######## design 1 ########
Figure 1. M3 wires (design 1).
Scale: 2 px per um.
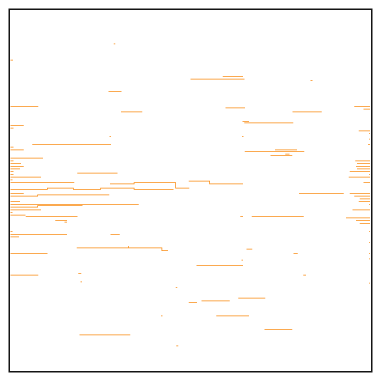

`src/rtl/rxhs_pkg.sv`:
```
// Shared definitions for the RX handshake block: handshake FSM encoding,
// default sizing and the pointer-width helper used by the FIFO and the top.
package rxhs_pkg;

  // Handshake FSM states; ST_ERR is an unreachable recovery state.
  typedef enum logic [1:0] {
    ST_RST  = 2'd0,
    ST_IDLE = 2'd1,
    ST_ACK  = 2'd2,
    ST_ERR  = 2'd3
  } state_t;

  localparam int unsigned RXHS_WIDTH = 55;
  localparam int unsigned RXHS_DEPTH = 4;

  // Pointer width for a FIFO of the given depth; the count is one bit wider.
  function automatic int unsigned ptr_w(input int unsigned depth);
    return $clog2(depth);
  endfunction

endpackage

```
`src/rtl/rxhs_fifo.sv`:
```
// Synchronous show-ahead FIFO: the head entry is visible on rd_data_o while
// the FIFO is non-empty (zero when empty). Owns the storage and pointers.
// Writes into a full FIFO and reads from an empty FIFO are ignored.
module rxhs_fifo
  import rxhs_pkg::*;
#(
  parameter int unsigned WIDTH = RXHS_WIDTH,
  parameter int unsigned DEPTH = RXHS_DEPTH
) (
  input  logic                    clk_i,
  input  logic                    rst_i,
  input  logic                    wr_en_i,
  input  logic [WIDTH-1:0]        wr_data_i,
  input  logic                    rd_en_i,
  output logic [WIDTH-1:0]        rd_data_o,
  output logic                    empty_o,
  output logic                    full_o,
  output logic [ptr_w(DEPTH):0]   count_o
);

  localparam int unsigned PW = ptr_w(DEPTH);
  localparam logic [PW:0] FULL_CNT = (PW+1)'(DEPTH);

  logic [WIDTH-1:0] mem_q [DEPTH];
  logic [PW-1:0]    wr_ptr_q, wr_ptr_d;
  logic [PW-1:0]    rd_ptr_q, rd_ptr_d;
  logic [PW:0]      count_q, count_d;
  logic             do_wr, do_rd;

  assign empty_o = (count_q == '0);
  assign full_o  = (count_q == FULL_CNT);
  assign do_wr   = wr_en_i && !full_o;
  assign do_rd   = rd_en_i && !empty_o;

  // Next pointer and occupancy; pointers wrap naturally at DEPTH.
  always_comb begin
    wr_ptr_d = wr_ptr_q;
    rd_ptr_d = rd_ptr_q;
    count_d  = count_q;
    if (do_wr) wr_ptr_d = wr_ptr_q + 1'b1;
    if (do_rd) rd_ptr_d = rd_ptr_q + 1'b1;
    case ({do_wr, do_rd})
      2'b10:   count_d = count_q + 1'b1;
      2'b01:   count_d = count_q - 1'b1;
      default: count_d = count_q;
    endcase
  end

  // Pointer and count registers; reset empties the FIFO.
  always_ff @(posedge clk_i) begin
    if (rst_i) begin
      wr_ptr_q <= '0;
      rd_ptr_q <= '0;
      count_q  <= '0;
    end else begin
      wr_ptr_q <= wr_ptr_d;
      rd_ptr_q <= rd_ptr_d;
      count_q  <= count_d;
    end
  end

  // Storage array; contents need no reset because count gates visibility.
  always_ff @(posedge clk_i) begin
    if (do_wr) mem_q[wr_ptr_q] <= wr_data_i;
  end

  assign rd_data_o = empty_o ? '0 : mem_q[rd_ptr_q];
  assign count_o   = count_q;

endmodule

```
`src/rtl/rx_handshake.sv`:
```
// Router-core side of the RX interface. Captures packets from the RX unit
// over a four-phase level handshake (RX_Data_Valid / RX_Data_Ack) into a
// show-ahead FIFO and presents them to the core as valid/data with a
// one-cycle take pulse.
//
// Optional build macro RXHS_PARITY_CHECK_EN: RX_Data[WIDTH-1] carries even
// parity over the rest of the packet; bad packets are acknowledged but
// dropped, and parity_err pulses for one cycle.
//
// Handshake semantics: the RX unit raises RX_Data_Valid with stable data and
// holds both until RX_Data_Ack is high; Ack then stays high until Valid falls.
// A packet is written only at an IDLE edge with Valid high and the FIFO not
// full (occupancy before any same-cycle take). On the core side, rc_data is
// valid whenever rc_data_valid is high; a take pulse while empty is ignored.
module rx_handshake
  import rxhs_pkg::*;
#(
  parameter int unsigned WIDTH = RXHS_WIDTH,
  parameter int unsigned DEPTH = RXHS_DEPTH
) (
  input  logic                   clk,
  input  logic                   rst,
  input  logic                   RX_Data_Valid,
  input  logic [WIDTH-1:0]       RX_Data,
  output logic                   RX_Data_Ack,
  output logic                   rc_data_valid,
  output logic [WIDTH-1:0]       rc_data,
  input  logic                   rc_data_taken,
  output logic [ptr_w(DEPTH):0]  fifo_count,
  output logic                   parity_err,
  output state_t                 fsm_state_o
);

  state_t state_q, state_d;
  logic   capture;
  logic   par_ok;
  logic   fifo_wr;
  logic   fifo_empty;
  logic   fifo_full;

  // Handshake state register.
  always_ff @(posedge clk) begin
    if (rst) state_q <= ST_RST;
    else     state_q <= state_d;
  end

  // Next-state logic; capture marks the single write edge of a handshake.
  always_comb begin
    state_d = state_q;
    capture = 1'b0;
    case (state_q)
      ST_RST:  state_d = ST_IDLE;
      ST_IDLE: begin
        if (RX_Data_Valid && !fifo_full) begin
          capture = 1'b1;
          state_d = ST_ACK;
        end
      end
      ST_ACK:  if (!RX_Data_Valid) state_d = ST_IDLE;
      ST_ERR:  state_d = ST_RST;
    endcase
  end

  // Ack is a pure decode of the registered state.
  assign RX_Data_Ack = (state_q == ST_ACK);
  assign fsm_state_o = state_q;

`ifdef RXHS_PARITY_CHECK_EN
  logic parity_err_q;

  // Even parity across the whole packet means the XOR of all bits is zero.
  assign par_ok = ~(^RX_Data);

  // One-cycle error pulse for a dropped packet, in the cycle after capture.
  always_ff @(posedge clk) begin
    if (rst) parity_err_q <= 1'b0;
    else     parity_err_q <= capture && !par_ok;
  end

  assign parity_err = parity_err_q;
`else
  assign par_ok     = 1'b1;
  assign parity_err = 1'b0;
`endif

  assign fifo_wr = capture && par_ok;

  rxhs_fifo #(
    .WIDTH (WIDTH),
    .DEPTH (DEPTH)
  ) u_fifo (
    .clk_i     (clk),
    .rst_i     (rst),
    .wr_en_i   (fifo_wr),
    .wr_data_i (RX_Data),
    .rd_en_i   (rc_data_taken),
    .rd_data_o (rc_data),
    .empty_o   (fifo_empty),
    .full_o    (fifo_full),
    .count_o   (fifo_count)
  );

  assign rc_data_valid = !fifo_empty;

endmodule

```
`config.mk`:
```
export PLATFORM = sky130hd
export DESIGN_NAME = rx_handshake
export DESIGN_NICKNAME = d
export VERILOG_FILES = /design/src/rtl/rxhs_pkg.sv /design/src/rtl/rxhs_fifo.sv /design/src/rtl/rx_handshake.sv
export SDC_FILE = /design/constraint.sdc
export NUM_CORES = 1
export LEC_CHECK = 0
export ABC_AREA = 1
export CAP_MARGIN = 20
export CORE_MARGIN = 3
export CORE_UTILIZATION = 30
export CTS_CLUSTER_DIAMETER = 30
export DETAILED_ROUTE_END_ITERATION = 8
export SYNTH_ARGS = -nofsm -noshare
export SYNTH_HDL_FRONTEND = slang
export SYNTH_HIERARCHICAL = 1
export SYNTH_SLANG_ARGS = --single-unit
```
`constraint.sdc`:
```
create_clock -name clk -period 9.1 [get_ports clk]
set_clock_uncertainty 0.1 [all_clocks]
set_input_delay 1.365 -clock clk [delete_from_list [all_inputs] [get_ports clk]]
set_output_delay 1.365 -clock clk [all_outputs]
set_load 0.02 [all_outputs]
```
######## design 2 ########
$ cat config.mk
export PLATFORM = sky130hd
export DESIGN_NAME = obstacle_lanes_flat
export DESIGN_NICKNAME = d
export VERILOG_FILES = /design/src/rtl/crossy_pkg.sv /design/src/rtl/obstacle_lanes_if.sv /design/src/rtl/obstacle_lanes_lane.sv /design/src/rtl/obstacle_lanes.sv /design/src/flat_wrapper.sv
export SDC_FILE = /design/constraint.sdc
export NUM_CORES = 1
export LEC_CHECK = 0
export ABC_CLOCK_PERIOD_IN_PS = 9100
export CAP_MARGIN = 40
export CELL_PAD_IN_SITES_DETAIL_PLACEMENT = 1
export CELL_PAD_IN_SITES_GLOBAL_PLACEMENT = 1
export CORE_MARGIN = 1.5
export CORE_UTILIZATION = 30
export CTS_BUF_LIST = sky130_fd_sc_hd__clkbuf_4 sky130_fd_sc_hd__clkbuf_8
export DETAILED_ROUTE_END_ITERATION = 10
export PLACE_DENSITY = 0.67
export RECOVER_POWER = 50
export SETUP_SLACK_MARGIN = 0.4
export SYNTH_ARGS = -nofsm -noshare
export SYNTH_HDL_FRONTEND = slang
export SYNTH_SLANG_ARGS = --single-unit
$ cat constraint.sdc
create_clock -name clk -period 9.1 [get_ports clk]
set_input_delay 1.82 -clock clk [delete_from_list [all_inputs] [get_ports clk]]
set_output_delay 1.82 -clock clk [all_outputs]
set_load 0.05 [all_outputs]
$ cat src/rtl/crossy_pkg.sv
// Shared definitions for the crossing-game obstacle logic.
//   SCREEN_W / SCREEN_H : visible raster size in pixels / rows
//   LFSR_TAPS           : Galois tap mask for x^16+x^14+x^13+x^11
//   lane_t              : per-lane state (position, direction, speed, last row)
//   lfsr_next()         : one Galois step (shift right, xor taps on lsb out)
package crossy_pkg;

  localparam int SCREEN_W = 640;
  localparam int SCREEN_H = 480;
  localparam logic [15:0] LFSR_TAPS = 16'hB400;

  typedef struct packed {
    logic [9:0] x;        // left edge of the car, 0..639
    logic       dir;      // 1 = moving right
    logic [2:0] speed;    // pixels per move_tick, 1..4
    logic [9:0] prev_ly;  // lane row seen at the previous move_tick
  } lane_t;

  function automatic logic [15:0] lfsr_next(input logic [15:0] l);
    return {1'b0, l[15:1]} ^ (l[0] ? LFSR_TAPS : 16'h0000);
  endfunction

endpackage

$ cat src/rtl/obstacle_lanes_if.sv
// Signal bundle between the scroll controller / VGA renderer and
// obstacle_lanes.
//   move_tick, scroll_y        : scroll controller outputs
//   video_active, pix_x, pix_y : renderer pixel query
//   player_x, player_y         : player box top-left corner
//   clear_collision            : clears the sticky collision flag
//   obstacle_px, collision     : results from obstacle_lanes
// master drives the query side, slave is the obstacle_lanes block.
// There is no valid/ready pair: every cycle presents a query and the
// result appears exactly one cycle later.
interface obstacle_lanes_if;
  logic       move_tick;
  logic [9:0] scroll_y;
  logic       video_active;
  logic [9:0] pix_x;
  logic [9:0] pix_y;
  logic [9:0] player_x;
  logic [9:0] player_y;
  logic       clear_collision;
  logic       obstacle_px;
  logic       collision;

  modport master (
    output move_tick, scroll_y, video_active, pix_x, pix_y,
           player_x, player_y, clear_collision,
    input  obstacle_px, collision
  );

  modport slave (
    input  move_tick, scroll_y, video_active, pix_x, pix_y,
           player_x, player_y, clear_collision,
    output obstacle_px, collision
  );
endinterface

$ cat src/rtl/obstacle_lanes_lane.sv
// One obstacle lane: holds a single car, moves or reseeds it on
// move_tick, and reports whether the queried pixel lies on the car.
//   clk, reset        : clock, synchronous active-high reset
//   move_tick         : advance the car this cycle
//   scroll_y          : shared vertical scroll offset
//   seed_bits         : low LFSR bits used when the lane wraps to the top
//   pix_x, pix_y      : queried pixel
//   hit               : pixel lies on this lane's car (ungated by video)
module obstacle_lane
  import crossy_pkg::*;
#(
  parameter int LANE_IDX   = 0,
  parameter int LANE_PITCH = 120,
  parameter int CAR_W      = 32,
  parameter int CAR_H      = 16
) (
  input  logic        clk,
  input  logic        reset,
  input  logic        move_tick,
  input  logic [9:0]  scroll_y,
  input  logic [12:0] seed_bits,
  input  logic [9:0]  pix_x,
  input  logic [9:0]  pix_y,
  output logic        hit
);

  localparam logic [10:0] W11  = 11'(SCREEN_W);
  localparam logic [10:0] H11  = 11'(SCREEN_H);
  localparam logic [10:0] BASE = 11'(LANE_IDX * LANE_PITCH);
  localparam lane_t RST = '{
    x:       10'((LANE_IDX * 160) % SCREEN_W),
    dir:     1'((LANE_IDX % 2) == 0),
    speed:   3'((LANE_IDX % 4) + 1),
    prev_ly: 10'((LANE_IDX * LANE_PITCH) % SCREEN_H)
  };

  lane_t              st, st_next;
  logic [10:0]        ly_raw, right_sum, seed_x, ly_end;
  logic [9:0]         ly, dx_mod;
  logic signed [10:0] left_diff, dx;
  logic               row_hit, col_hit;

  // Lane row follows the scroll offset with a single wrap back into range.
  assign ly_raw = BASE + {1'b0, scroll_y};
  assign ly     = (ly_raw >= H11) ? 10'(ly_raw - H11) : ly_raw[9:0];

  assign right_sum = {1'b0, st.x} + {8'd0, st.speed};
  assign left_diff = $signed({1'b0, st.x}) - $signed({8'd0, st.speed});
  assign seed_x    = {1'b0, seed_bits[9:0]};

  always_comb begin
    st_next = st;
    if (move_tick) begin
      // A row that went backwards means the lane scrolled off the bottom
      // and reappeared at the top: give it a fresh car instead of moving.
      if (ly < st.prev_ly) begin
        st_next.x     = (seed_x >= W11) ? 10'(seed_x - W11) : seed_bits[9:0];
        st_next.dir   = seed_bits[10];
        st_next.speed = {1'b0, seed_bits[12:11]} + 3'd1;
      end else if (st.dir) begin
        st_next.x = (right_sum >= W11) ? 10'(right_sum - W11) : right_sum[9:0];
      end else begin
        st_next.x = left_diff[10] ? 10'(left_diff + 11'sd640) : left_diff[9:0];
      end
      st_next.prev_ly = ly;
    end
  end

  always_ff @(posedge clk) begin
    if (reset) st <= RST;
    else       st <= st_next;
  end

  // Rows clip at the screen bottom; columns wrap so a car can straddle
  // the left/right edges.
  assign ly_end  = {1'b0, ly} + 11'(CAR_H);
  assign row_hit = (pix_y >= ly) && ({1'b0, pix_y} < ly_end) && ({1'b0, pix_y} < H11);
  assign dx      = $signed({1'b0, pix_x}) - $signed({1'b0, st.x});
  assign dx_mod  = dx[10] ? 10'(dx + 11'sd640) : dx[9:0];
  assign col_hit = ({1'b0, dx_mod} < 11'(CAR_W));
  assign hit     = row_hit && col_hit;

endmodule

$ cat src/rtl/obstacle_lanes.sv
// Obstacle lanes for the crossing game: NUM_LANES cars that ride the
// scroll offset, per-pixel obstacle lookup for the renderer and a sticky
// player/obstacle collision flag.
//   clk, reset : clock, synchronous active-high reset
//   bus        : obstacle_lanes_if.slave (scroll, pixel query, player box,
//                clear_collision in; obstacle_px, collision out)
// obstacle_px is registered (one cycle after the query); collision rises
// on the same edge as the matching obstacle_px.
module obstacle_lanes
  import crossy_pkg::*;
#(
  parameter int          NUM_LANES  = 4,
  parameter int          LANE_PITCH = 120,
  parameter int          CAR_W      = 32,
  parameter int          CAR_H      = 16,
  parameter int          PLAYER_W   = 16,
  parameter int          PLAYER_H   = 16,
  parameter logic [15:0] LFSR_SEED  = 16'hACE1
) (
  input logic              clk,
  input logic              reset,
  obstacle_lanes_if.slave  bus
);

  logic [15:0]          lfsr;
  logic [NUM_LANES-1:0] lane_hit;
  logic                 pixel_hit, in_box_x, in_box_y, coll_set;
  logic                 px_q, coll_q;

  // Free-running so reseeds depend on how long the game has been idle.
  always_ff @(posedge clk) begin
    if (reset) lfsr <= LFSR_SEED;
    else       lfsr <= lfsr_next(lfsr);
  end

  for (genvar i = 0; i < NUM_LANES; i++) begin : g_lane
    obstacle_lane #(
      .LANE_IDX  (i),
      .LANE_PITCH(LANE_PITCH),
      .CAR_W     (CAR_W),
      .CAR_H     (CAR_H)
    ) u_lane (
      .clk      (clk),
      .reset    (reset),
      .move_tick(bus.move_tick),
      .scroll_y (bus.scroll_y),
      .seed_bits(lfsr[12:0]),
      .pix_x    (bus.pix_x),
      .pix_y    (bus.pix_y),
      .hit      (lane_hit[i])
    );
  end

  assign pixel_hit = bus.video_active && (|lane_hit);
  assign in_box_x  = (bus.pix_x >= bus.player_x) &&
                     ({1'b0, bus.pix_x} < ({1'b0, bus.player_x} + 11'(PLAYER_W)));
  assign in_box_y  = (bus.pix_y >= bus.player_y) &&
                     ({1'b0, bus.pix_y} < ({1'b0, bus.player_y} + 11'(PLAYER_H)));
  assign coll_set  = pixel_hit && in_box_x && in_box_y;

  // A hit on the player box wins over a simultaneous clear.
  always_ff @(posedge clk) begin
    if (reset) begin
      px_q   <= 1'b0;
      coll_q <= 1'b0;
    end else begin
      px_q <= pixel_hit;
      if (coll_set)                 coll_q <= 1'b1;
      else if (bus.clear_collision) coll_q <= 1'b0;
    end
  end

  assign bus.obstacle_px = px_q;
  assign bus.collision   = coll_q;

endmodule

$ cat src/flat_wrapper.sv
// flat-port wrapper written by rule: the top's interface ports become plain ports
module obstacle_lanes_flat import crossy_pkg::*;
#(
  parameter int          NUM_LANES  = 4,
  parameter int          LANE_PITCH = 120,
  parameter int          CAR_W      = 32,
  parameter int          CAR_H      = 16,
  parameter int          PLAYER_W   = 16,
  parameter int          PLAYER_H   = 16,
  parameter logic [15:0] LFSR_SEED  = 16'hACE1
)
  (clk, reset, bus_move_tick, bus_scroll_y, bus_video_active, bus_pix_x, bus_pix_y, bus_player_x, bus_player_y, bus_clear_collision, bus_obstacle_px, bus_collision);
  obstacle_lanes_if bus_i ();
  input logic clk;
  input logic reset;
  input wire logic [$bits(bus_i.move_tick)-1:0] bus_move_tick;
  input wire logic [$bits(bus_i.scroll_y)-1:0] bus_scroll_y;
  input wire logic [$bits(bus_i.video_active)-1:0] bus_video_active;
  input wire logic [$bits(bus_i.pix_x)-1:0] bus_pix_x;
  input wire logic [$bits(bus_i.pix_y)-1:0] bus_pix_y;
  input wire logic [$bits(bus_i.player_x)-1:0] bus_player_x;
  input wire logic [$bits(bus_i.player_y)-1:0] bus_player_y;
  input wire logic [$bits(bus_i.clear_collision)-1:0] bus_clear_collision;
  output wire logic [$bits(bus_i.obstacle_px)-1:0] bus_obstacle_px;
  output wire logic [$bits(bus_i.collision)-1:0] bus_collision;
  assign bus_i.move_tick = bus_move_tick;
  assign bus_i.scroll_y = bus_scroll_y;
  assign bus_i.video_active = bus_video_active;
  assign bus_i.pix_x = bus_pix_x;
  assign bus_i.pix_y = bus_pix_y;
  assign bus_i.player_x = bus_player_x;
  assign bus_i.player_y = bus_player_y;
  assign bus_i.clear_collision = bus_clear_collision;
  assign bus_obstacle_px = bus_i.obstacle_px;
  assign bus_collision = bus_i.collision;
  obstacle_lanes #(.NUM_LANES(NUM_LANES), .LANE_PITCH(LANE_PITCH), .CAR_W(CAR_W), .CAR_H(CAR_H), .PLAYER_W(PLAYER_W), .PLAYER_H(PLAYER_H), .LFSR_SEED(LFSR_SEED)) u_core (.clk(clk), .reset(reset), .bus(bus_i));
endmodule
Figure 2. M2 wires (design 2).
Scale: 1.5 px per um.
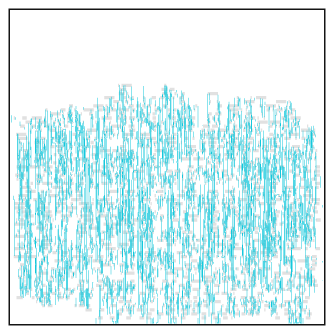
main direction = vertical
longest straight run = 73.9 um
share of all routed wire = 48%
final wirelength: 41.08 mm
met2 Track Usage GR: 0.3337
via count: 12130

Figure 3. M3 wires (design 2).
Scale: 2 px per um.
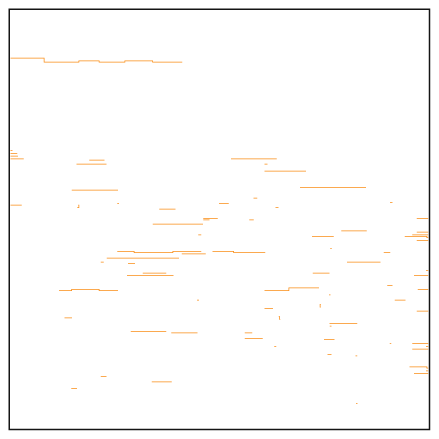
share of all routed wire = 1.8%
longest straight run = 35.9 um
nets with wire on the layer = 50
wire length on this layer = 739 um
M3 GR Usage: 0.01870

==> run notes, design 2 <==
run results: Min-Delay Endpoint u_core.lfsr[14], Mux area share 0.03437, Slew Viols, Final between 200 and 300, count leader, synth ha_1, Most flops, register u_core.g_lane.u_lane.st, xor/xnor share 0.06434, slew margin rel. -1.523, HP Class reg -> reg, grt peak-use layer met2, Cell Type Count between 90 and 100, vias per cell roughly 5.5, Fin Setup TNS 0 ns, RSZ-0062 raised after global routing no, Clock Power Share 0.165, Max Cap Viol 5, top cell category combinational gates, Commonest cells post-synth ha_1, inv_1, nor2_1, nand2_1, dfxtp_1, Max clock buf depth 2, Floorplan Nets 1941, Top logic family AND-OR/OR-AND gates, critical path start-end classification in -> reg, DR WL met2 slightly below 20 mm, slowest CP cell clkbuf_1, TritonRoute pass-1 iters 5, Final Hold Violating Endpoints 0, Iteration-0 DRC Markers roughly 650, Compound Share, Synth 0.2520, Seq pwr share 0.295, violated checks max-capacitance violations, max-slew violations, final instance area around 14000 sq um, final non-filler cell total roughly 2200, register area 2062 sq um, Congestion Overflow GR 0, commonest cells after routing, fill and taps aside ha_1, inv_1, nor2_1, nand2_1, dfxtp_1, CTS buffer count 9, ant diodes 0, Die ar. about 44000 sq um, Top pwr grp combinational logic, Post CTS Setup Buffer Count 0, CP Capture Type register, final tally of setup violations 0, Non-clk bufs 67, reg-to-reg startpoint u_core.g_lane[3].u_lane.st[17], Min-Delay Startpoint u_core.lfsr[15], ys cells approximately 1700, R2R depth 14, highest routed metal layer met4, hold depth 1, run status finished, violations left, Synth area leader ha_1, Starting Density 0.3046, buffering overhead 0.04394, WP data required around 9.3 ns, Layout fillers 5114, chip width about 210 um, Logic Gate Count roughly 1300, die height around 210 um, combinational share of cell area 0.7014, IO Port Bufs roughly 56, I/O pins approximately 57, FF-to-FF End u_core.bus.collision, hpwl dp 31.47 mm, Sequential Power between 500 and 600 uW
Figure 4. Signal wires on met4 (design 1).
Scale: 2 px per um. Supply wires on this layer in gray.
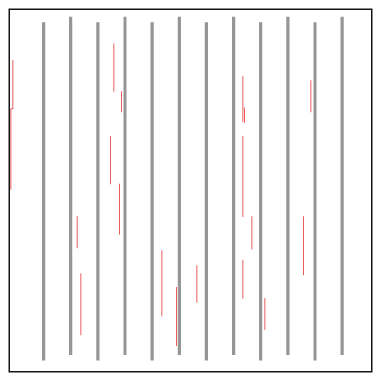
wire length on this layer = 441 um
longest straight run = 40.3 um
share of all routed wire = 2.1%
main direction = vertical
nets with wire on the layer = 8
via count: 5900
final wirelength: 20.66 mm

About Figure 1:
wire length on this layer = 1110 um
main direction = horizontal
longest straight run = 63.7 um
nets with wire on the layer = 72
M3 GR Usage: 0.03472

==> run notes, design 1 <==
run results: critical path start-end classification reg -> out, min cycle time layout a little under 5 ns, slowest CP cell dfxtp_4, Placer Congestion around 0.7, Seq pwr share 0.306, Congestion Overflow GR 0, DR WL met2 roughly 10 mm, Fmax achieved between 0.2 and 0.25 GHz, final hold slack about 0.4 ns, Worst-Margin Slew roughly 0.89 ns, run status complete, no violations, HP Class reg -> reg, slew margin rel. 0.4063, met2 Track Usage GR 0.2049, vias per cell ~4.5, die height between 150 and 200 um, Logic power comb between 1000 and 1500 uW, Floorplan Nets 803, max reg flops 220, final instance area about 12000 sq um

## Gallery

Cell outlines without signal wires.
Plate I
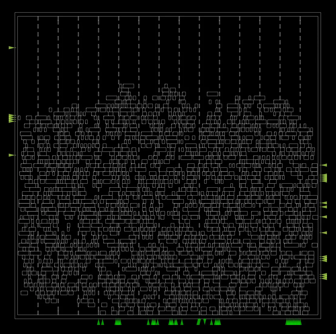
Plate II
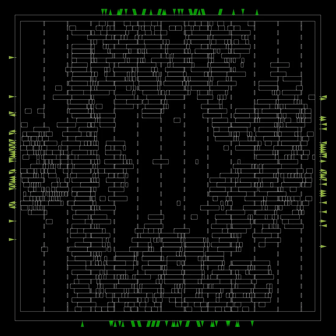
For design 2, see Plate I.
For design 1, see Plate II.
Of these, most cells: Plate I
Of these, highest utilization: Plate II


######## design 3 ########
Figure 5. Cell outlines without signal wires (design 3).
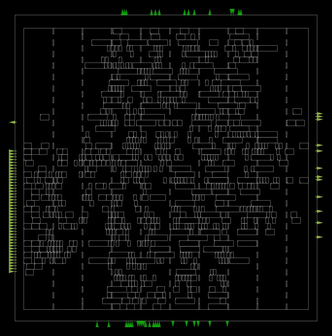

==> config.mk <==
export PLATFORM = sky130hd
export DESIGN_NAME = ext_pipe
export DESIGN_NICKNAME = d
export VERILOG_FILES = /design/src/rtl/ext_pkg.sv /design/src/rtl/ext_core.sv /design/src/rtl/ext_pipe.sv
export SDC_FILE = /design/constraint.sdc
export NUM_CORES = 1
export LEC_CHECK = 0
export ABC_AREA = 1
export CORE_AREA = 4 4 139 141
export DETAILED_ROUTE_END_ITERATION = 6
export DIE_AREA = 0 0 143 145
export PLACE_DENSITY = 0.43
export SLEW_MARGIN = 30
export SYNTH_ARGS = -nofsm -noshare
export SYNTH_HDL_FRONTEND = slang
export SYNTH_SLANG_ARGS = --single-unit
export TNS_END_PERCENT = 10
==> constraint.sdc <==
create_clock -name clk -period 1.7 [get_ports clk]
set_input_delay 0.34 -clock clk [delete_from_list [all_inputs] [get_ports clk]]
set_output_delay 0.34 -clock clk [all_outputs]
set_load 0.02 [all_outputs]
==> src/rtl/ext_pkg.sv <==
// Shared definitions for the extension pipeline: the operation encoding used
// by the decode stage and by the extension datapath.
package ext_pkg;

  typedef enum logic [2:0] {
    SEXT   = 3'd0,
    ZEXT   = 3'd1,
    UPPER  = 3'd2,
    BRANCH = 3'd3,
    LB     = 3'd4,
    LBU    = 3'd5,
    LH     = 3'd6,
    LHU    = 3'd7
  } ext_op_t;

endpackage

==> src/rtl/ext_core.sv <==
// Combinational immediate / load-data extender. It selects and extends the
// operand for one request and flags misaligned halfword loads.
module ext_core
  import ext_pkg::*;
#(
  parameter int DATA_W = 32,
  parameter int IMM_W  = 16,
  localparam int BOFF_W = $clog2(DATA_W/8)
) (
  input  ext_op_t             i_op,
  input  logic [IMM_W-1:0]    i_imm,
  input  logic [DATA_W-1:0]   i_data,
  input  logic [BOFF_W-1:0]   i_boff,
  output logic [DATA_W-1:0]   o_data,
  output logic                o_err
);

  logic [BOFF_W-1:0] w_hOff;
  logic [7:0]        w_byte;
  logic [15:0]       w_half;
  logic [DATA_W-1:0] w_immSext;

  // Halfword lanes are addressed by the byte offset with its low bit dropped.
  assign w_hOff    = i_boff & ~BOFF_W'(1);
  assign w_byte    = i_data[{i_boff, 3'b000} +: 8];
  assign w_half    = i_data[{w_hOff, 3'b000} +: 16];
  assign w_immSext = {{(DATA_W-IMM_W){i_imm[IMM_W-1]}}, i_imm};

  always_comb begin
    o_data = '0;
    o_err  = 1'b0;
    case (i_op)
      SEXT:   o_data = w_immSext;
      ZEXT:   o_data = {{(DATA_W-IMM_W){1'b0}}, i_imm};
      UPPER:  o_data = {i_imm, {(DATA_W-IMM_W){1'b0}}};
      BRANCH: o_data = w_immSext << 2;
      LB:     o_data = {{(DATA_W-8){w_byte[7]}}, w_byte};
      LBU:    o_data = {{(DATA_W-8){1'b0}}, w_byte};
      LH: begin
        if (i_boff[0]) o_err  = 1'b1;
        else           o_data = {{(DATA_W-16){w_half[15]}}, w_half};
      end
      LHU: begin
        if (i_boff[0]) o_err  = 1'b1;
        else           o_data = {{(DATA_W-16){1'b0}}, w_half};
      end
      default: ;
    endcase
  end

endmodule

==> src/rtl/ext_pipe.sv <==
// Pipelined extension stage: valid/ready input, a 2-entry result FIFO and
// registered in_ready so consumer stalls never reach the producer combinationally.
module ext_pipe
  import ext_pkg::*;
#(
  parameter int DATA_W = 32,
  parameter int IMM_W  = 16,
  localparam int BOFF_W = $clog2(DATA_W/8)
) (
  input  logic              clk,
  input  logic              reset_n,
  input  logic              in_valid,
  output logic              in_ready,
  input  logic [2:0]        in_op,
  input  logic [IMM_W-1:0]  in_imm,
  input  logic [DATA_W-1:0] in_data,
  input  logic [BOFF_W-1:0] in_boff,
  output logic              out_valid,
  input  logic              out_ready,
  output logic [DATA_W-1:0] out_data,
  output logic              out_err
);

  logic [DATA_W-1:0] r_data [2];
  logic              r_err  [2];
  logic              r_rdPtr;
  logic              r_wrPtr;
  logic [1:0]        r_count;

  logic [DATA_W-1:0] w_extData;
  logic              w_extErr;
  logic              w_push;
  logic              w_pop;

  ext_core #(
    .DATA_W (DATA_W),
    .IMM_W  (IMM_W)
  ) u_core (
    .i_op   (ext_op_t'(in_op)),
    .i_imm  (in_imm),
    .i_data (in_data),
    .i_boff (in_boff),
    .o_data (w_extData),
    .o_err  (w_extErr)
  );

  assign in_ready  = (r_count != 2'd2);
  assign out_valid = (r_count != 2'd0);
  assign out_data  = r_data[r_rdPtr];
  assign out_err   = r_err[r_rdPtr];

  assign w_push = in_valid && in_ready;
  assign w_pop  = out_valid && out_ready;

  // Storage is cleared on reset so an empty buffer presents zeros.
  always_ff @(posedge clk or negedge reset_n) begin
    if (!reset_n) begin
      for (int i = 0; i < 2; i++) begin
        r_data[i] <= '0;
        r_err[i]  <= 1'b0;
      end
      r_rdPtr <= 1'b0;
      r_wrPtr <= 1'b0;
      r_count <= 2'd0;
    end else begin
      if (w_push) begin
        r_data[r_wrPtr] <= w_extData;
        r_err[r_wrPtr]  <= w_extErr;
        r_wrPtr         <= ~r_wrPtr;
      end
      if (w_pop) r_rdPtr <= ~r_rdPtr;
      case ({w_push, w_pop})
        2'b10:   r_count <= r_count + 2'd1;
        2'b01:   r_count <= r_count - 2'd1;
        default: r_count <= r_count;
      endcase
    end
  end

endmodule
######## design 4 ########
[src/rtl/occupancy_balance_monitor_pkg.sv]
// Shared types and helpers for the occupancy balance monitor.
package occupancy_balance_monitor_pkg;

    // Alarm FSM state encoding.
    typedef enum logic [1:0] {
        IDLE    = 2'd0,
        PENDING = 2'd1,
        ALARM   = 2'd2,
        ACKED   = 2'd3
    } state_e;

    // Ceiling log2 with a floor of 1, so every index or counter is at least one bit wide.
    function automatic int clog2(input int value);
        int result;
        result = 0;
        for (int i = 0; i < 31; i++) begin
            if ((1 << i) < value) begin
                result = i + 1;
            end
        end
        if (result < 1) begin
            result = 1;
        end
        return result;
    endfunction

endpackage

[src/rtl/occupancy_balance_monitor_minmax_reduce.sv]
// Combinational N-way max/min over packed room counts; ties resolve to the lowest index.
module minmax_reduce
    import occupancy_balance_monitor_pkg::*;
#(
    parameter  int N  = 3,
    parameter  int W  = 3,
    localparam int IW = clog2(N)
) (
    input  logic [N*W-1:0] counts,
    output logic [W-1:0]   max_val,
    output logic [W-1:0]   min_val,
    output logic [IW-1:0]  max_idx,
    output logic [IW-1:0]  min_idx
);

    // Linear scan; strict comparisons keep the earliest room on ties.
    always_comb begin
        max_val = counts[0 +: W];
        min_val = counts[0 +: W];
        max_idx = '0;
        min_idx = '0;
        for (int i = 1; i < N; i++) begin
            if (counts[i*W +: W] > max_val) begin
                max_val = counts[i*W +: W];
                max_idx = IW'(i);
            end
            if (counts[i*W +: W] < min_val) begin
                min_val = counts[i*W +: W];
                min_idx = IW'(i);
            end
        end
    end

endmodule

[src/rtl/occupancy_balance_monitor.sv]
// Occupancy balance monitor: registers the max/min spread across N rooms and raises a
// debounced, latched, acknowledgeable alarm when the spread stays above TOL for HOLD cycles.
module occupancy_balance_monitor
    import occupancy_balance_monitor_pkg::*;
#(
    parameter  int N    = 3,
    parameter  int W    = 3,
    parameter  int TOL  = 1,
    parameter  int HOLD = 4,
    parameter  int CW   = 8,
    localparam int IW   = clog2(N)
) (
    input  logic           clock,
    input  logic           reset_n,
    input  logic           enable,
    input  logic [N*W-1:0] counts,
    input  logic           ack,
    output logic           alarm,
    output logic           pending,
    output logic [W-1:0]   spread,
    output logic [IW-1:0]  max_idx,
    output logic [IW-1:0]  min_idx,
    output logic [CW-1:0]  alarm_count
);

    // Persistence counter only needs to reach HOLD-1, so it never wraps.
    localparam int                CNT_W     = clog2(HOLD + 1);
    localparam logic [CNT_W-1:0]  HOLD_LAST = CNT_W'(HOLD - 1);

    logic [W-1:0]  max_val;
    logic [W-1:0]  min_val;
    logic [IW-1:0] max_idx_c;
    logic [IW-1:0] min_idx_c;

    logic [W-1:0]  spread_d,  spread_q;
    logic [IW-1:0] max_idx_d, max_idx_q;
    logic [IW-1:0] min_idx_d, min_idx_q;
    logic          imb_d,     imb_q;

    state_e           state_d, state_q;
    logic [CNT_W-1:0] cnt_d,   cnt_q;
    logic             alarm_d, alarm_q;
    logic             pending_d, pending_q;
    logic [CW-1:0]    alarm_count_d, alarm_count_q;
    logic             enter_alarm;

    minmax_reduce #(
        .N (N),
        .W (W)
    ) u_minmax (
        .counts  (counts),
        .max_val (max_val),
        .min_val (min_val),
        .max_idx (max_idx_c),
        .min_idx (min_idx_c)
    );

    // Stage-1 next values: spread is max minus min, so it cannot underflow.
    always_comb begin
        spread_d  = max_val - min_val;
        max_idx_d = max_idx_c;
        min_idx_d = min_idx_c;
        imb_d     = int'(spread_d) > TOL;
    end

    // Stage-1 register: spread, indices and imbalance flag share one cycle of latency.
    always_ff @(posedge clock or negedge reset_n) begin
        // NOTE: sequential state is written with non-blocking assignments so every flop
        // samples the pre-edge values regardless of statement order.
        if (!reset_n) begin
            spread_q  <= '0;
            max_idx_q <= '0;
            min_idx_q <= '0;
            imb_q     <= 1'b0;
        end else begin
            spread_q  <= spread_d;
            max_idx_q <= max_idx_d;
            min_idx_q <= min_idx_d;
            imb_q     <= imb_d;
        end
    end

    // Alarm FSM next-state, persistence count, and registered output decode.
    always_comb begin
        // NOTE: every signal assigned here gets a default first, so no path can infer a latch.
        state_d       = state_q;
        cnt_d         = cnt_q;
        enter_alarm   = 1'b0;
        case (state_q)
            IDLE: begin
                cnt_d = '0;
                if (enable && imb_q) begin
                    if (HOLD == 1) begin
                        state_d     = ALARM;
                        enter_alarm = 1'b1;
                    end else begin
                        state_d = PENDING;
                        cnt_d   = CNT_W'(1);
                    end
                end
            end
            PENDING: begin
                if (!imb_q || !enable) begin
                    state_d = IDLE;
                    cnt_d   = '0;
                end else if (cnt_q == HOLD_LAST) begin
                    // An ack landing on this cycle is deliberately ignored.
                    state_d     = ALARM;
                    cnt_d       = '0;
                    enter_alarm = 1'b1;
                end else begin
                    cnt_d = cnt_q + CNT_W'(1);
                end
            end
            ALARM: begin
                cnt_d = '0;
                if (ack) begin
                    state_d = imb_q ? ACKED : IDLE;
                end
            end
            ACKED: begin
                // Stay silent until the imbalance clears; no re-alarm on the same event.
                cnt_d = '0;
                if (!imb_q) begin
                    state_d = IDLE;
                end
            end
            default: begin
                state_d = IDLE;
                cnt_d   = '0;
            end
        endcase

        alarm_d   = (state_d == ALARM);
        pending_d = (state_d == PENDING);

        alarm_count_d = alarm_count_q;
        if (enter_alarm && (alarm_count_q != {CW{1'b1}})) begin
            alarm_count_d = alarm_count_q + CW'(1);
        end
    end

    // FSM and output registers; reset clears the alarm without waiting for a clock.
    always_ff @(posedge clock or negedge reset_n) begin
        if (!reset_n) begin
            state_q       <= IDLE;
            cnt_q         <= '0;
            alarm_q       <= 1'b0;
            pending_q     <= 1'b0;
            alarm_count_q <= '0;
        end else begin
            state_q       <= state_d;
            cnt_q         <= cnt_d;
            alarm_q       <= alarm_d;
            pending_q     <= pending_d;
            alarm_count_q <= alarm_count_d;
        end
    end

    assign alarm       = alarm_q;
    assign pending     = pending_q;
    assign spread      = spread_q;
    assign max_idx     = max_idx_q;
    assign min_idx     = min_idx_q;
    assign alarm_count = alarm_count_q;

endmodule

[config.mk]
export PLATFORM = sky130hd
export DESIGN_NAME = occupancy_balance_monitor
export DESIGN_NICKNAME = d
export VERILOG_FILES = /design/src/rtl/occupancy_balance_monitor_pkg.sv /design/src/rtl/occupancy_balance_monitor_minmax_reduce.sv /design/src/rtl/occupancy_balance_monitor.sv
export SDC_FILE = /design/constraint.sdc
export NUM_CORES = 1
export LEC_CHECK = 0
export ABC_AREA = 1
export CAP_MARGIN = 5
export CORE_ASPECT_RATIO = 0.6
export CORE_MARGIN = 3
export CORE_UTILIZATION = 40
export CTS_CLUSTER_DIAMETER = 150
export DETAILED_ROUTE_END_ITERATION = 8
export PLACE_DENSITY = 0.63
export SETUP_SLACK_MARGIN = 0.15
export SYNTH_ARGS = -nofsm -noshare
export SYNTH_HDL_FRONTEND = slang
export SYNTH_SLANG_ARGS = --single-unit
[constraint.sdc]
create_clock -name clock -period 3.55 [get_ports clock]
set_clock_uncertainty 0.05 [all_clocks]
set_input_delay 0.71 -clock clock [delete_from_list [all_inputs] [get_ports clock]]
set_output_delay 0.71 -clock clock [all_outputs]
set_load 0.03 [all_outputs]

==> screenshots <==
M1 wires.
shot_01.png
Scale: 2 px per um. Supply wires on this layer in gray.
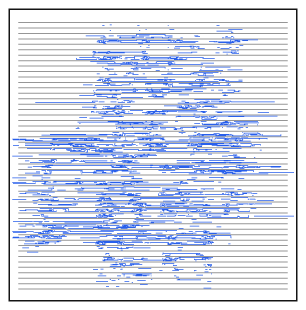
shot_02.png
Scale: 4 px per um. Supply wires on this layer in gray.
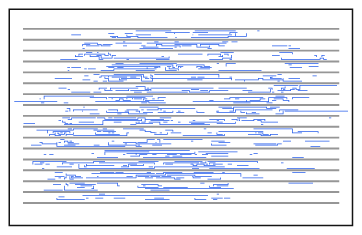
design 3: shot_01.png
design 4: shot_02.png
Of these, largest die: shot_01.png

Figure 6. Signal wires on met4 (design 3).
Scale: 2 px per um. Supply wires on this layer in gray.
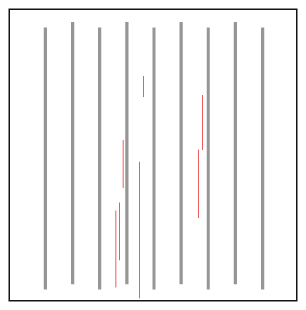
longest straight run = 68.0 um
wire length on this layer = 230 um
main direction = vertical
nets with wire on the layer = 5
share of all routed wire = 1.7%
final wirelength: 13.95 mm
via count: 4188

## Picture notes: Figure 5
cell row count: 49
Layout fillers: 1909
Core Area: 17960 sq um
num sequential: 70

==> run notes, design 3 <==
run results: run status finished, violations left, violated checks negative setup slack, Seq pwr share 0.301, Power Clock roughly 2200 uW, Sequential Power between 2000 and 3000 uW, xor/xnor share 0.006446, ant diodes 0, number of enable flip-flop cells 0, final tally of setup violations 1, Sink Count 70, largest net degree at the start of global routing 39, die height 145 um, Top pwr grp combinational logic, fin crit share 1.002, Leak between 0.003 and 0.004 uW, CP Launch Type register, RSZ-0062 raised after global routing yes, Clock buffer cells 10, Max-area cell share 0.4297, slew margin rel. 0.5651, clock-pin slew on the worst setup and hold paths ~0.06 ns, most frequent logic cell in the layout nand2_1, Max Cap Viol 0, min cycle time layout 1.704 ns, critical path's top delay family flip-flops, Die ar. 20740 sq um, final worst setup slack -0.003942 ns, top cell category combinational gates, Adders+Majority by Area 0.003069, Cell Pwr Density roughly 1600 nW/um^2, max reg flops around 64, HP Class reg -> reg, YS chip area roughly 4000 sq um, WP data required about 1.4 ns, highest routed metal layer met4, register area about 1800 sq um, Post-route DRC 0, Worst Skew roughly 0.0057 ns, Total Routing Usage GR 0.1355, Design Power approximately 9600 uW, Non-clk bufs ~130, Floorplan Nets between 600 and 700, Max clock buf depth 2, Post-synth seq share 0.4297, DR WL met2 between 6 and 7 mm, count leader, synth nand2_1
Figure 7. M3 wires (design 4).
Scale: 4 px per um.
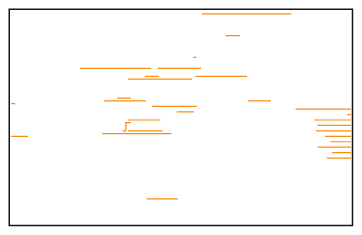
nets with wire on the layer = 26
wire length on this layer = 237 um
share of all routed wire = 5.9%
main direction = horizontal
longest straight run = 22.1 um
M3 GR Usage: 0.03976
via count: 1370
final wirelength: 4.025 mm

==> run notes, design 4 <==
run results: critical path start-end classification in -> reg, run status complete, no violations, Seq pwr share 0.338, WP data required roughly 3.7 ns, Design Power between 1000 and 1500 uW, Floorplan Nets between 200 and 250, Crit. Startpoint counts[1], post-route ant nets 0, Max-area cell share 0.3799, Warnings, synthesis 0, buffering overhead 0.2320, die height between 50 and 60 um, vias per cell between 4 and 5, utilization after layout 0.6719, Sw Pwr 416.3 uW, YS chip area 1515 sq um, share of cells above drive strength 1 0.4016, DR WL met2 about 1.9 mm, Slew Viols, Final 0, register area 575.6 sq um, syn avg cell area approximately 8.6 sq um, max reg flops 8, Total Routing Usage GR 0.1842, Cell Type Count 29, RSZ-0062 raised after global routing no, Max Cap Viol 0, Post-Synth Simple-Gate Area 0.3204, Final Hold Violating Endpoints 0, Iteration-0 DRC Markers approximately 58, Compound Share, Synth 0.08092, Top pwr grp combinational logic, FF-to-FF End alarm_count[2], Power Clock around 170 uW, crit-path max cell delay between 0.3 and 0.4 ns, final hold slack about 0.43 ns, Synth area leader dfrtp_1, critical path's top delay family simple AND/OR/NAND/NOR gates, Logic Gate Count ~120, ant diodes 0, slowest CP cell fa_2, final instance area about 2300 sq um, Sequential Power roughly 360 uW, crit path DAT about 3.3 ns, post_cts resized 24, chip width approximately 85 um, hpwl dp between 2 and 3 mm, Mux area share 0, Top logic family simple AND/OR/NAND/NOR gates, final non-filler cell total 289, Min-Delay Endpoint cnt_q[0], Leak between 0.001 and 0.0015 uW, top cell category combinational gates, Logic power comb ~530 uW

######## design 5 ########
Figure 8. M1 wires (design 5).
Scale: 4 px per um. Supply wires on this layer in gray.
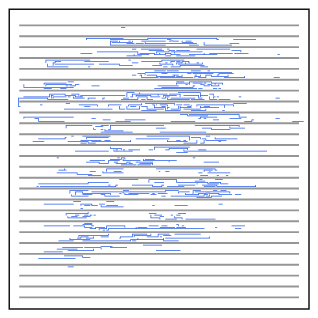

==> src/rtl/kabeta_clk_pkg.sv <==
// Shared types and default timing for the PLL / domain reset sequencer.
// The output decode lives here so every user agrees on the per-state levels.
`timescale 1ns/1ps
package kabeta_clk_pkg;

  typedef enum logic [2:0] {
    PLL_RST,
    WAIT_LOCK,
    STABLE,
    REL_IO,
    RUN
  } seq_state_t;

  localparam int RETRY_MAX = 15;

  localparam int DEF_SYNC_STAGES = 2;
  localparam int DEF_PLL_RESET_CYCLES = 16;
  localparam int DEF_LOCK_TIMEOUT_CYCLES = 65536;
  localparam int DEF_LOCK_STABLE_CYCLES = 1024;
  localparam int DEF_RELEASE_GAP_CYCLES = 8;
  localparam int DEF_CNT_W = 17;

  typedef struct packed {
    logic pll_rst;
    logic io_rst;
    logic sys_rst;
    logic ready;
  } seq_out_t;

  function automatic seq_out_t decode_outs(seq_state_t s);
    seq_out_t o;
    o.pll_rst = (s == PLL_RST);
    o.io_rst = !((s == REL_IO) || (s == RUN));
    o.sys_rst = (s != RUN);
    o.ready = (s == RUN);
    return o;
  endfunction

endpackage

==> src/rtl/bit_synchronizer.sv <==
// Multi-flop synchronizer for a single asynchronous level.
// Clears to 0 so a stale lock never leaks out of reset.
`timescale 1ns/1ps
module bit_synchronizer #(
  parameter int STAGES = 2
) (
  input  logic clk,
  input  logic rst,
  input  logic d,
  output logic q
);

  logic [STAGES-1:0] chain;

  always_ff @(posedge clk or posedge rst) begin
    if (rst) begin
      chain <= '0;
    end else begin
      chain <= {chain[STAGES-2:0], d};
    end
  end

  assign q = chain[STAGES-1];

endmodule

==> src/rtl/pll_reset_sequencer.sv <==
// PLL reset pulse, debounced lock wait and ordered IO/Sys domain reset release.
// Outputs are registered from the next state so they move on the transition edge.
`timescale 1ns/1ps
module pll_reset_sequencer
  import kabeta_clk_pkg::*;
#(
  parameter int SYNC_STAGES = DEF_SYNC_STAGES,
  parameter int PLL_RESET_CYCLES = DEF_PLL_RESET_CYCLES,
  parameter int LOCK_TIMEOUT_CYCLES = DEF_LOCK_TIMEOUT_CYCLES,
  parameter int LOCK_STABLE_CYCLES = DEF_LOCK_STABLE_CYCLES,
  parameter int RELEASE_GAP_CYCLES = DEF_RELEASE_GAP_CYCLES,
  parameter int CNT_W = DEF_CNT_W
) (
  input  logic       Clock,
  input  logic       Reset,
  input  logic       Locked,
  input  logic       Relock_Req,
  output logic       PLL_Reset,
  output logic       IO_Reset,
  output logic       Sys_Reset,
  output logic       Ready,
  output logic       Lock_Lost,
  output logic [3:0] Retry_Count
);

  seq_state_t state, state_n;
  logic [CNT_W-1:0] cnt, cnt_n;
  logic [3:0] retry_n;
  logic lost_n;
  logic locked_s;
  logic cnt_zero;
  logic relock;
  logic timeout;
  seq_out_t outs_n;

  bit_synchronizer #(
    .STAGES(SYNC_STAGES)
  ) u_lock_sync (
    .clk(Clock),
    .rst(Reset),
    .d  (Locked),
    .q  (locked_s)
  );

  // STABLE loads the full count: entry edge plus that many confirmations
  function automatic logic [CNT_W-1:0] load_for(seq_state_t s);
    case (s)
      PLL_RST:   return CNT_W'(PLL_RESET_CYCLES - 1);
      WAIT_LOCK: return CNT_W'(LOCK_TIMEOUT_CYCLES - 1);
      STABLE:    return CNT_W'(LOCK_STABLE_CYCLES);
      REL_IO:    return CNT_W'(RELEASE_GAP_CYCLES - 1);
      default:   return '0;
    endcase
  endfunction

  assign cnt_zero = (cnt == '0);
  assign relock = Relock_Req && (state != PLL_RST);
  assign timeout = (state == WAIT_LOCK) && !relock
                && !locked_s && cnt_zero;

  always_comb begin
    state_n = state;
    cnt_n = cnt_zero ? cnt : cnt - CNT_W'(1);
    unique case (state)
      PLL_RST: begin
        if (cnt_zero) state_n = WAIT_LOCK;
      end
      WAIT_LOCK: begin
        if (relock) state_n = PLL_RST;
        else if (locked_s) state_n = STABLE;
        else if (cnt_zero) state_n = PLL_RST;
      end
      STABLE: begin
        if (relock) state_n = PLL_RST;
        else if (!locked_s) state_n = WAIT_LOCK;
        else if (cnt_zero) state_n = REL_IO;
      end
      REL_IO: begin
        if (relock) state_n = PLL_RST;
        else if (!locked_s) state_n = WAIT_LOCK;
        else if (cnt_zero) state_n = RUN;
      end
      RUN: begin
        if (relock) state_n = PLL_RST;
        else if (!locked_s) state_n = WAIT_LOCK;
      end
      default: state_n = PLL_RST;
    endcase
    if (state_n != state) cnt_n = load_for(state_n);
  end

  always_comb begin
    retry_n = Retry_Count;
    if (timeout && (Retry_Count != 4'(RETRY_MAX)))
      retry_n = Retry_Count + 4'd1;
  end

  // a lock drop seen in RUN outranks a same-cycle relock clear
  always_comb begin
    lost_n = Lock_Lost;
    if ((state == RUN) && !locked_s) lost_n = 1'b1;
    else if (relock) lost_n = 1'b0;
  end

  assign outs_n = decode_outs(state_n);

  always_ff @(posedge Clock or posedge Reset) begin
    if (Reset) begin
      state <= PLL_RST;
      cnt <= CNT_W'(PLL_RESET_CYCLES - 1);
      Retry_Count <= '0;
      Lock_Lost <= 1'b0;
      PLL_Reset <= 1'b1;
      IO_Reset <= 1'b1;
      Sys_Reset <= 1'b1;
      Ready <= 1'b0;
    end else begin
      state <= state_n;
      cnt <= cnt_n;
      Retry_Count <= retry_n;
      Lock_Lost <= lost_n;
      PLL_Reset <= outs_n.pll_rst;
      IO_Reset <= outs_n.io_rst;
      Sys_Reset <= outs_n.sys_rst;
      Ready <= outs_n.ready;
    end
  end

endmodule

==> config.mk <==
export PLATFORM = sky130hd
export DESIGN_NAME = pll_reset_sequencer
export DESIGN_NICKNAME = d
export VERILOG_FILES = /design/src/rtl/kabeta_clk_pkg.sv /design/src/rtl/bit_synchronizer.sv /design/src/rtl/pll_reset_sequencer.sv
export SDC_FILE = /design/constraint.sdc
export NUM_CORES = 1
export LEC_CHECK = 0
export CAP_MARGIN = 20
export CORE_MARGIN = 2
export CORE_UTILIZATION = 35
export CTS_CLUSTER_SIZE = 20
export DETAILED_ROUTE_END_ITERATION = 10
export PLACE_DENSITY = 0.64
export SLEW_MARGIN = 20
export SYNTH_ARGS = -nofsm -noshare
export SYNTH_HDL_FRONTEND = slang
export SYNTH_SLANG_ARGS = --single-unit
export TNS_END_PERCENT = 100
==> constraint.sdc <==
create_clock -name Clock -period 4.2 [get_ports Clock]
set_clock_uncertainty 0.2 [all_clocks]
set_input_delay 0.42 -clock Clock [delete_from_list [all_inputs] [get_ports Clock]]
set_output_delay 0.42 -clock Clock [all_outputs]
set_load 0.01 [all_outputs]
######## design 6 ########
`src/rtl/mem_arbiter.sv`:
```
// Two-port memory arbiter: an instruction-fetch port and a load/store data
// port share one main-memory port with a one-cycle read latency. Data
// normally wins a conflict. After STARVE_LIMIT consecutive denied fetch
// cycles, fetch wins the next conflict.
module mem_arbiter #(
    parameter int unsigned STARVE_LIMIT = 4
) (
    input  logic        i_clk,
    input  logic        i_rst,

    input  logic        i_if_req,
    input  logic [31:0] i_if_addr,
    output logic        o_if_gnt,
    output logic        o_if_rvalid,
    output logic [31:0] o_if_rdata,
    output logic        o_if_stall,

    input  logic        i_d_req,
    input  logic        i_d_wr_en,
    input  logic [31:0] i_d_addr,
    input  logic [31:0] i_d_wr_val,
    input  logic [2:0]  i_d_l_s_sel,
    output logic        o_d_gnt,
    output logic        o_d_rvalid,
    output logic [31:0] o_d_rdata,

    output logic [31:0] o_mem_addr,
    output logic        o_mem_wr_en,
    output logic [31:0] o_mem_wr_val,
    output logic [2:0]  o_mem_wr_type,
    input  logic [31:0] i_mem_rd_val
);

    // Access-width selector encoding shared with the load/store unit.
    localparam logic [2:0] L_S_WORD = 3'd2;

    // Counter is wide enough to hold STARVE_LIMIT itself (and never zero width).
    localparam int              CW      = $clog2(STARVE_LIMIT + 2);
    localparam logic [CW-1:0]   LIMIT_C = CW'(STARVE_LIMIT);
    localparam logic [CW-1:0]   ONE_C   = CW'(1);
    localparam logic [CW-1:0]   ZERO_C  = CW'(0);

    // Who owns the memory response arriving next cycle.
    typedef enum logic [1:0] {
        OWN_NONE = 2'd0,
        OWN_IF   = 2'd1,
        OWN_DATA = 2'd2
    } owner_t;

    owner_t          owner_r;
    owner_t          owner_next_s;
    logic [CW-1:0]   starve_cnt_r;
    logic [CW-1:0]   starve_cnt_next_s;
    logic            fetch_priority_s;
    logic            if_gnt_s;
    logic            d_gnt_s;

    // Fetch takes priority once it has been denied STARVE_LIMIT cycles in a row.
    always_comb begin
        if (starve_cnt_r == LIMIT_C) begin
            fetch_priority_s = 1'b1;
        end else begin
            fetch_priority_s = 1'b0;
        end
    end

    // Grant selection: at most one grant, none while in reset.
    always_comb begin
        if_gnt_s = 1'b0;
        d_gnt_s  = 1'b0;
        if (i_rst) begin
            if_gnt_s = 1'b0;
            d_gnt_s  = 1'b0;
        end else if (i_if_req && i_d_req) begin
            if (fetch_priority_s) begin
                if_gnt_s = 1'b1;
            end else begin
                d_gnt_s = 1'b1;
            end
        end else if (i_d_req) begin
            d_gnt_s = 1'b1;
        end else if (i_if_req) begin
            if_gnt_s = 1'b1;
        end else begin
            if_gnt_s = 1'b0;
            d_gnt_s  = 1'b0;
        end
    end

    // Next owner and next starvation count from this cycle's grant.
    always_comb begin
        owner_next_s      = OWN_NONE;
        starve_cnt_next_s = ZERO_C;
        if (if_gnt_s) begin
            owner_next_s = OWN_IF;
        end else if (d_gnt_s) begin
            owner_next_s = OWN_DATA;
        end else begin
            owner_next_s = OWN_NONE;
        end

        if (!i_if_req || if_gnt_s) begin
            starve_cnt_next_s = ZERO_C;
        end else if (starve_cnt_r == LIMIT_C) begin
            starve_cnt_next_s = LIMIT_C;
        end else begin
            starve_cnt_next_s = starve_cnt_r + ONE_C;
        end
    end

    // State registers with synchronous reset.
    always_ff @(posedge i_clk) begin
        if (i_rst) begin
            owner_r      <= OWN_NONE;
            starve_cnt_r <= ZERO_C;
        end else begin
            owner_r      <= owner_next_s;
            starve_cnt_r <= starve_cnt_next_s;
        end
    end

    // Grant, stall and memory-port drive (combinational, same cycle as grant).
    always_comb begin
        o_if_gnt     = if_gnt_s;
        o_d_gnt      = d_gnt_s;
        o_if_stall   = i_if_req & ~if_gnt_s;
        o_mem_wr_en  = d_gnt_s & i_d_wr_en;
        o_mem_wr_val = i_d_wr_val;
        if (d_gnt_s) begin
            o_mem_addr    = i_d_addr;
            o_mem_wr_type = i_d_l_s_sel;
        end else begin
            // Idle and fetch cycles both present the fetch address as a word read.
            o_mem_addr    = i_if_addr;
            o_mem_wr_type = L_S_WORD;
        end
    end

    // Response steering: the registered owner selects which port sees the
    // returning word; a reset in the response cycle drops the response.
    always_comb begin
        o_if_rvalid = 1'b0;
        o_d_rvalid  = 1'b0;
        o_if_rdata  = i_mem_rd_val;
        o_d_rdata   = i_mem_rd_val;
        case (owner_r)
            OWN_IF: begin
                o_if_rvalid = ~i_rst;
                o_d_rvalid  = 1'b0;
            end
            OWN_DATA: begin
                o_if_rvalid = 1'b0;
                o_d_rvalid  = ~i_rst;
            end
            OWN_NONE: begin
                o_if_rvalid = 1'b0;
                o_d_rvalid  = 1'b0;
            end
            default: begin
                o_if_rvalid = 1'b0;
                o_d_rvalid  = 1'b0;
            end
        endcase
    end

endmodule

```
`config.mk`:
```
export PLATFORM = sky130hd
export DESIGN_NAME = mem_arbiter
export DESIGN_NICKNAME = d
export VERILOG_FILES = /design/src/rtl/mem_arbiter.sv
export SDC_FILE = /design/constraint.sdc
export NUM_CORES = 1
export LEC_CHECK = 0
export CAP_MARGIN = 20
export CORE_AREA = 4 4 104 106
export CTS_CLUSTER_DIAMETER = 120
export DETAILED_ROUTE_END_ITERATION = 10
export DIE_AREA = 0 0 108 110
export PLACE_DENSITY = 0.65
export SETUP_SLACK_MARGIN = 0.4
export SYNTH_ARGS = -nofsm -noshare
export SYNTH_HDL_FRONTEND = slang
export SYNTH_SLANG_ARGS = --single-unit
```
`constraint.sdc`:
```
create_clock -name i_clk -period 2.3 [get_ports i_clk]
set_input_delay 0.345 -clock i_clk [delete_from_list [all_inputs] [get_ports i_clk]]
set_output_delay 0.345 -clock i_clk [all_outputs]
set_load 0.05 [all_outputs]
```
######## design 7 ########
==> config.mk <==
export PLATFORM = sky130hd
export DESIGN_NAME = alu_ej_1_flat
export DESIGN_NICKNAME = d
export VERILOG_FILES = /design/src/rtl/alu_ej_1_if.sv /design/src/rtl/alu_ej_1.sv /design/src/flat_wrapper.sv
export SDC_FILE = /design/constraint.sdc
export NUM_CORES = 1
export LEC_CHECK = 0
export CAP_MARGIN = 20
export CORE_ASPECT_RATIO = 1.2
export CORE_MARGIN = 2
export CORE_UTILIZATION = 46
export CTS_CLUSTER_DIAMETER = 200
export DETAILED_ROUTE_END_ITERATION = 10
export PLACE_DENSITY_LB_ADDON = 0.1
export SLEW_MARGIN = 20
export SYNTH_ARGS = -nofsm -noshare
export SYNTH_HDL_FRONTEND = slang
export SYNTH_SLANG_ARGS = --single-unit
export TNS_END_PERCENT = 5
==> constraint.sdc <==
create_clock -name clk -period 2.4 [get_ports clk]
set_clock_uncertainty 0.2 [all_clocks]
set_input_delay 0.48 -clock clk [delete_from_list [all_inputs] [get_ports clk]]
set_output_delay 0.48 -clock clk [all_outputs]
set_load 0.005 [all_outputs]
==> src/rtl/alu_ej_1_if.sv <==
// Operand/result bundle for the exercise ALU: operands and select flow in,
// registered result and flags flow back out.
interface alu_ej_1_if #(
    parameter int WIDTH = 4
);
    logic [WIDTH-1:0] A;
    logic [WIDTH-1:0] B;
    logic [2:0]       H;
    logic             Cin;
    logic [WIDTH-1:0] F;
    logic             Cout;
    logic             Zero;

    modport master (
        output A, B, H, Cin,
        input  F, Cout, Zero
    );

    modport slave (
        input  A, B, H, Cin,
        output F, Cout, Zero
    );
endinterface

==> src/rtl/alu_ej_1.sv <==
// 8-function ALU with carry-in; result, carry-out and zero flag are registered
// one cycle after the operands are sampled.
module alu_ej_1 #(
    parameter int WIDTH = 4
) (
    input logic       clk,
    input logic       rst,
    alu_ej_1_if.slave bus
);

    // Returns {carry, result}; logic ops force the carry bit to 0.
    function automatic logic [WIDTH:0] alu_op(
        input logic [WIDTH-1:0] a,
        input logic [WIDTH-1:0] b,
        input logic [2:0]       h,
        input logic             cin
    );
        logic [WIDTH:0] cin_ext;
        logic [WIDTH:0] res;
        cin_ext = {{WIDTH{1'b0}}, cin};
        res     = '0;
        case (h)
            3'b000: res = {1'b0, a} + cin_ext;
            3'b001: res = {1'b0, a} + {1'b0, b} + cin_ext;
            3'b010: res = {1'b0, a} + {1'b0, ~b} + cin_ext;
            3'b011: res = {1'b0, a} + {1'b0, {WIDTH{1'b1}}} + cin_ext;
            3'b100: res = {1'b0, a & b};
            3'b101: res = {1'b0, a | b};
            3'b110: res = {1'b0, a ^ b};
            3'b111: res = {1'b0, ~a};
        endcase
        return res;
    endfunction

    logic [WIDTH:0]   res_p0;
    logic [WIDTH-1:0] f_p1;
    logic             cout_p1;
    logic             zero_p1;

    assign res_p0 = alu_op(bus.A, bus.B, bus.H, bus.Cin);

    // p0 -> p1: zero flag derived from the value being loaded so it tracks F
    always_ff @(posedge clk) begin
        if (rst) begin
            f_p1    <= '0;
            cout_p1 <= 1'b0;
            zero_p1 <= 1'b1;
        end else begin
            f_p1    <= res_p0[WIDTH-1:0];
            cout_p1 <= res_p0[WIDTH];
            zero_p1 <= (res_p0[WIDTH-1:0] == '0);
        end
    end

    assign bus.F    = f_p1;
    assign bus.Cout = cout_p1;
    assign bus.Zero = zero_p1;

endmodule

==> src/flat_wrapper.sv <==
// flat-port wrapper written by rule: the top's interface ports become plain ports
module alu_ej_1_flat 
#(
    parameter int WIDTH = 4
)
  (clk, rst, bus_A, bus_B, bus_H, bus_Cin, bus_F, bus_Cout, bus_Zero);
  alu_ej_1_if #(.WIDTH(WIDTH)) bus_i ();
  input logic clk;
  input logic rst;
  input wire logic [$bits(bus_i.A)-1:0] bus_A;
  input wire logic [$bits(bus_i.B)-1:0] bus_B;
  input wire logic [$bits(bus_i.H)-1:0] bus_H;
  input wire logic [$bits(bus_i.Cin)-1:0] bus_Cin;
  output wire logic [$bits(bus_i.F)-1:0] bus_F;
  output wire logic [$bits(bus_i.Cout)-1:0] bus_Cout;
  output wire logic [$bits(bus_i.Zero)-1:0] bus_Zero;
  assign bus_i.A = bus_A;
  assign bus_i.B = bus_B;
  assign bus_i.H = bus_H;
  assign bus_i.Cin = bus_Cin;
  assign bus_F = bus_i.F;
  assign bus_Cout = bus_i.Cout;
  assign bus_Zero = bus_i.Zero;
  alu_ej_1 #(.WIDTH(WIDTH)) u_core (.clk(clk), .rst(rst), .bus(bus_i));
endmodule
Figure 9. Cell outlines without signal wires (design 7).
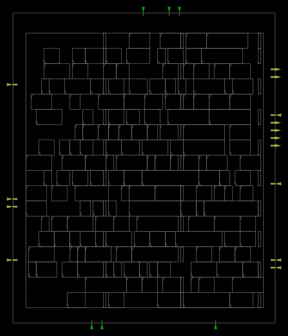
Core Area: 2072 sq um
sequential cell area share: 0.07862
TAP cells: 30

==> run notes, design 7 <==
run results: Adders+Majority by Area 0.2658, Placer Congestion roughly 0.88, OpenROAD warnings 38, Area Growth Syn to Fin 51.68%, combinational share of cell area 0.5414, syn avg cell area between 8 and 9 sq um, Synth async-reset ratio 0, run status finished, violations left, violated checks negative setup slack, final tally of setup violations 1, DR WL met2 ~1.3 mm, die height 55.26 um, IO Port Bufs 19, Slew Viols, Final 0, Final Hold Violating Endpoints 0, peak supply drop 209.2 uV, Seq pwr share 0.240, Power Clock a little over 90 uW, Synth Cell Area 1007 sq um, clock-pin slew on the worst setup and hold paths 0.04 ns, Fin Setup TNS -0.01459 ns, met1 Use GR 0.2581, chip width 46.72 um, Nets roughly 200, CP Capture Type register, number of cells on the critical path 9, hpwl dp around 2.1 mm, most frequent logic cell in the layout buf_4, Design Power approximately 470 uW, slew margin rel. 0.7393, Congestion Overflow GR 0, ant diodes 0, Commonest cells post-synth ha_1, inv_1, a21oi_1, nor2_1, dfxtp_1, Clock buffer cells 3, CTS tree yes, combinational power share 0.567, share of cells above drive strength 1 0.3554, Seq cells post-synth 6, I/O pins 20, Sw Pwr about 160 uW, fin crit share 1.006, post_cts resized 18, num sequential 6, Top logic family adder cells, Synth area leaders ha_1, dfxtp_1, fa_1, first-pass GRT wire length roughly 4.1 mm, Met3 Routed Length 90 um, Max clock buf depth 2, Internal 317.4 uW, RSZ-0062 raised after global routing yes, final worst setup slack -0.01459 ns, Buf+Inv Stages, Crit Path 3, Non-clk bufs about 53, Post-route DRC 0, hold depth 5
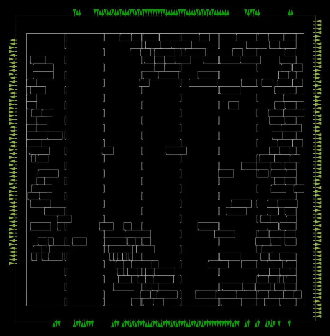
Figure 10: design 6, cell outlines without signal wires.
cell row count: 36
TAP cells: 133

==> run notes, design 6 <==
run results: final tally of setup violations 0, Avg WL per Cell between 15 and 20 um, utilization after layout 0.2730, WP data required just under 2 ns, crit-path max cell delay roughly 0.33 ns, met1 Use GR 0.08839, run status complete, no violations, Met3 Routed Length 818 um, syn avg cell area 9.196 sq um, dpl cell area roughly 2500 sq um, sequential cell area share 0.03844, Max-area cell share 0.4808, CTS buffer count 3, Synth Cell Area 1499 sq um, highest routed metal layer met4, Iteration-0 DRC Markers around 46, Worst setup endpoint o_mem_addr[9], dominant register cell dfxtp_1, switch share 0.3671, Internal between 500 and 600 uW, Fin Setup TNS 0 ns, Post-Synth Simple-Gate Area 0.07429, post-route ant nets 0
Figure 11. Cell outlines without signal wires (design 5).
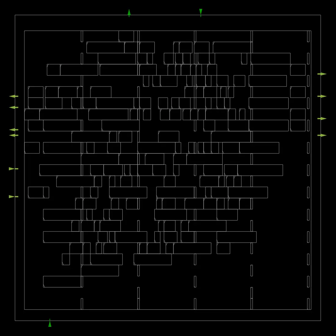
num sequential: 31
cell row count: 25
Core Area: 4755 sq um

About Figure 8:
wire length on this layer = 1650 um
nets with wire on the layer = 165
main direction = horizontal
via count: 1228
met1 Use GR: 0.1928

==> run notes, design 5 <==
run results: Crit. Startpoint cnt[0], switch share 0.3272, Met3 Routed Length between 100 and 150 um, Non-clk bufs 14, Iteration-0 DRC Markers 77, critical path start-end classification reg -> reg, post-route ant nets 0, run status complete, no violations, Max clock buf depth 2, Post-synth seq share 0.4501, vias per cell 4.952, H-tree depth 2, Area Growth Syn to Fin 17.73%, Congestion Overflow GR 0, vias in the first global route 1148, TritonRoute pass-1 iters 4, YS chip area around 1700 sq um, fin crit share 0.5771, count leader, synth dfrtp_1, slew margin rel. 0.5576, final non-filler cell total ~250, Cell Type Count between 40 and 50, critical path peak fanout 11, clock latency on the worst-skew pair slightly below 0.3 ns, FF-to-FF End Retry_Count[1], RSZ-0062 raised after global routing no, final hold slack 0.1495 ns, Clock Power Share 0.287, multi-input logic area 893.4 sq um, final worst setup slack ~1.8 ns, Sequential Power between 500 and 600 uW, DR WL met2 between 1 and 1.5 mm, Mux area share 0.01866, Clock buffer cells 5, hpwl dp between 2 and 2.5 mm

######## design 8 ########
Figure 12. Signal wires on met4 (design 8).
Scale: 2 px per um. Supply wires on this layer in gray.
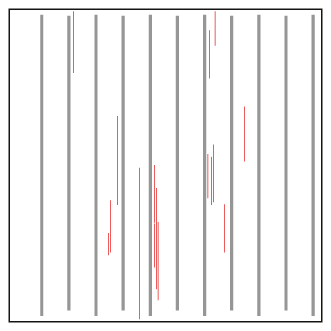

### config.mk
export PLATFORM = sky130hd
export DESIGN_NAME = mrv32_ctrl
export DESIGN_NICKNAME = d
export VERILOG_FILES = /design/src/rtl/mrv32_ctrl.sv
export SDC_FILE = /design/constraint.sdc
export NUM_CORES = 1
export LEC_CHECK = 0
export CORE_MARGIN = 2
export CORE_UTILIZATION = 40
export CTS_CLUSTER_DIAMETER = 60
export DETAILED_ROUTE_END_ITERATION = 10
export GPL_TIMING_DRIVEN = 0
export PLACE_DENSITY = 0.68
export SLEW_MARGIN = 5
export SYNTH_ARGS = -nofsm -noshare
export SYNTH_HDL_FRONTEND = slang
export SYNTH_SLANG_ARGS = --single-unit
### constraint.sdc
create_clock -name clk -period 2.5 [get_ports clk]
set_input_delay 0.25 -clock clk [delete_from_list [all_inputs] [get_ports clk]]
set_output_delay 0.25 -clock clk [all_outputs]
set_load 0.02 [all_outputs]
### src/rtl/mrv32_ctrl.sv
// -----------------------------------------------------------------------------
// mrv32_ctrl
//
// Multi-cycle sequencer for the MRV32 core. Owns the program counter and the
// instruction register and walks every instruction through
// FETCH -> DECODE -> EXEC -> (MEM) -> WB. It handshakes with the instruction
// and data memories, strobes the datapath, and drops into a sticky TRAP state
// on unsupported instructions or misaligned JAL targets.
//
// Ports
//   clk, rst_n        : clock, asynchronous active-low reset
//   imem_req          : fetch request, high in FETCH
//   imem_addr         : fetch address (always equal to pc)
//   imem_rvalid       : fetch data valid (same cycle as imem_req or later)
//   imem_rdata        : fetched instruction word
//   ir                : instruction register, feeds the decoder
//   dec_mem_ren       : decoder says load
//   dec_mem_wen       : decoder says store
//   dec_reg_wen       : decoder says the instruction writes rd
//   dec_is_jal        : decoder says JAL
//   dec_unsupported   : decoder cannot handle ir
//   dec_imm           : decoder immediate for ir
//   ex_en             : one-cycle EXEC strobe, datapath latches ALU result
//   dmem_req          : data access request, high in MEM
//   dmem_ready        : data access complete
//   rf_wen            : register-file write strobe (WB only)
//   wb_sel            : writeback mux select, 0 ALU / 1 load / 2 PC+4
//   pc                : address of the current instruction
//   trap              : sticky halt indicator
//   trap_pc           : pc of the faulting instruction
//   instret           : retired-instruction counter (wraps at 2^32)
// -----------------------------------------------------------------------------
module mrv32_ctrl #(
  parameter logic [31:0] RESET_PC = 32'h0000_0000
) (
  input  logic        clk,
  input  logic        rst_n,
  // instruction memory
  output logic        imem_req,
  output logic [31:0] imem_addr,
  input  logic        imem_rvalid,
  input  logic [31:0] imem_rdata,
  // decoder
  output logic [31:0] ir,
  input  logic        dec_mem_ren,
  input  logic        dec_mem_wen,
  input  logic        dec_reg_wen,
  input  logic        dec_is_jal,
  input  logic        dec_unsupported,
  input  logic [31:0] dec_imm,
  // datapath / data memory
  output logic        ex_en,
  output logic        dmem_req,
  input  logic        dmem_ready,
  output logic        rf_wen,
  output logic [1:0]  wb_sel,
  // architectural status
  output logic [31:0] pc,
  output logic        trap,
  output logic [31:0] trap_pc,
  output logic [31:0] instret
);

  localparam logic [31:0] NOP_INSTR = 32'h0000_0013;

  localparam logic [1:0] WB_ALU  = 2'd0;
  localparam logic [1:0] WB_LOAD = 2'd1;
  localparam logic [1:0] WB_LINK = 2'd2;

  typedef enum logic [2:0] {
    S_IDLE   = 3'd0,
    S_FETCH  = 3'd1,
    S_DECODE = 3'd2,
    S_EXEC   = 3'd3,
    S_MEM    = 3'd4,
    S_WB     = 3'd5,
    S_TRAP   = 3'd6
  } state_t;

  state_t state, state_next;

  // Decoder flags captured at DECODE. The decoder output is stable while ir
  // holds, so capturing it once is equivalent to sampling it live, and it
  // keeps rf_wen and wb_sel free of combinational paths from the inputs.
  logic        is_load;
  logic        is_store;
  logic        reg_wen_q;
  logic        is_jal_q;
  logic [31:0] imm_q;

  logic        jal_misaligned;
  logic [1:0]  jal_target_lo;
  logic        decode_fault;
  logic        retire;
  logic [31:0] pc_next_seq;

  // ---------------------------------------------------------------------------
  // Decode-time fault detection. Only the two low bits of pc + imm decide
  // alignment, and carries only propagate upward, so a 2-bit add suffices.
  // ---------------------------------------------------------------------------
  assign jal_target_lo  = pc[1:0] + dec_imm[1:0];
  assign jal_misaligned = dec_is_jal & (|jal_target_lo);
  assign decode_fault   = dec_unsupported | jal_misaligned;

  // An instruction retires when it leaves WB, or when a store finishes in MEM.
  assign retire = (state == S_WB) |
                  ((state == S_MEM) & dmem_ready & is_store);

  // Sequential successor; JAL redirects. Both wrap modulo 2^32 naturally.
  assign pc_next_seq = is_jal_q ? (pc + imm_q) : (pc + 32'd4);

  // ---------------------------------------------------------------------------
  // State register
  // ---------------------------------------------------------------------------
  // NOTE: sequential state uses non-blocking assignments so every register
  // samples pre-edge values regardless of the order the processes execute.
  always_ff @(posedge clk or negedge rst_n) begin
    if (!rst_n) begin
      state <= S_IDLE;
    end else begin
      state <= state_next;
    end
  end

  // ---------------------------------------------------------------------------
  // Next-state logic
  // ---------------------------------------------------------------------------
  // NOTE: state_next is given a default before the case so that every path
  // assigns it and no latch is inferred for the hold cases.
  always_comb begin
    state_next = state;
    unique case (state)
      S_IDLE:   state_next = S_FETCH;
      S_FETCH:  if (imem_rvalid) state_next = S_DECODE;
      S_DECODE: state_next = decode_fault ? S_TRAP : S_EXEC;
      S_EXEC:   state_next = (is_load | is_store) ? S_MEM : S_WB;
      S_MEM: begin
        if (dmem_ready) state_next = is_store ? S_FETCH : S_WB;
      end
      S_WB:     state_next = S_FETCH;
      S_TRAP:   state_next = S_TRAP;
      default:  state_next = S_TRAP;
    endcase
  end

  // ---------------------------------------------------------------------------
  // Outputs. Requests and strobes decode from registered state only.
  // ---------------------------------------------------------------------------
  assign imem_req  = (state == S_FETCH);
  assign imem_addr = pc;
  assign ex_en     = (state == S_EXEC);
  assign dmem_req  = (state == S_MEM);
  assign rf_wen    = (state == S_WB) & reg_wen_q;
  assign trap      = (state == S_TRAP);

  // The writeback select is presented from EXEC onward so the datapath mux
  // has settled well before the WB strobe; it reads 0 everywhere else.
  always_comb begin
    wb_sel = WB_ALU;
    if ((state == S_EXEC) || (state == S_MEM) || (state == S_WB)) begin
      if (is_jal_q)     wb_sel = WB_LINK;
      else if (is_load) wb_sel = WB_LOAD;
      else              wb_sel = WB_ALU;
    end
  end

  // ---------------------------------------------------------------------------
  // Architectural registers. In TRAP none of the enables below can fire, so
  // pc, ir and instret stay frozen until reset.
  // ---------------------------------------------------------------------------
  always_ff @(posedge clk or negedge rst_n) begin
    if (!rst_n) begin
      pc      <= RESET_PC;
      ir      <= NOP_INSTR;
      instret <= 32'd0;
      trap_pc <= 32'd0;
    end else begin
      if ((state == S_FETCH) && imem_rvalid) begin
        ir <= imem_rdata;
      end
      if ((state == S_DECODE) && decode_fault) begin
        trap_pc <= pc;
      end
      if (retire) begin
        pc      <= pc_next_seq;
        instret <= instret + 32'd1;
      end
    end
  end

  // ---------------------------------------------------------------------------
  // Captured decoder flags. A store wins over a load if the decoder ever
  // raises both, so the access always completes through the store path.
  // ---------------------------------------------------------------------------
  always_ff @(posedge clk or negedge rst_n) begin
    if (!rst_n) begin
      is_load   <= 1'b0;
      is_store  <= 1'b0;
      reg_wen_q <= 1'b0;
      is_jal_q  <= 1'b0;
      imm_q     <= 32'd0;
    end else if (state == S_DECODE) begin
      is_load   <= dec_mem_ren & ~dec_mem_wen;
      is_store  <= dec_mem_wen;
      reg_wen_q <= dec_reg_wen;
      is_jal_q  <= dec_is_jal;
      imm_q     <= dec_imm;
    end
  end

endmodule
######## design 9 ########
$ cat config.mk
export PLATFORM = sky130hd
export DESIGN_NAME = mc_ctrl_fsm
export DESIGN_NICKNAME = d
export VERILOG_FILES = /design/src/rtl/mc_ctrl_fsm.sv
export SDC_FILE = /design/constraint.sdc
export NUM_CORES = 1
export LEC_CHECK = 0
export CAP_MARGIN = 5
export CORE_MARGIN = 5
export CORE_UTILIZATION = 33
export CTS_CLUSTER_DIAMETER = 80
export DETAILED_ROUTE_END_ITERATION = 12
export PLACE_DENSITY = 0.8
export REMOVE_ABC_BUFFERS = 1
export SLEW_MARGIN = 10
export SYNTH_ARGS = -nofsm -noshare
export SYNTH_HDL_FRONTEND = slang
export SYNTH_SLANG_ARGS = --single-unit
$ cat constraint.sdc
create_clock -name clk -period 1.5 [get_ports clk]
set_input_delay 0.15 -clock clk [delete_from_list [all_inputs] [get_ports clk]]
set_output_delay 0.15 -clock clk [all_outputs]
set_load 0.02 [all_outputs]
$ cat src/rtl/mc_ctrl_fsm.sv
// Multi-cycle control FSM for the MIPS-subset datapath: sequences fetch/decode/execute/memory/writeback
// over one shared, variable-latency memory port and flags a sticky bus error on memory timeout.
module mc_ctrl_fsm #(
  parameter int TIMEOUT = 16
) (
  input  logic        clk,
  input  logic        reset,
  input  logic [31:0] instr,
  input  logic        zero,
  input  logic        mem_ready,
  output logic        mem_req,
  output logic        mem_we,
  output logic        iord,
  output logic        ir_we,
  output logic        pc_we,
  output logic [1:0]  pc_sel,
  output logic        reg_we,
  output logic [1:0]  reg_dst,
  output logic [1:0]  wd_sel,
  output logic        alu_src,
  output logic        ext_op,
  output logic [3:0]  alu_ctrl,
  output logic [3:0]  state,
  output logic        bus_err
);

  typedef enum logic [3:0] {
    S_IF   = 4'd0,
    S_ID   = 4'd1,
    S_EX_R = 4'd2,
    S_EX_I = 4'd3,
    S_MA   = 4'd4,
    S_MRD  = 4'd5,
    S_MWR  = 4'd6,
    S_WB   = 4'd7,
    S_WBM  = 4'd8,
    S_BR   = 4'd9,
    S_JAL  = 4'd10,
    S_JR   = 4'd11,
    S_ERR  = 4'd15
  } state_t;

  localparam logic [5:0] OP_RTYPE = 6'h00;
  localparam logic [5:0] OP_JAL   = 6'h03;
  localparam logic [5:0] OP_BEQ   = 6'h04;
  localparam logic [5:0] OP_ORI   = 6'h0D;
  localparam logic [5:0] OP_LUI   = 6'h0F;
  localparam logic [5:0] OP_LW    = 6'h23;
  localparam logic [5:0] OP_SW    = 6'h2B;
  localparam logic [5:0] FN_JR    = 6'h08;
  localparam logic [5:0] FN_ADD   = 6'h20;
  localparam logic [5:0] FN_SUB   = 6'h22;

  localparam logic [3:0] ALU_ADD = 4'b0010;
  localparam logic [3:0] ALU_SUB = 4'b0110;
  localparam logic [3:0] ALU_OR  = 4'b0001;
  localparam logic [3:0] ALU_LUI = 4'b0011;

  localparam int             CNT_W    = $clog2(TIMEOUT);
  localparam logic [CNT_W-1:0] CNT_LAST = CNT_W'(TIMEOUT - 1);

  state_t           st;
  logic [CNT_W-1:0] wait_cnt;
  logic [5:0]       op;
  logic [5:0]       funct;
  logic             is_rtype;
  logic             mem_busy;
  logic [3:0]       alu_fn;
  logic             unused_instr_bits;

  assign op                = instr[31:26];
  assign funct             = instr[5:0];
  assign is_rtype          = (op == OP_RTYPE);
  assign unused_instr_bits = ^instr[25:6];
  assign mem_busy          = (st == S_IF) || (st == S_MRD) || (st == S_MWR);
  assign state             = st;

  // ALU function for the current instruction; held through WB so the result register stays stable.
  always_comb begin
    alu_fn = ALU_ADD;
    if (is_rtype && funct == FN_SUB) alu_fn = ALU_SUB;
    else if (op == OP_ORI)           alu_fn = ALU_OR;
    else if (op == OP_LUI)           alu_fn = ALU_LUI;
  end

  // NOTE: all state is updated with non-blocking assignments so every register samples pre-edge values.
  always_ff @(posedge clk) begin
    if (reset) begin
      st       <= S_IF;
      wait_cnt <= '0;
      bus_err  <= 1'b0;
    end else begin
      wait_cnt <= '0;
      if (mem_busy && !mem_ready) begin
        // A pending access waits; the cycle it would reach TIMEOUT aborts into ERR instead.
        if (wait_cnt == CNT_LAST) begin
          st      <= S_ERR;
          bus_err <= 1'b1;
        end else begin
          wait_cnt <= wait_cnt + 1'b1;
        end
      end else begin
        case (st)
          S_IF: st <= S_ID;
          S_ID: begin
            case (op)
              OP_RTYPE: begin
                if (funct == FN_ADD || funct == FN_SUB) st <= S_EX_R;
                else if (funct == FN_JR)                st <= S_JR;
                else                                    st <= S_IF;
              end
              OP_ORI, OP_LUI: st <= S_EX_I;
              OP_LW, OP_SW:   st <= S_MA;
              OP_BEQ:         st <= S_BR;
              OP_JAL:         st <= S_JAL;
              default:        st <= S_IF;
            endcase
          end
          S_EX_R, S_EX_I: st <= S_WB;
          S_MA:           st <= (op == OP_SW) ? S_MWR : S_MRD;
          S_MRD:          st <= S_WBM;
          S_ERR:          st <= S_ERR;
          default:        st <= S_IF;
        endcase
      end
    end
  end

  // NOTE: every output gets a default before the case so no latch is inferred for unlisted states.
  always_comb begin
    mem_req  = 1'b0;
    mem_we   = 1'b0;
    iord     = 1'b0;
    ir_we    = 1'b0;
    pc_we    = 1'b0;
    pc_sel   = 2'd0;
    reg_we   = 1'b0;
    reg_dst  = 2'd0;
    wd_sel   = 2'd0;
    alu_src  = 1'b0;
    ext_op   = 1'b0;
    alu_ctrl = 4'd0;
    if (!reset) begin
      case (st)
        S_IF: begin
          mem_req = 1'b1;
          ir_we   = mem_ready;
          pc_we   = mem_ready;
        end
        S_EX_R: alu_ctrl = alu_fn;
        S_EX_I: begin
          alu_src  = 1'b1;
          ext_op   = 1'b1;
          alu_ctrl = alu_fn;
        end
        S_WB: begin
          reg_we   = 1'b1;
          reg_dst  = is_rtype ? 2'd1 : 2'd0;
          alu_src  = !is_rtype;
          ext_op   = !is_rtype;
          alu_ctrl = alu_fn;
        end
        S_MA: begin
          alu_src  = 1'b1;
          alu_ctrl = ALU_ADD;
        end
        S_MRD: begin
          mem_req = 1'b1;
          iord    = 1'b1;
        end
        S_MWR: begin
          mem_req = 1'b1;
          iord    = 1'b1;
          mem_we  = 1'b1;
        end
        S_WBM: begin
          reg_we = 1'b1;
          wd_sel = 2'd1;
        end
        S_BR: begin
          alu_ctrl = ALU_SUB;
          pc_we    = zero;
          pc_sel   = 2'd1;
        end
        S_JAL: begin
          reg_we  = 1'b1;
          reg_dst = 2'd2;
          wd_sel  = 2'd2;
          pc_we   = 1'b1;
          pc_sel  = 2'd2;
        end
        S_JR: begin
          pc_we  = 1'b1;
          pc_sel = 2'd3;
        end
        default: ;
      endcase
    end
  end

endmodule

######## design 10 ########
**src/rtl/tiny_glut_result_collector.sv**
```systemverilog
// Result collector: buffers the unthrottled beat stream in a FWFT FIFO and re-emits it with m_tlast/stage_done.
// Optional macro TINY_GLUT_NAN_FLUSH_EN canonicalises bf16 NaN lanes at the FIFO write.
module tiny_glut_result_collector #(
  parameter int DATA_NUM   = 192,
  parameter int FIFO_DEPTH = 16,
  parameter int CNT_W      = 10
) (
  input  logic             clk,
  input  logic             rst_n,
  input  logic             stage_start,
  input  logic             in_tvalid,
  input  logic [63:0]      in_tdata,
  output logic             m_tvalid,
  input  logic             m_tready,
  output logic [63:0]      m_tdata,
  output logic             m_tlast,
  output logic             stage_done,
  output logic             overflow,
  output logic [CNT_W-1:0] beat_cnt
);

  localparam int AW = $clog2(FIFO_DEPTH);
  localparam logic [AW:0]      DEPTH_C = (AW+1)'(FIFO_DEPTH);
  localparam logic [AW:0]      ONE_C   = (AW+1)'(1);
  localparam logic [CNT_W-1:0] LAST_C  = CNT_W'(DATA_NUM - 1);

  typedef enum logic [1:0] {IDLE, COLLECT, DRAIN} state_e;

  state_e           state_q, state_d;
  logic             stage_start_q;
  logic             start_pulse;
  logic [AW-1:0]    wr_ptr_q, wr_ptr_d, rd_ptr_q, rd_ptr_d;
  logic [AW:0]      occ_q, occ_d;
  logic [CNT_W-1:0] in_cnt_q, in_cnt_d, beat_cnt_q, beat_cnt_d;
  logic             overflow_q, overflow_d;
  logic             stage_done_q, stage_done_d;
  logic [63:0]      mem_q [FIFO_DEPTH];
  logic [63:0]      wr_data;
  logic             wr_req, wr_en, rd_en, full;

  assign start_pulse = stage_start & ~stage_start_q;
  assign full        = (occ_q == DEPTH_C);
  assign m_tvalid    = (occ_q != '0);
  assign rd_en       = m_tvalid & m_tready;
  assign wr_req      = (state_q == COLLECT) & in_tvalid & ~start_pulse;
  // A full FIFO still accepts a write when a read frees the slot in the same cycle.
  assign wr_en       = wr_req & (~full | rd_en);
  assign m_tdata     = m_tvalid ? mem_q[rd_ptr_q] : '0;
  assign m_tlast     = (state_q == DRAIN) & (occ_q == ONE_C);
  assign stage_done  = stage_done_q;
  assign overflow    = overflow_q;
  assign beat_cnt    = beat_cnt_q;

`ifdef TINY_GLUT_NAN_FLUSH_EN
  function automatic logic [63:0] nan_flush(input logic [63:0] d);
    logic [63:0] r;
    r = d;
    for (int unsigned i = 0; i < 4; i++) begin
      if (d[16*i+7 +: 8] == 8'hFF && d[16*i +: 7] != '0) begin
        r[16*i +: 16] = 16'h7FC0;
      end
    end
    return r;
  endfunction

  assign wr_data = nan_flush(in_tdata);
`else
  assign wr_data = in_tdata;
`endif

  always_comb begin
    state_d      = state_q;
    wr_ptr_d     = wr_ptr_q;
    rd_ptr_d     = rd_ptr_q;
    occ_d        = occ_q;
    in_cnt_d     = in_cnt_q;
    beat_cnt_d   = beat_cnt_q;
    overflow_d   = overflow_q;
    stage_done_d = 1'b0;

    if (rd_en) begin
      rd_ptr_d   = rd_ptr_q + AW'(1);
      beat_cnt_d = beat_cnt_q + CNT_W'(1);
    end
    if (wr_en) begin
      wr_ptr_d = wr_ptr_q + AW'(1);
    end
    case ({wr_en, rd_en})
      2'b10:   occ_d = occ_q + ONE_C;
      2'b01:   occ_d = occ_q - ONE_C;
      default: occ_d = occ_q;
    endcase

    // Dropped beats still count, so a stage is always DATA_NUM input beats long.
    if (wr_req) begin
      in_cnt_d = in_cnt_q + CNT_W'(1);
      if (!wr_en) begin
        overflow_d = 1'b1;
      end
      if (in_cnt_q == LAST_C) begin
        state_d = DRAIN;
      end
    end

    if (state_q == DRAIN && rd_en && occ_q == ONE_C) begin
      state_d      = IDLE;
      stage_done_d = 1'b1;
    end

    if (start_pulse) begin
      state_d      = COLLECT;
      wr_ptr_d     = '0;
      rd_ptr_d     = '0;
      occ_d        = '0;
      in_cnt_d     = '0;
      beat_cnt_d   = '0;
      overflow_d   = 1'b0;
      stage_done_d = 1'b0;
    end
  end

  always_ff @(posedge clk or negedge rst_n) begin
    if (!rst_n) begin
      state_q       <= IDLE;
      stage_start_q <= 1'b0;
      wr_ptr_q      <= '0;
      rd_ptr_q      <= '0;
      occ_q         <= '0;
      in_cnt_q      <= '0;
      beat_cnt_q    <= '0;
      overflow_q    <= 1'b0;
      stage_done_q  <= 1'b0;
    end else begin
      state_q       <= state_d;
      stage_start_q <= stage_start;
      wr_ptr_q      <= wr_ptr_d;
      rd_ptr_q      <= rd_ptr_d;
      occ_q         <= occ_d;
      in_cnt_q      <= in_cnt_d;
      beat_cnt_q    <= beat_cnt_d;
      overflow_q    <= overflow_d;
      stage_done_q  <= stage_done_d;
    end
  end

  always_ff @(posedge clk) begin
    if (wr_en) begin
      mem_q[wr_ptr_q] <= wr_data;
    end
  end

endmodule

```
**config.mk**
```make
export PLATFORM = sky130hd
export DESIGN_NAME = tiny_glut_result_collector
export DESIGN_NICKNAME = d
export VERILOG_FILES = /design/src/rtl/tiny_glut_result_collector.sv
export SDC_FILE = /design/constraint.sdc
export NUM_CORES = 1
export LEC_CHECK = 0
export ABC_CLOCK_PERIOD_IN_PS = 8220
export CAP_MARGIN = 20
export CORE_UTILIZATION = 40
export CTS_CLUSTER_DIAMETER = 200
export DETAILED_ROUTE_END_ITERATION = 10
export SLEW_MARGIN = 40
export SYNTH_ARGS = -nofsm -noshare
export SYNTH_HDL_FRONTEND = slang
export SYNTH_SLANG_ARGS = --single-unit
```
**constraint.sdc**
```tcl
create_clock -name clk -period 8.22 [get_ports clk]
set_input_delay 1.644 -clock clk [delete_from_list [all_inputs] [get_ports clk]]
set_output_delay 1.644 -clock clk [all_outputs]
set_load 0.005 [all_outputs]
```
######## design 11 ########
<file path="src/rtl/id_stage_pkg.sv">
// Shared decode constants for the ID stage and its EX consumer: opcodes,
// instruction field positions, the NOP/bubble opcode and the FSM encoding.
package id_stage_pkg;

    localparam logic [3:0] OP_ADD  = 4'h0;
    localparam logic [3:0] OP_SUB  = 4'h1;
    localparam logic [3:0] OP_AND  = 4'h2;
    localparam logic [3:0] OP_OR   = 4'h3;
    localparam logic [3:0] OP_ADDI = 4'h4;
    localparam logic [3:0] OP_LW   = 4'h5;
    localparam logic [3:0] OP_SW   = 4'h6;
    localparam logic [3:0] OP_BEQ  = 4'h7;
    localparam logic [3:0] OP_NOP  = 4'hF;

    localparam int OP_LSB  = 12;
    localparam int RD_LSB  = 8;
    localparam int RS1_LSB = 4;
    localparam int RS2_LSB = 0;

    typedef struct packed {
        logic wen;
        logic memrd;
        logic memwr;
        logic branch;
    } ctrl_t;

    typedef enum logic {
        ST_RUN    = 1'b0,
        ST_LSTALL = 1'b1
    } id_state_e;

endpackage

</file>
<file path="src/rtl/id_decode.sv">
// Combinational instruction decoder: controls, source-use flags, second read
// address select (rd for stores) and sign-extended imm4.
module id_decode
    import id_stage_pkg::*;
#(
    parameter int DSIZE = 16,
    parameter int ASIZE = 4,
    parameter int ISIZE = 16
) (
    input  logic [ISIZE-1:0] insn,
    output logic [3:0]       op,
    output ctrl_t            ctrl,
    output logic             use_a,
    output logic             use_b,
    output logic [ASIZE-1:0] rd,
    output logic [ASIZE-1:0] raddr1,
    output logic [ASIZE-1:0] raddr2,
    output logic [DSIZE-1:0] imm
);

    logic [3:0] op_f;

    always_comb begin
        op_f   = insn[OP_LSB +: 4];
        rd     = insn[RD_LSB +: ASIZE];
        raddr1 = insn[RS1_LSB +: ASIZE];
        raddr2 = insn[RS2_LSB +: ASIZE];
        imm    = {{(DSIZE-4){insn[RS2_LSB+3]}}, insn[RS2_LSB +: 4]};
        op     = op_f;
        ctrl   = '0;
        use_a  = 1'b0;
        use_b  = 1'b0;
        case (op_f)
            OP_ADD, OP_SUB, OP_AND, OP_OR: begin
                ctrl.wen = 1'b1;
                use_a    = 1'b1;
                use_b    = 1'b1;
            end
            OP_ADDI: begin
                ctrl.wen = 1'b1;
                use_a    = 1'b1;
            end
            OP_LW: begin
                ctrl.wen   = 1'b1;
                ctrl.memrd = 1'b1;
                use_a      = 1'b1;
            end
            OP_SW: begin
                // Store data comes from rd, so it rides the second read port.
                ctrl.memwr = 1'b1;
                use_a      = 1'b1;
                use_b      = 1'b1;
                raddr2     = insn[RD_LSB +: ASIZE];
            end
            OP_BEQ: begin
                ctrl.branch = 1'b1;
                use_a       = 1'b1;
                use_b       = 1'b1;
            end
            default: op = OP_NOP;
        endcase
    end

endmodule

</file>
<file path="src/rtl/id_stage.sv">
// Decode stage: ID/EX pipeline register, load-use interlock, branch flush
// squash, interlock FSM and saturating stall/flush counters.
module id_stage
    import id_stage_pkg::*;
#(
    parameter int DSIZE = 16,
    parameter int ASIZE = 4,
    parameter int ISIZE = 16,
    parameter int CNTW  = 16
) (
    input  logic             clk,
    input  logic             rst,
    input  logic             if_valid,
    input  logic [ISIZE-1:0] if_insn,
    input  logic             ex_hold,
    input  logic             ex_flush,
    output logic [ASIZE-1:0] raddr1,
    output logic [ASIZE-1:0] raddr2,
    input  logic [DSIZE-1:0] rdata1,
    input  logic [DSIZE-1:0] rdata2,
    output logic             id_stall,
    output logic             ex_valid,
    output logic [3:0]       ex_op,
    output logic [ASIZE-1:0] ex_rd,
    output logic [DSIZE-1:0] ex_a,
    output logic [DSIZE-1:0] ex_b,
    output logic [DSIZE-1:0] ex_imm,
    output logic             ex_wen,
    output logic             ex_memrd,
    output logic             ex_memwr,
    output logic             ex_branch,
    output logic [CNTW-1:0]  stall_cnt,
    output logic [CNTW-1:0]  flush_cnt
);

    logic [3:0]       dec_op;
    ctrl_t            dec_ctrl;
    logic             dec_use_a, dec_use_b;
    logic [ASIZE-1:0] dec_rd;
    logic [DSIZE-1:0] dec_imm;

    id_decode #(.DSIZE(DSIZE), .ASIZE(ASIZE), .ISIZE(ISIZE)) u_decode (
        .insn   (if_insn),
        .op     (dec_op),
        .ctrl   (dec_ctrl),
        .use_a  (dec_use_a),
        .use_b  (dec_use_b),
        .rd     (dec_rd),
        .raddr1 (raddr1),
        .raddr2 (raddr2),
        .imm    (dec_imm)
    );

    logic             ex_valid_q, ex_valid_d;
    logic [3:0]       ex_op_q, ex_op_d;
    logic [ASIZE-1:0] ex_rd_q, ex_rd_d;
    logic [DSIZE-1:0] ex_a_q, ex_a_d;
    logic [DSIZE-1:0] ex_b_q, ex_b_d;
    logic [DSIZE-1:0] ex_imm_q, ex_imm_d;
    ctrl_t            ex_ctrl_q, ex_ctrl_d;
    id_state_e        state_q, state_d;
    logic [CNTW-1:0]  stall_cnt_q, stall_cnt_d;
    logic [CNTW-1:0]  flush_cnt_q, flush_cnt_d;
    logic             hazard;
    logic             take_hazard;

    // Hazard depends only on the instruction and ID/EX, never on rdata.
    always_comb begin
        hazard = if_valid && ex_valid_q && ex_ctrl_q.memrd &&
                 ((dec_use_a && ex_rd_q == raddr1) || (dec_use_b && ex_rd_q == raddr2));
        take_hazard = hazard && !ex_flush && !ex_hold;
        id_stall    = !ex_flush && (ex_hold || hazard);
    end

    always_comb begin
        ex_valid_d = ex_valid_q;
        ex_op_d    = ex_op_q;
        ex_rd_d    = ex_rd_q;
        ex_a_d     = ex_a_q;
        ex_b_d     = ex_b_q;
        ex_imm_d   = ex_imm_q;
        ex_ctrl_d  = ex_ctrl_q;
        if (ex_flush || (!ex_hold && (hazard || !if_valid))) begin
            ex_valid_d = 1'b0;
            ex_op_d    = OP_NOP;
            ex_rd_d    = '0;
            ex_a_d     = '0;
            ex_b_d     = '0;
            ex_imm_d   = '0;
            ex_ctrl_d  = '0;
        end else if (!ex_hold) begin
            ex_valid_d = 1'b1;
            ex_op_d    = dec_op;
            ex_rd_d    = dec_rd;
            ex_a_d     = rdata1;
            ex_b_d     = rdata2;
            ex_imm_d   = dec_imm;
            ex_ctrl_d  = dec_ctrl;
        end
    end

    // LSTALL lasts exactly one edge: the bubble it inserted has memrd=0.
    always_comb begin
        state_d = state_q;
        case (state_q)
            ST_RUN:    if (take_hazard) state_d = ST_LSTALL;
            ST_LSTALL: state_d = ST_RUN;
            default:   state_d = ST_RUN;
        endcase
        if (ex_flush) state_d = ST_RUN;
    end

    always_comb begin
        stall_cnt_d = stall_cnt_q;
        flush_cnt_d = flush_cnt_q;
        if (take_hazard && stall_cnt_q != '1) stall_cnt_d = stall_cnt_q + 1'b1;
        if (ex_flush && flush_cnt_q != '1)    flush_cnt_d = flush_cnt_q + 1'b1;
    end

    always_ff @(posedge clk or posedge rst) begin
        if (rst) begin
            ex_valid_q  <= 1'b0;
            ex_op_q     <= OP_NOP;
            ex_rd_q     <= '0;
            ex_a_q      <= '0;
            ex_b_q      <= '0;
            ex_imm_q    <= '0;
            ex_ctrl_q   <= '0;
            state_q     <= ST_RUN;
            stall_cnt_q <= '0;
            flush_cnt_q <= '0;
        end else begin
            ex_valid_q  <= ex_valid_d;
            ex_op_q     <= ex_op_d;
            ex_rd_q     <= ex_rd_d;
            ex_a_q      <= ex_a_d;
            ex_b_q      <= ex_b_d;
            ex_imm_q    <= ex_imm_d;
            ex_ctrl_q   <= ex_ctrl_d;
            state_q     <= state_d;
            stall_cnt_q <= stall_cnt_d;
            flush_cnt_q <= flush_cnt_d;
        end
    end

    a_no_hazard_in_lstall : assert property (@(posedge clk) disable iff (rst)
        !(state_q == ST_LSTALL && hazard));

    assign ex_valid  = ex_valid_q;
    assign ex_op     = ex_op_q;
    assign ex_rd     = ex_rd_q;
    assign ex_a      = ex_a_q;
    assign ex_b      = ex_b_q;
    assign ex_imm    = ex_imm_q;
    assign ex_wen    = ex_ctrl_q.wen;
    assign ex_memrd  = ex_ctrl_q.memrd;
    assign ex_memwr  = ex_ctrl_q.memwr;
    assign ex_branch = ex_ctrl_q.branch;
    assign stall_cnt = stall_cnt_q;
    assign flush_cnt = flush_cnt_q;

endmodule
</file>
<file path="config.mk">
export PLATFORM = sky130hd
export DESIGN_NAME = id_stage
export DESIGN_NICKNAME = d
export VERILOG_FILES = /design/src/rtl/id_stage_pkg.sv /design/src/rtl/id_decode.sv /design/src/rtl/id_stage.sv
export SDC_FILE = /design/constraint.sdc
export NUM_CORES = 1
export LEC_CHECK = 0
export CORE_ASPECT_RATIO = 1.25
export CORE_MARGIN = 5
export CORE_UTILIZATION = 30
export CTS_CLUSTER_SIZE = 20
export DETAILED_ROUTE_END_ITERATION = 8
export GPL_TIMING_DRIVEN = 0
export HOLD_SLACK_MARGIN = 0.03
export PLACE_DENSITY = 0.69
export SLEW_MARGIN = 20
export SYNTH_ARGS = -nofsm -noshare
export SYNTH_HDL_FRONTEND = slang
export SYNTH_SLANG_ARGS = --single-unit
</file>
<file path="constraint.sdc">
create_clock -name clk -period 2.8 [get_ports clk]
set_input_delay 0.56 -clock clk [delete_from_list [all_inputs] [get_ports clk]]
set_output_delay 0.56 -clock clk [all_outputs]
set_load 0.1 [all_outputs]
</file>
Figure 13. Signal wires on met4 (design 10).
Scale: 1 px per um. Supply wires on this layer in gray.
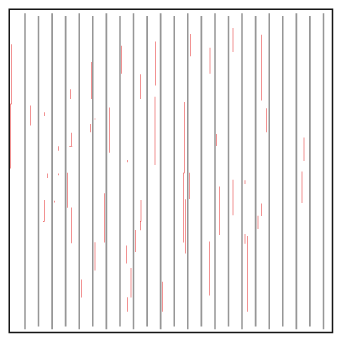
longest straight run = 75.5 um
wire length on this layer = 1470 um
main direction = vertical
share of all routed wire = 1.7%
via count: 18140
final wirelength: 85.91 mm

Figure 14. M2 wires (design 10).
Scale: 1 px per um.
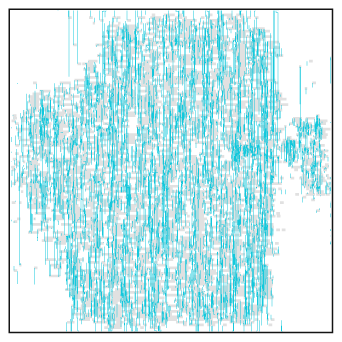
nets with wire on the layer = 1847
longest straight run = 111 um
wire length on this layer = 42.1 mm
met2 Track Usage GR: 0.2725

==> run notes, design 10 <==
run results: vias per cell 5.391, buffering overhead 0.04118, vias in the first global route between 15000 and 20000, clock latency on the worst-skew pair around 0.67 ns, Clock buffer cells approximately 130, max reg flops roughly 1000, H-tree depth 3, ant diodes 1, Floorplan Nets between 1500 and 2000, final instance area 47580 sq um, Synth area leader edfxtp_1, final non-filler cell total roughly 3400, slew margin rel. 0.4463, chip width 321.8 um, post-route ant nets 0, final worst setup slack between 2 and 3 ns, utilization after layout 0.4724, multi-input logic area 8720 sq um, FF-to-FF End mem_q[15][42], number of enable flip-flop cells approximately 1000, clock-pin slew on the worst setup and hold paths around 0.060 ns, combinational power share 0.249, Worst setup endpoint m_tdata[39], Power Clock ~4800 uW, first-pass GRT wire length 128.3 mm, WL met1 around 38 mm, clock network area share 0.07221, Crit path top cell by count mux4_2, Most flops, register mem_q, DP Cell Count 3167, Core Area between 100000 and 150000 sq um, Cell Type Count 36, Seq cells post-synth around 1100, Fmax achieved ~0.18 GHz, M3 GR Usage 0.03144, register area around 32000 sq um, Met3 Routed Length 4.429 mm, R2R depth 6, Adders+Majority by Area 0.003365, I/O pins 147, count leader, synth edfxtp_1, die height 321.8 um, peak supply drop ~200 uV, Die ar. around 100000 sq um, share of cells above drive strength 1 0.2715, Fin Setup TNS 0 ns, run status complete, no violations, pre-CTS setup slack between 2 and 3 ns, HP Class reg -> reg, Leak 0.01462 uW, crit-path max cell delay just over 0.8 ns, critical path start-end classification reg -> out, critical path's top delay family buffers and inverters, crit path DAT between 3 and 4 ns, Commonest cells post-synth edfxtp_1, mux4_2, and2_1, clkbuf_1, dfrtp_1, highest routed metal layer met5, Non-clock inverters 13, TAP cells about 1400, Post-synth seq share 0.7750, Sequential Power ~6400 uW, WP data required 6.58 ns, hold depth 2, dominant register cell edfxtp_1
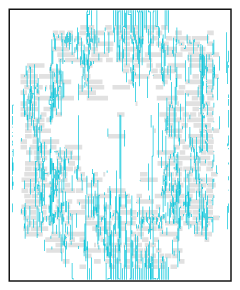
Figure 15: design 11, M2 wires.
Scale: 2 px per um.
wire length on this layer = 5190 um
longest straight run = 45.6 um
share of all routed wire = 48%
via count: 3150
met2 Track Usage GR: 0.2328
final wirelength: 10.72 mm

==> run notes, design 11 <==
run results: post-synthesis instance total ~320, final worst setup slack -0.2014 ns, register area about 2000 sq um, Non-clk bufs ~190, Mux area share 0.01198, hpwl dp 7.949 mm, Nets 550, Internal around 2400 uW, Post-Synth Simple-Gate Area 0.1580, Clock Power Share 0.341, final non-filler cell total 664, Floorplan Nets 378, Clock buffer cells 9, post-route ant nets 0, Cell Type Count roughly 48, buffering overhead 0.3046, Crit. Startpoint if_insn[15], Area Growth Syn to Fin 59.65%, most frequent logic cell in the layout clkdlybuf4s50_1, syn avg cell area roughly 12 sq um, RSZ-0062 raised after global routing yes, clock latency on the worst-skew pair ~0.34 ns, critical path start-end classification in -> out, Logic power comb 1170 uW, WL met1 approximately 4.6 mm, sequential cell area share 0.3390, slowest CP cell o41ai_4, Top pwr grp sequential cells, Fin Setup TNS -0.2164 ns, ant diodes 0, violated checks negative setup slack, run status finished, violations left, Synth area leaders dfrtp_1, a22o_1, xnor2_1, Logic Gate Count roughly 210, Cell Pwr Density between 600 and 700 nW/um^2, reg-to-reg startpoint ex_rd[0], Max Cap Viol 0, Power Clock around 1300 uW, OpenROAD warnings 29, Seq cells post-synth 81, FF-to-FF End ex_b[15], Post-synth seq share 0.5403, Synth Cell Area around 3800 sq um, Placer Congestion roughly 0.78, vias in the first global route 3259, clock-pin slew on the worst setup and hold paths approximately 0.070 ns, hold depth 3, final tally of setup violations 2, crit path DAT 2.44 ns, Layout fillers 1157, slew margin rel. 0.3286, crit-path max cell delay 0.43 ns
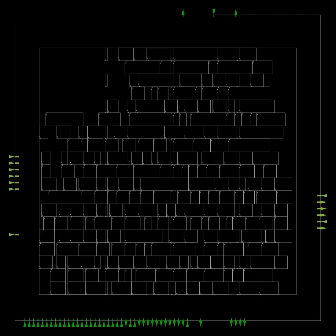
Figure 16: design 9, cell outlines without signal wires.
TAP cells: 31
num sequential: 9
Layout fillers: 177
cell row count: 19

==> run notes, design 9 <==
run results: YS chip area ~960 sq um, ant diodes 0, Placer Congestion between 0.9 and 1, FF-to-FF End state[3], initial antenna violation count 0, most frequent logic cell in the layout buf_4, post-synthesis instance total ~140, violated checks negative setup slack, Slew Viols, Final 0, critical-path cell list buf_4 -> nand2b_4 -> buf_6 -> mux2i_1 -> nand2_1 -> inv_1 -> buf_6, Crit. Startpoint state[0], Core Area approximately 2800 sq um, final non-filler cell total 272, first-pass GRT wire length a little over 6 mm, Synth async-reset ratio 0, Sw Pwr roughly 490 uW, final worst setup slack -0.1841 ns, run status finished, violations left, final tally of setup violations 19, TritonRoute pass-1 iters 4, Clock buffer cells 4, utilization after layout 0.7562, DR WL met2 between 2 and 2.5 mm, count leader, synth nor2_1, ys cells roughly 140
Figure 17. Cell outlines without signal wires (design 8).
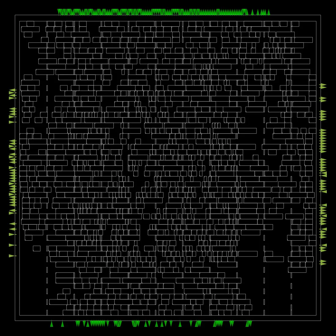
sequential cell area share: 0.3098
Layout fillers: 1846

Notes on Figure 12 above:
nets with wire on the layer = 13
share of all routed wire = 1.8%
longest straight run = 75.5 um
main direction = vertical
wire length on this layer = 492 um
via count: 7875
final wirelength: 27.29 mm

==> run notes, design 8 <==
run results: run status finished, violations left, violated checks negative setup slack, Placer Congestion 0.9231, peak supply drop roughly 710 uV, fin crit share 1.050, register area about 4200 sq um, YS chip area ~9200 sq um, WL met1 about 12 mm, post_cts resized 80, number of enable flip-flop cells 0, Mux area share 0.1302, Starting Density 0.4066, final tally of setup violations 5, crit-path max cell delay between 0.4 and 0.5 ns, CTS buffer count 17, critical path peak fanout 3, Floorplan Nets about 980, ant diodes 0, first-pass GRT wire length between 40 and 50 mm, I/O pins 240, Max Cap Viol 0, FF-to-FF End imem_addr[31], Fin Setup TNS -0.2347 ns, Non-clk bufs ~350, Max-area cell share 0.4472, Met3 Routed Length 1.537 mm, dpl cell area around 12000 sq um, Iteration-0 DRC Markers between 500 and 600, Final Hold Violating Endpoints 0, OpenROAD warnings 28, switch share 0.4302, TritonRoute pass-1 iters 5, Post-route DRC 0, chip width approximately 160 um, post-route ant nets 0, clock root cell clkbuf_16, Nets 1277, final worst setup slack -0.1238 ns, Worst-Margin Slew about 0.73 ns, slowest CP cell dfrtp_2, Slew Viols, Final 0, dominant register cell dfrtp_1, Crit. Startpoint imem_addr[24], critical path's top delay family AND-OR/OR-AND gates, Warnings, synthesis 0, num sequential around 170, slew margin rel. 0.5103, Worst Skew ~0.011 ns, critical-path cell list ha_4 -> a211oi_2 -> nor3_2 -> or4_1 -> a221oi_2 -> mux2i_1 -> o41ai_2 -> a311oi_4 -> xnor2_1, share of cells above drive strength 1 0.2953, Core Area between 20000 and 25000 sq um, count leader, synth dfrtp_1, number of cells on the critical path 9, highest routed metal layer met4, syn avg cell area ~11 sq um, largest net degree at the start of global routing 94, buffering overhead 0.2317, R2R depth 9, most frequent logic cell in the layout clkdlybuf4s50_1, DP Cell Count between 1000 and 1500, HP Class in -> async, pre-CTS setup slack -0.5614 ns, vias per cell approximately 5.4, Compound Share, Synth 0.1286, Sw Pwr 8182 uW, Design Power 19020 uW, Die ar. approximately 24000 sq um, post-synthesis instance total between 800 and 900

######## design 12 ########
Figure 18. M3 wires (design 12).
Scale: 6 px per um.
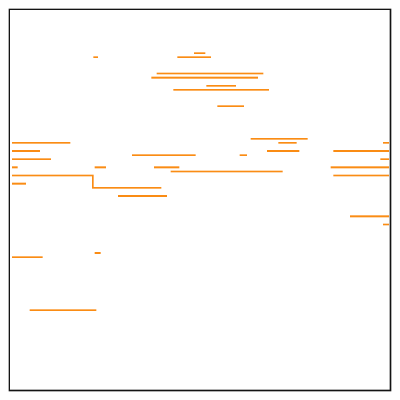

--- src/rtl/usr_pkg.sv ---
// usr_pkg: shared types and helpers for the universal shift register.
//   usr_mode_t  - 3-bit operating mode (HOLD, LOAD, SHR, SHL, ROR, ROL, ASR, reserved)
//   usr_state_t - burst controller states (IDLE, RUN, DONE)
//   usr_cnt_w   - default burst-count width for a given register width
//   usr_is_burst_mode - modes that a start pulse turns into a burst
package usr_pkg;

    typedef enum logic [2:0] {
        MODE_HOLD = 3'd0,
        MODE_LOAD = 3'd1,
        MODE_SHR  = 3'd2,
        MODE_SHL  = 3'd3,
        MODE_ROR  = 3'd4,
        MODE_ROL  = 3'd5,
        MODE_ASR  = 3'd6,
        MODE_RSVD = 3'd7
    } usr_mode_t;

    typedef enum logic [1:0] {
        ST_IDLE = 2'd0,
        ST_RUN  = 2'd1,
        ST_DONE = 2'd2
    } usr_state_t;

    // Room for bursts longer than the register itself.
    function automatic int unsigned usr_cnt_w(input int unsigned width);
        return $clog2(width) + 2;
    endfunction

    function automatic logic usr_is_burst_mode(input usr_mode_t m);
        case (m)
            MODE_SHR, MODE_SHL, MODE_ROR, MODE_ROL, MODE_ASR: return 1'b1;
            default:                                          return 1'b0;
        endcase
    endfunction

endpackage

--- src/rtl/usr_step.sv ---
// usr_step: combinational next-value unit, shared by direct and burst paths.
//   r           - current register value
//   mode        - step to apply
//   parallel_in - LOAD data
//   serial_in_l - bit entering the MSB on SHR
//   serial_in_r - bit entering the LSB on SHL
//   nxt         - value after one step
module usr_step
    import usr_pkg::*;
#(
    parameter int unsigned WIDTH = 4
) (
    input  logic [WIDTH-1:0] r,
    input  usr_mode_t        mode,
    input  logic [WIDTH-1:0] parallel_in,
    input  logic             serial_in_l,
    input  logic             serial_in_r,
    output logic [WIDTH-1:0] nxt
);

    always_comb begin
        nxt = r;
        case (mode)
            MODE_LOAD: nxt = parallel_in;
            MODE_SHR:  nxt = {serial_in_l, r[WIDTH-1:1]};
            MODE_SHL:  nxt = {r[WIDTH-2:0], serial_in_r};
            MODE_ROR:  nxt = {r[0], r[WIDTH-1:1]};
            MODE_ROL:  nxt = {r[WIDTH-2:0], r[WIDTH-1]};
            MODE_ASR:  nxt = {r[WIDTH-1], r[WIDTH-1:1]};
            default:   nxt = r;
        endcase
    end

endmodule

--- src/rtl/univ_shift_register.sv ---
// univ_shift_register: parametrised universal shift register with burst controller.
//   clk, rst              - clock, synchronous active-high reset
//   mode                  - 0 HOLD,1 LOAD,2 SHR,3 SHL,4 ROR,5 ROL,6 ASR,7 HOLD
//   parallel_in           - LOAD data
//   serial_in_l/_r        - serial bits entering MSB (SHR) / LSB (SHL)
//   start, shift_cnt      - request a burst of shift_cnt steps of mode
//   parallel_out          - register contents
//   serial_out_l/_r       - MSB / LSB of the register
//   busy, done            - burst running / one-cycle completion pulse
module univ_shift_register
    import usr_pkg::*;
#(
    parameter int unsigned WIDTH = 4,
    parameter int unsigned CNT_W = usr_cnt_w(WIDTH)
) (
    input  logic             clk,
    input  logic             rst,
    input  logic [2:0]       mode,
    input  logic [WIDTH-1:0] parallel_in,
    input  logic             serial_in_l,
    input  logic             serial_in_r,
    input  logic             start,
    input  logic [CNT_W-1:0] shift_cnt,
    output logic [WIDTH-1:0] parallel_out,
    output logic             serial_out_l,
    output logic             serial_out_r,
    output logic             busy,
    output logic             done
);

    usr_state_t       state_q, state_nxt;
    usr_mode_t        mode_q;
    usr_mode_t        live_mode;
    usr_mode_t        step_mode;
    logic [CNT_W-1:0] cnt_q;
    logic [WIDTH-1:0] r_q;
    logic [WIDTH-1:0] step_nxt;
    logic             start_burst;

    assign live_mode   = usr_mode_t'(mode);
    assign start_burst = (state_q == ST_IDLE) && start && usr_is_burst_mode(live_mode);
    // During a burst the latched mode drives the step unit; live mode is ignored.
    assign step_mode   = (state_q == ST_RUN) ? mode_q : live_mode;

    usr_step #(.WIDTH(WIDTH)) u_step (
        .r           (r_q),
        .mode        (step_mode),
        .parallel_in (parallel_in),
        .serial_in_l (serial_in_l),
        .serial_in_r (serial_in_r),
        .nxt         (step_nxt)
    );

    // State register
    always_ff @(posedge clk) begin
        if (rst) state_q <= ST_IDLE;
        else     state_q <= state_nxt;
    end

    // Next-state logic
    always_comb begin
        state_nxt = state_q;
        case (state_q)
            ST_IDLE: if (start_burst) state_nxt = (shift_cnt == '0) ? ST_DONE : ST_RUN;
            ST_RUN:  if (cnt_q == CNT_W'(1)) state_nxt = ST_DONE;
            ST_DONE: state_nxt = ST_IDLE;
            default: state_nxt = ST_IDLE;
        endcase
    end

    // Outputs decoded from the state register
    always_comb begin
        busy = (state_q == ST_RUN);
        done = (state_q == ST_DONE);
    end

    // Datapath: register, burst counter, latched mode
    always_ff @(posedge clk) begin
        if (rst) begin
            r_q    <= '0;
            cnt_q  <= '0;
            mode_q <= MODE_HOLD;
        end else begin
            case (state_q)
                ST_IDLE: begin
                    // Accepting a burst leaves the register untouched on that edge.
                    if (start_burst) begin
                        mode_q <= live_mode;
                        cnt_q  <= shift_cnt;
                    end else begin
                        r_q <= step_nxt;
                    end
                end
                ST_RUN: begin
                    r_q   <= step_nxt;
                    cnt_q <= cnt_q - CNT_W'(1);
                end
                default: ;
            endcase
        end
    end

    assign parallel_out = r_q;
    assign serial_out_l = r_q[WIDTH-1];
    assign serial_out_r = r_q[0];

endmodule

--- config.mk ---
export PLATFORM = sky130hd
export DESIGN_NAME = univ_shift_register
export DESIGN_NICKNAME = d
export VERILOG_FILES = /design/src/rtl/usr_pkg.sv /design/src/rtl/usr_step.sv /design/src/rtl/univ_shift_register.sv
export SDC_FILE = /design/constraint.sdc
export NUM_CORES = 1
export LEC_CHECK = 0
export ABC_AREA = 1
export CAP_MARGIN = 20
export CELL_PAD_IN_SITES_DETAIL_PLACEMENT = 0
export CELL_PAD_IN_SITES_GLOBAL_PLACEMENT = 1
export CORE_MARGIN = 2
export CORE_UTILIZATION = 31
export DETAILED_ROUTE_END_ITERATION = 8
export PLACE_DENSITY_LB_ADDON = 0.3
export SETUP_SLACK_MARGIN = 0.4
export SYNTH_ARGS = -nofsm -noshare
export SYNTH_HDL_FRONTEND = slang
export SYNTH_HIERARCHICAL = 1
export SYNTH_SLANG_ARGS = --single-unit
--- constraint.sdc ---
create_clock -name clk -period 1.75 [get_ports clk]
set_input_delay 0.525 -clock clk [delete_from_list [all_inputs] [get_ports clk]]
set_output_delay 0.525 -clock clk [all_outputs]
set_load 0.01 [all_outputs]
######## design 13 ########
===== src/rtl/ppi_cpu_master.sv =====
// CPU-side PPI bus initiator: turns single-beat host read/write or BSR requests
// into timed cs_n / rd_n / wr_n / A / D bus cycles with configurable phase lengths.
module ppi_cpu_master #(
  parameter int SETUP_CYC    = 1,
  parameter int STROBE_CYC   = 2,
  parameter int HOLD_CYC     = 1,
  parameter int RECOVERY_CYC = 1
) (
  input  logic       clk,
  input  logic       rst,
  input  logic       req_valid,
  output logic       req_ready,
  input  logic       req_write,
  input  logic [1:0] req_addr,
  input  logic [7:0] req_wdata,
  input  logic       bsr_valid,
  output logic       bsr_ready,
  input  logic [2:0] bsr_bit,
  input  logic       bsr_set,
  output logic       rsp_valid,
  output logic [7:0] rsp_rdata,
  output logic       cs_n,
  output logic       rd_n,
  output logic       wr_n,
  output logic [1:0] a,
  output logic [7:0] d_out,
  output logic       d_oe,
  input  logic [7:0] d_in
);

  // Handshake: a request or BSR command transfers on a rising edge where its
  // valid and ready are both high; the host holds valid (and payload) until then.
  typedef enum logic [2:0] {IDLE, SETUP, STROBE, HOLD, RECOVER} state_t;

  localparam logic [3:0] SETUP_LD    = 4'(SETUP_CYC - 1);
  localparam logic [3:0] STROBE_LD   = 4'(STROBE_CYC - 1);
  localparam logic [3:0] HOLD_LD     = 4'(HOLD_CYC - 1);
  localparam logic [3:0] RECOVERY_LD = 4'((RECOVERY_CYC > 0) ? RECOVERY_CYC - 1 : 0);

  state_t     state, state_d;
  logic [3:0] cnt, cnt_d;
  logic       op_write, op_write_d;
  logic [7:0] rdata, rdata_d;
  logic       cs_n_d, rd_n_d, wr_n_d, d_oe_d, rsp_valid_d, req_ready_d;
  logic [1:0] a_d;
  logic [7:0] d_out_d, rsp_rdata_d;
  logic       accept_req, accept_bsr;

  // req has priority, so BSR is only offered while no request is pending.
  assign bsr_ready  = req_ready & ~req_valid;
  assign accept_req = req_valid & req_ready;
  assign accept_bsr = bsr_valid & bsr_ready;

  always_comb begin
    state_d     = state;
    cnt_d       = (cnt != 4'd0) ? cnt - 4'd1 : cnt;
    op_write_d  = op_write;
    rdata_d     = rdata;
    cs_n_d      = cs_n;
    rd_n_d      = rd_n;
    wr_n_d      = wr_n;
    a_d         = a;
    d_out_d     = d_out;
    d_oe_d      = d_oe;
    rsp_valid_d = 1'b0;
    rsp_rdata_d = rsp_rdata;
    req_ready_d = 1'b0;
    case (state)
      IDLE: begin
        req_ready_d = 1'b1;
        if (accept_req) begin
          state_d     = SETUP;
          cnt_d       = SETUP_LD;
          op_write_d  = req_write;
          cs_n_d      = 1'b0;
          a_d         = req_addr;
          d_out_d     = req_write ? req_wdata : 8'h00;
          d_oe_d      = req_write;
          req_ready_d = 1'b0;
        end else if (accept_bsr) begin
          // BSR is a control-register write with bit 7 clear.
          state_d     = SETUP;
          cnt_d       = SETUP_LD;
          op_write_d  = 1'b1;
          cs_n_d      = 1'b0;
          a_d         = 2'b11;
          d_out_d     = {4'b0000, bsr_bit, bsr_set};
          d_oe_d      = 1'b1;
          req_ready_d = 1'b0;
        end
      end
      SETUP: begin
        if (cnt == 4'd0) begin
          state_d = STROBE;
          cnt_d   = STROBE_LD;
          rd_n_d  = op_write;
          wr_n_d  = ~op_write;
        end
      end
      STROBE: begin
        if (cnt == 4'd0) begin
          state_d = HOLD;
          cnt_d   = HOLD_LD;
          rd_n_d  = 1'b1;
          wr_n_d  = 1'b1;
          if (!op_write) rdata_d = d_in;
        end
      end
      HOLD: begin
        if (cnt == 4'd0) begin
          cs_n_d      = 1'b1;
          d_oe_d      = 1'b0;
          rsp_valid_d = 1'b1;
          rsp_rdata_d = op_write ? 8'h00 : rdata;
          if (RECOVERY_CYC == 0) begin
            state_d     = IDLE;
            cnt_d       = 4'd0;
            req_ready_d = 1'b1;
          end else begin
            state_d = RECOVER;
            cnt_d   = RECOVERY_LD;
          end
        end
      end
      RECOVER: begin
        if (cnt == 4'd0) begin
          state_d     = IDLE;
          req_ready_d = 1'b1;
        end
      end
      default: state_d = IDLE;
    endcase
  end

  always_ff @(posedge clk) begin
    if (rst) begin
      state     <= IDLE;
      cnt       <= 4'd0;
      op_write  <= 1'b0;
      rdata     <= 8'h00;
      cs_n      <= 1'b1;
      rd_n      <= 1'b1;
      wr_n      <= 1'b1;
      a         <= 2'b00;
      d_out     <= 8'h00;
      d_oe      <= 1'b0;
      rsp_valid <= 1'b0;
      rsp_rdata <= 8'h00;
      req_ready <= 1'b0;
    end else begin
      state     <= state_d;
      cnt       <= cnt_d;
      op_write  <= op_write_d;
      rdata     <= rdata_d;
      cs_n      <= cs_n_d;
      rd_n      <= rd_n_d;
      wr_n      <= wr_n_d;
      a         <= a_d;
      d_out     <= d_out_d;
      d_oe      <= d_oe_d;
      rsp_valid <= rsp_valid_d;
      rsp_rdata <= rsp_rdata_d;
      req_ready <= req_ready_d;
    end
  end

endmodule


===== config.mk =====
export PLATFORM = sky130hd
export DESIGN_NAME = ppi_cpu_master
export DESIGN_NICKNAME = d
export VERILOG_FILES = /design/src/rtl/ppi_cpu_master.sv
export SDC_FILE = /design/constraint.sdc
export NUM_CORES = 1
export LEC_CHECK = 0
export ABC_CLOCK_PERIOD_IN_PS = 3940
export CAP_MARGIN = 20
export CELL_PAD_IN_SITES_DETAIL_PLACEMENT = 0
export CELL_PAD_IN_SITES_GLOBAL_PLACEMENT = 1
export CORE_MARGIN = 3
export CORE_UTILIZATION = 36
export CTS_CLUSTER_DIAMETER = 200
export DETAILED_ROUTE_END_ITERATION = 10
export PLACE_DENSITY = 0.9
export SLEW_MARGIN = 20
export SYNTH_ARGS = -nofsm -noshare
export SYNTH_HDL_FRONTEND = slang
export SYNTH_SLANG_ARGS = --single-unit
export TNS_END_PERCENT = 50

===== constraint.sdc =====
create_clock -name clk -period 3.94 [get_ports clk]
set_input_delay 1.182 -clock clk [delete_from_list [all_inputs] [get_ports clk]]
set_output_delay 1.182 -clock clk [all_outputs]
set_load 0.05 [all_outputs]

Figure 19. M1 wires (design 13).
Scale: 4 px per um. Supply wires on this layer in gray.
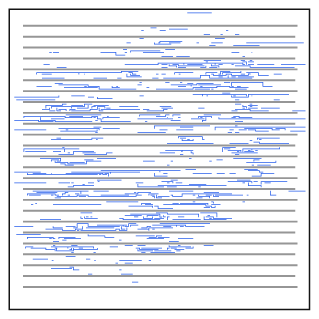
share of all routed wire = 48%
nets with wire on the layer = 229
longest straight run = 22.5 um
via count: 1461
final wirelength: 3.735 mm
met1 Use GR: 0.1866

==> run notes, design 13 <==
run results: Cell Type Count around 42, Sw Pwr ~630 uW, CTS tree yes, Post-synth seq share 0.4716, Post-Synth Simple-Gate Area 0.2506, hpwl dp approximately 2.6 mm, Avg WL per Cell around 13 um, Warnings, synthesis 0, run status complete, no violations, Compound Share, Synth 0.1275, YS chip area approximately 1700 sq um, Mux area share 0.05895, DP Cell Count roughly 280, IO Port Bufs ~51, number of enable flip-flop cells 0, HP Class reg -> reg, min cycle time layout 3.206 ns, most frequent logic cell in the layout clkdlybuf4s50_1, top cell category sequential cells
Figure 20. M1 wires (design 12).
Scale: 6 px per um. Supply wires on this layer in gray.
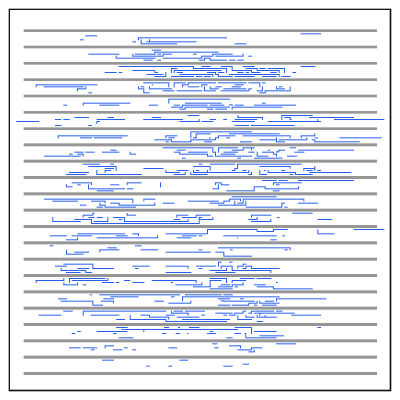
share of all routed wire = 41%
main direction = horizontal
nets with wire on the layer = 223
longest straight run = 19.3 um
wire length on this layer = 1480 um
via count: 1350
final wirelength: 3.634 mm
met1 Use GR: 0.2074

Notes on Figure 18 above:
share of all routed wire = 6.3%
nets with wire on the layer = 29
longest straight run = 18.4 um
main direction = horizontal
M3 GR Usage: 0.04821

==> run notes, design 12 <==
run results: Die ar. 4006 sq um, Placer Congestion 0.8380, Synth Cell Area ~1100 sq um, initial antenna violation count 0, Logic power comb between 700 and 800 uW, Leak ~0.00087 uW, Layout fillers around 370, crit-path max cell delay about 0.34 ns, Worst-Margin Slew ~0.32 ns, number of enable flip-flop cells 0, sequential cell area share 0.1463, combinational power share 0.562, clock root cell clkbuf_4, highest routed metal layer met4, number of cells on the critical path 5, Floorplan Nets 187, Top pwr grp combinational logic, chip width 63.29 um, switch share 0.4094, first-pass GRT wire length 5.699 mm, Buf+Inv Stages, Crit Path 4, Starting Density 0.3240, Post-Synth Simple-Gate Area 0.4765, pre-CTS setup slack -0.3406 ns, OpenROAD warnings 30, run status complete, no violations, Non-clock inverters 22, IO Port Bufs 23, Worst Skew approximately 0.0030 ns


## Gallery

M2 wires.
image #1
Scale: 4 px per um.
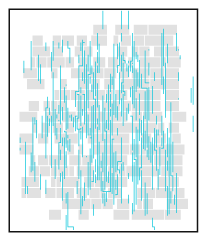
image #2
Scale: 4 px per um.
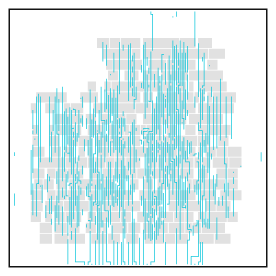
image #3
Scale: 2 px per um.
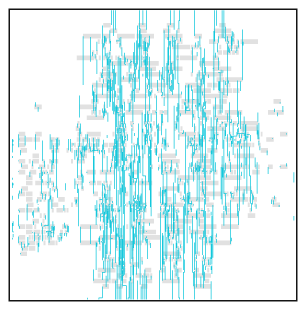
image #4
Scale: 4 px per um.
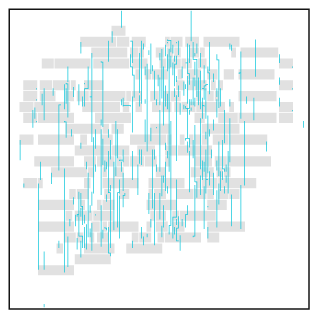
image #5
Scale: 1.5 px per um.
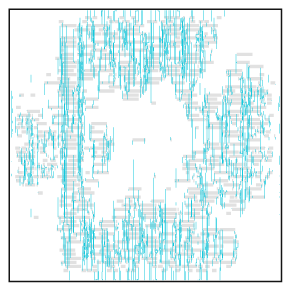
image #6
Scale: 4 px per um.
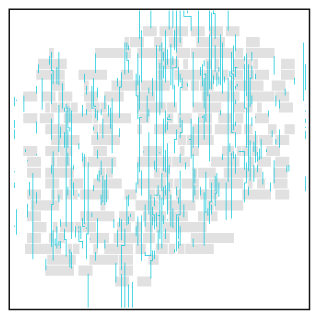
Image #4 is design 5.
Image #1 is design 7.
Image #2 is design 9.
Image #5 is design 1.
Image #3 is design 3.
Image #6 is design 13.

Key to image #4:
nets with wire on the layer = 144
main direction = vertical
longest straight run = 30.6 um


## Gallery

Cell outlines without signal wires.
(a)
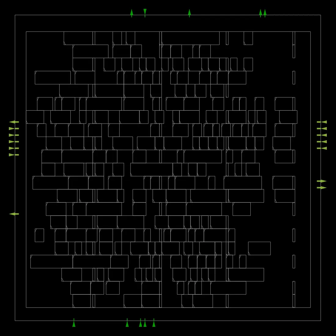
(b)
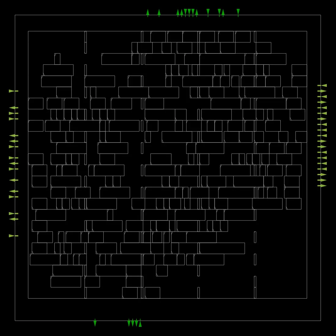
(c)
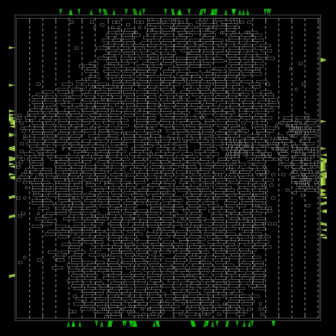
(d)
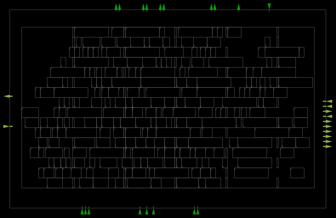
(e)
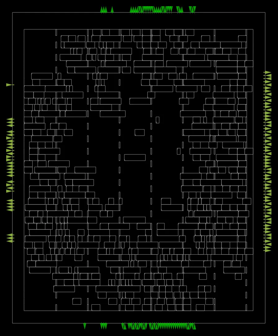
| picture | from |
|---|---|
| (e) | design 11 |
| (c) | design 10 |
| (b) | design 13 |
| (a) | design 12 |
| (d) | design 4 |

Power and IR drop assume default switching activity.
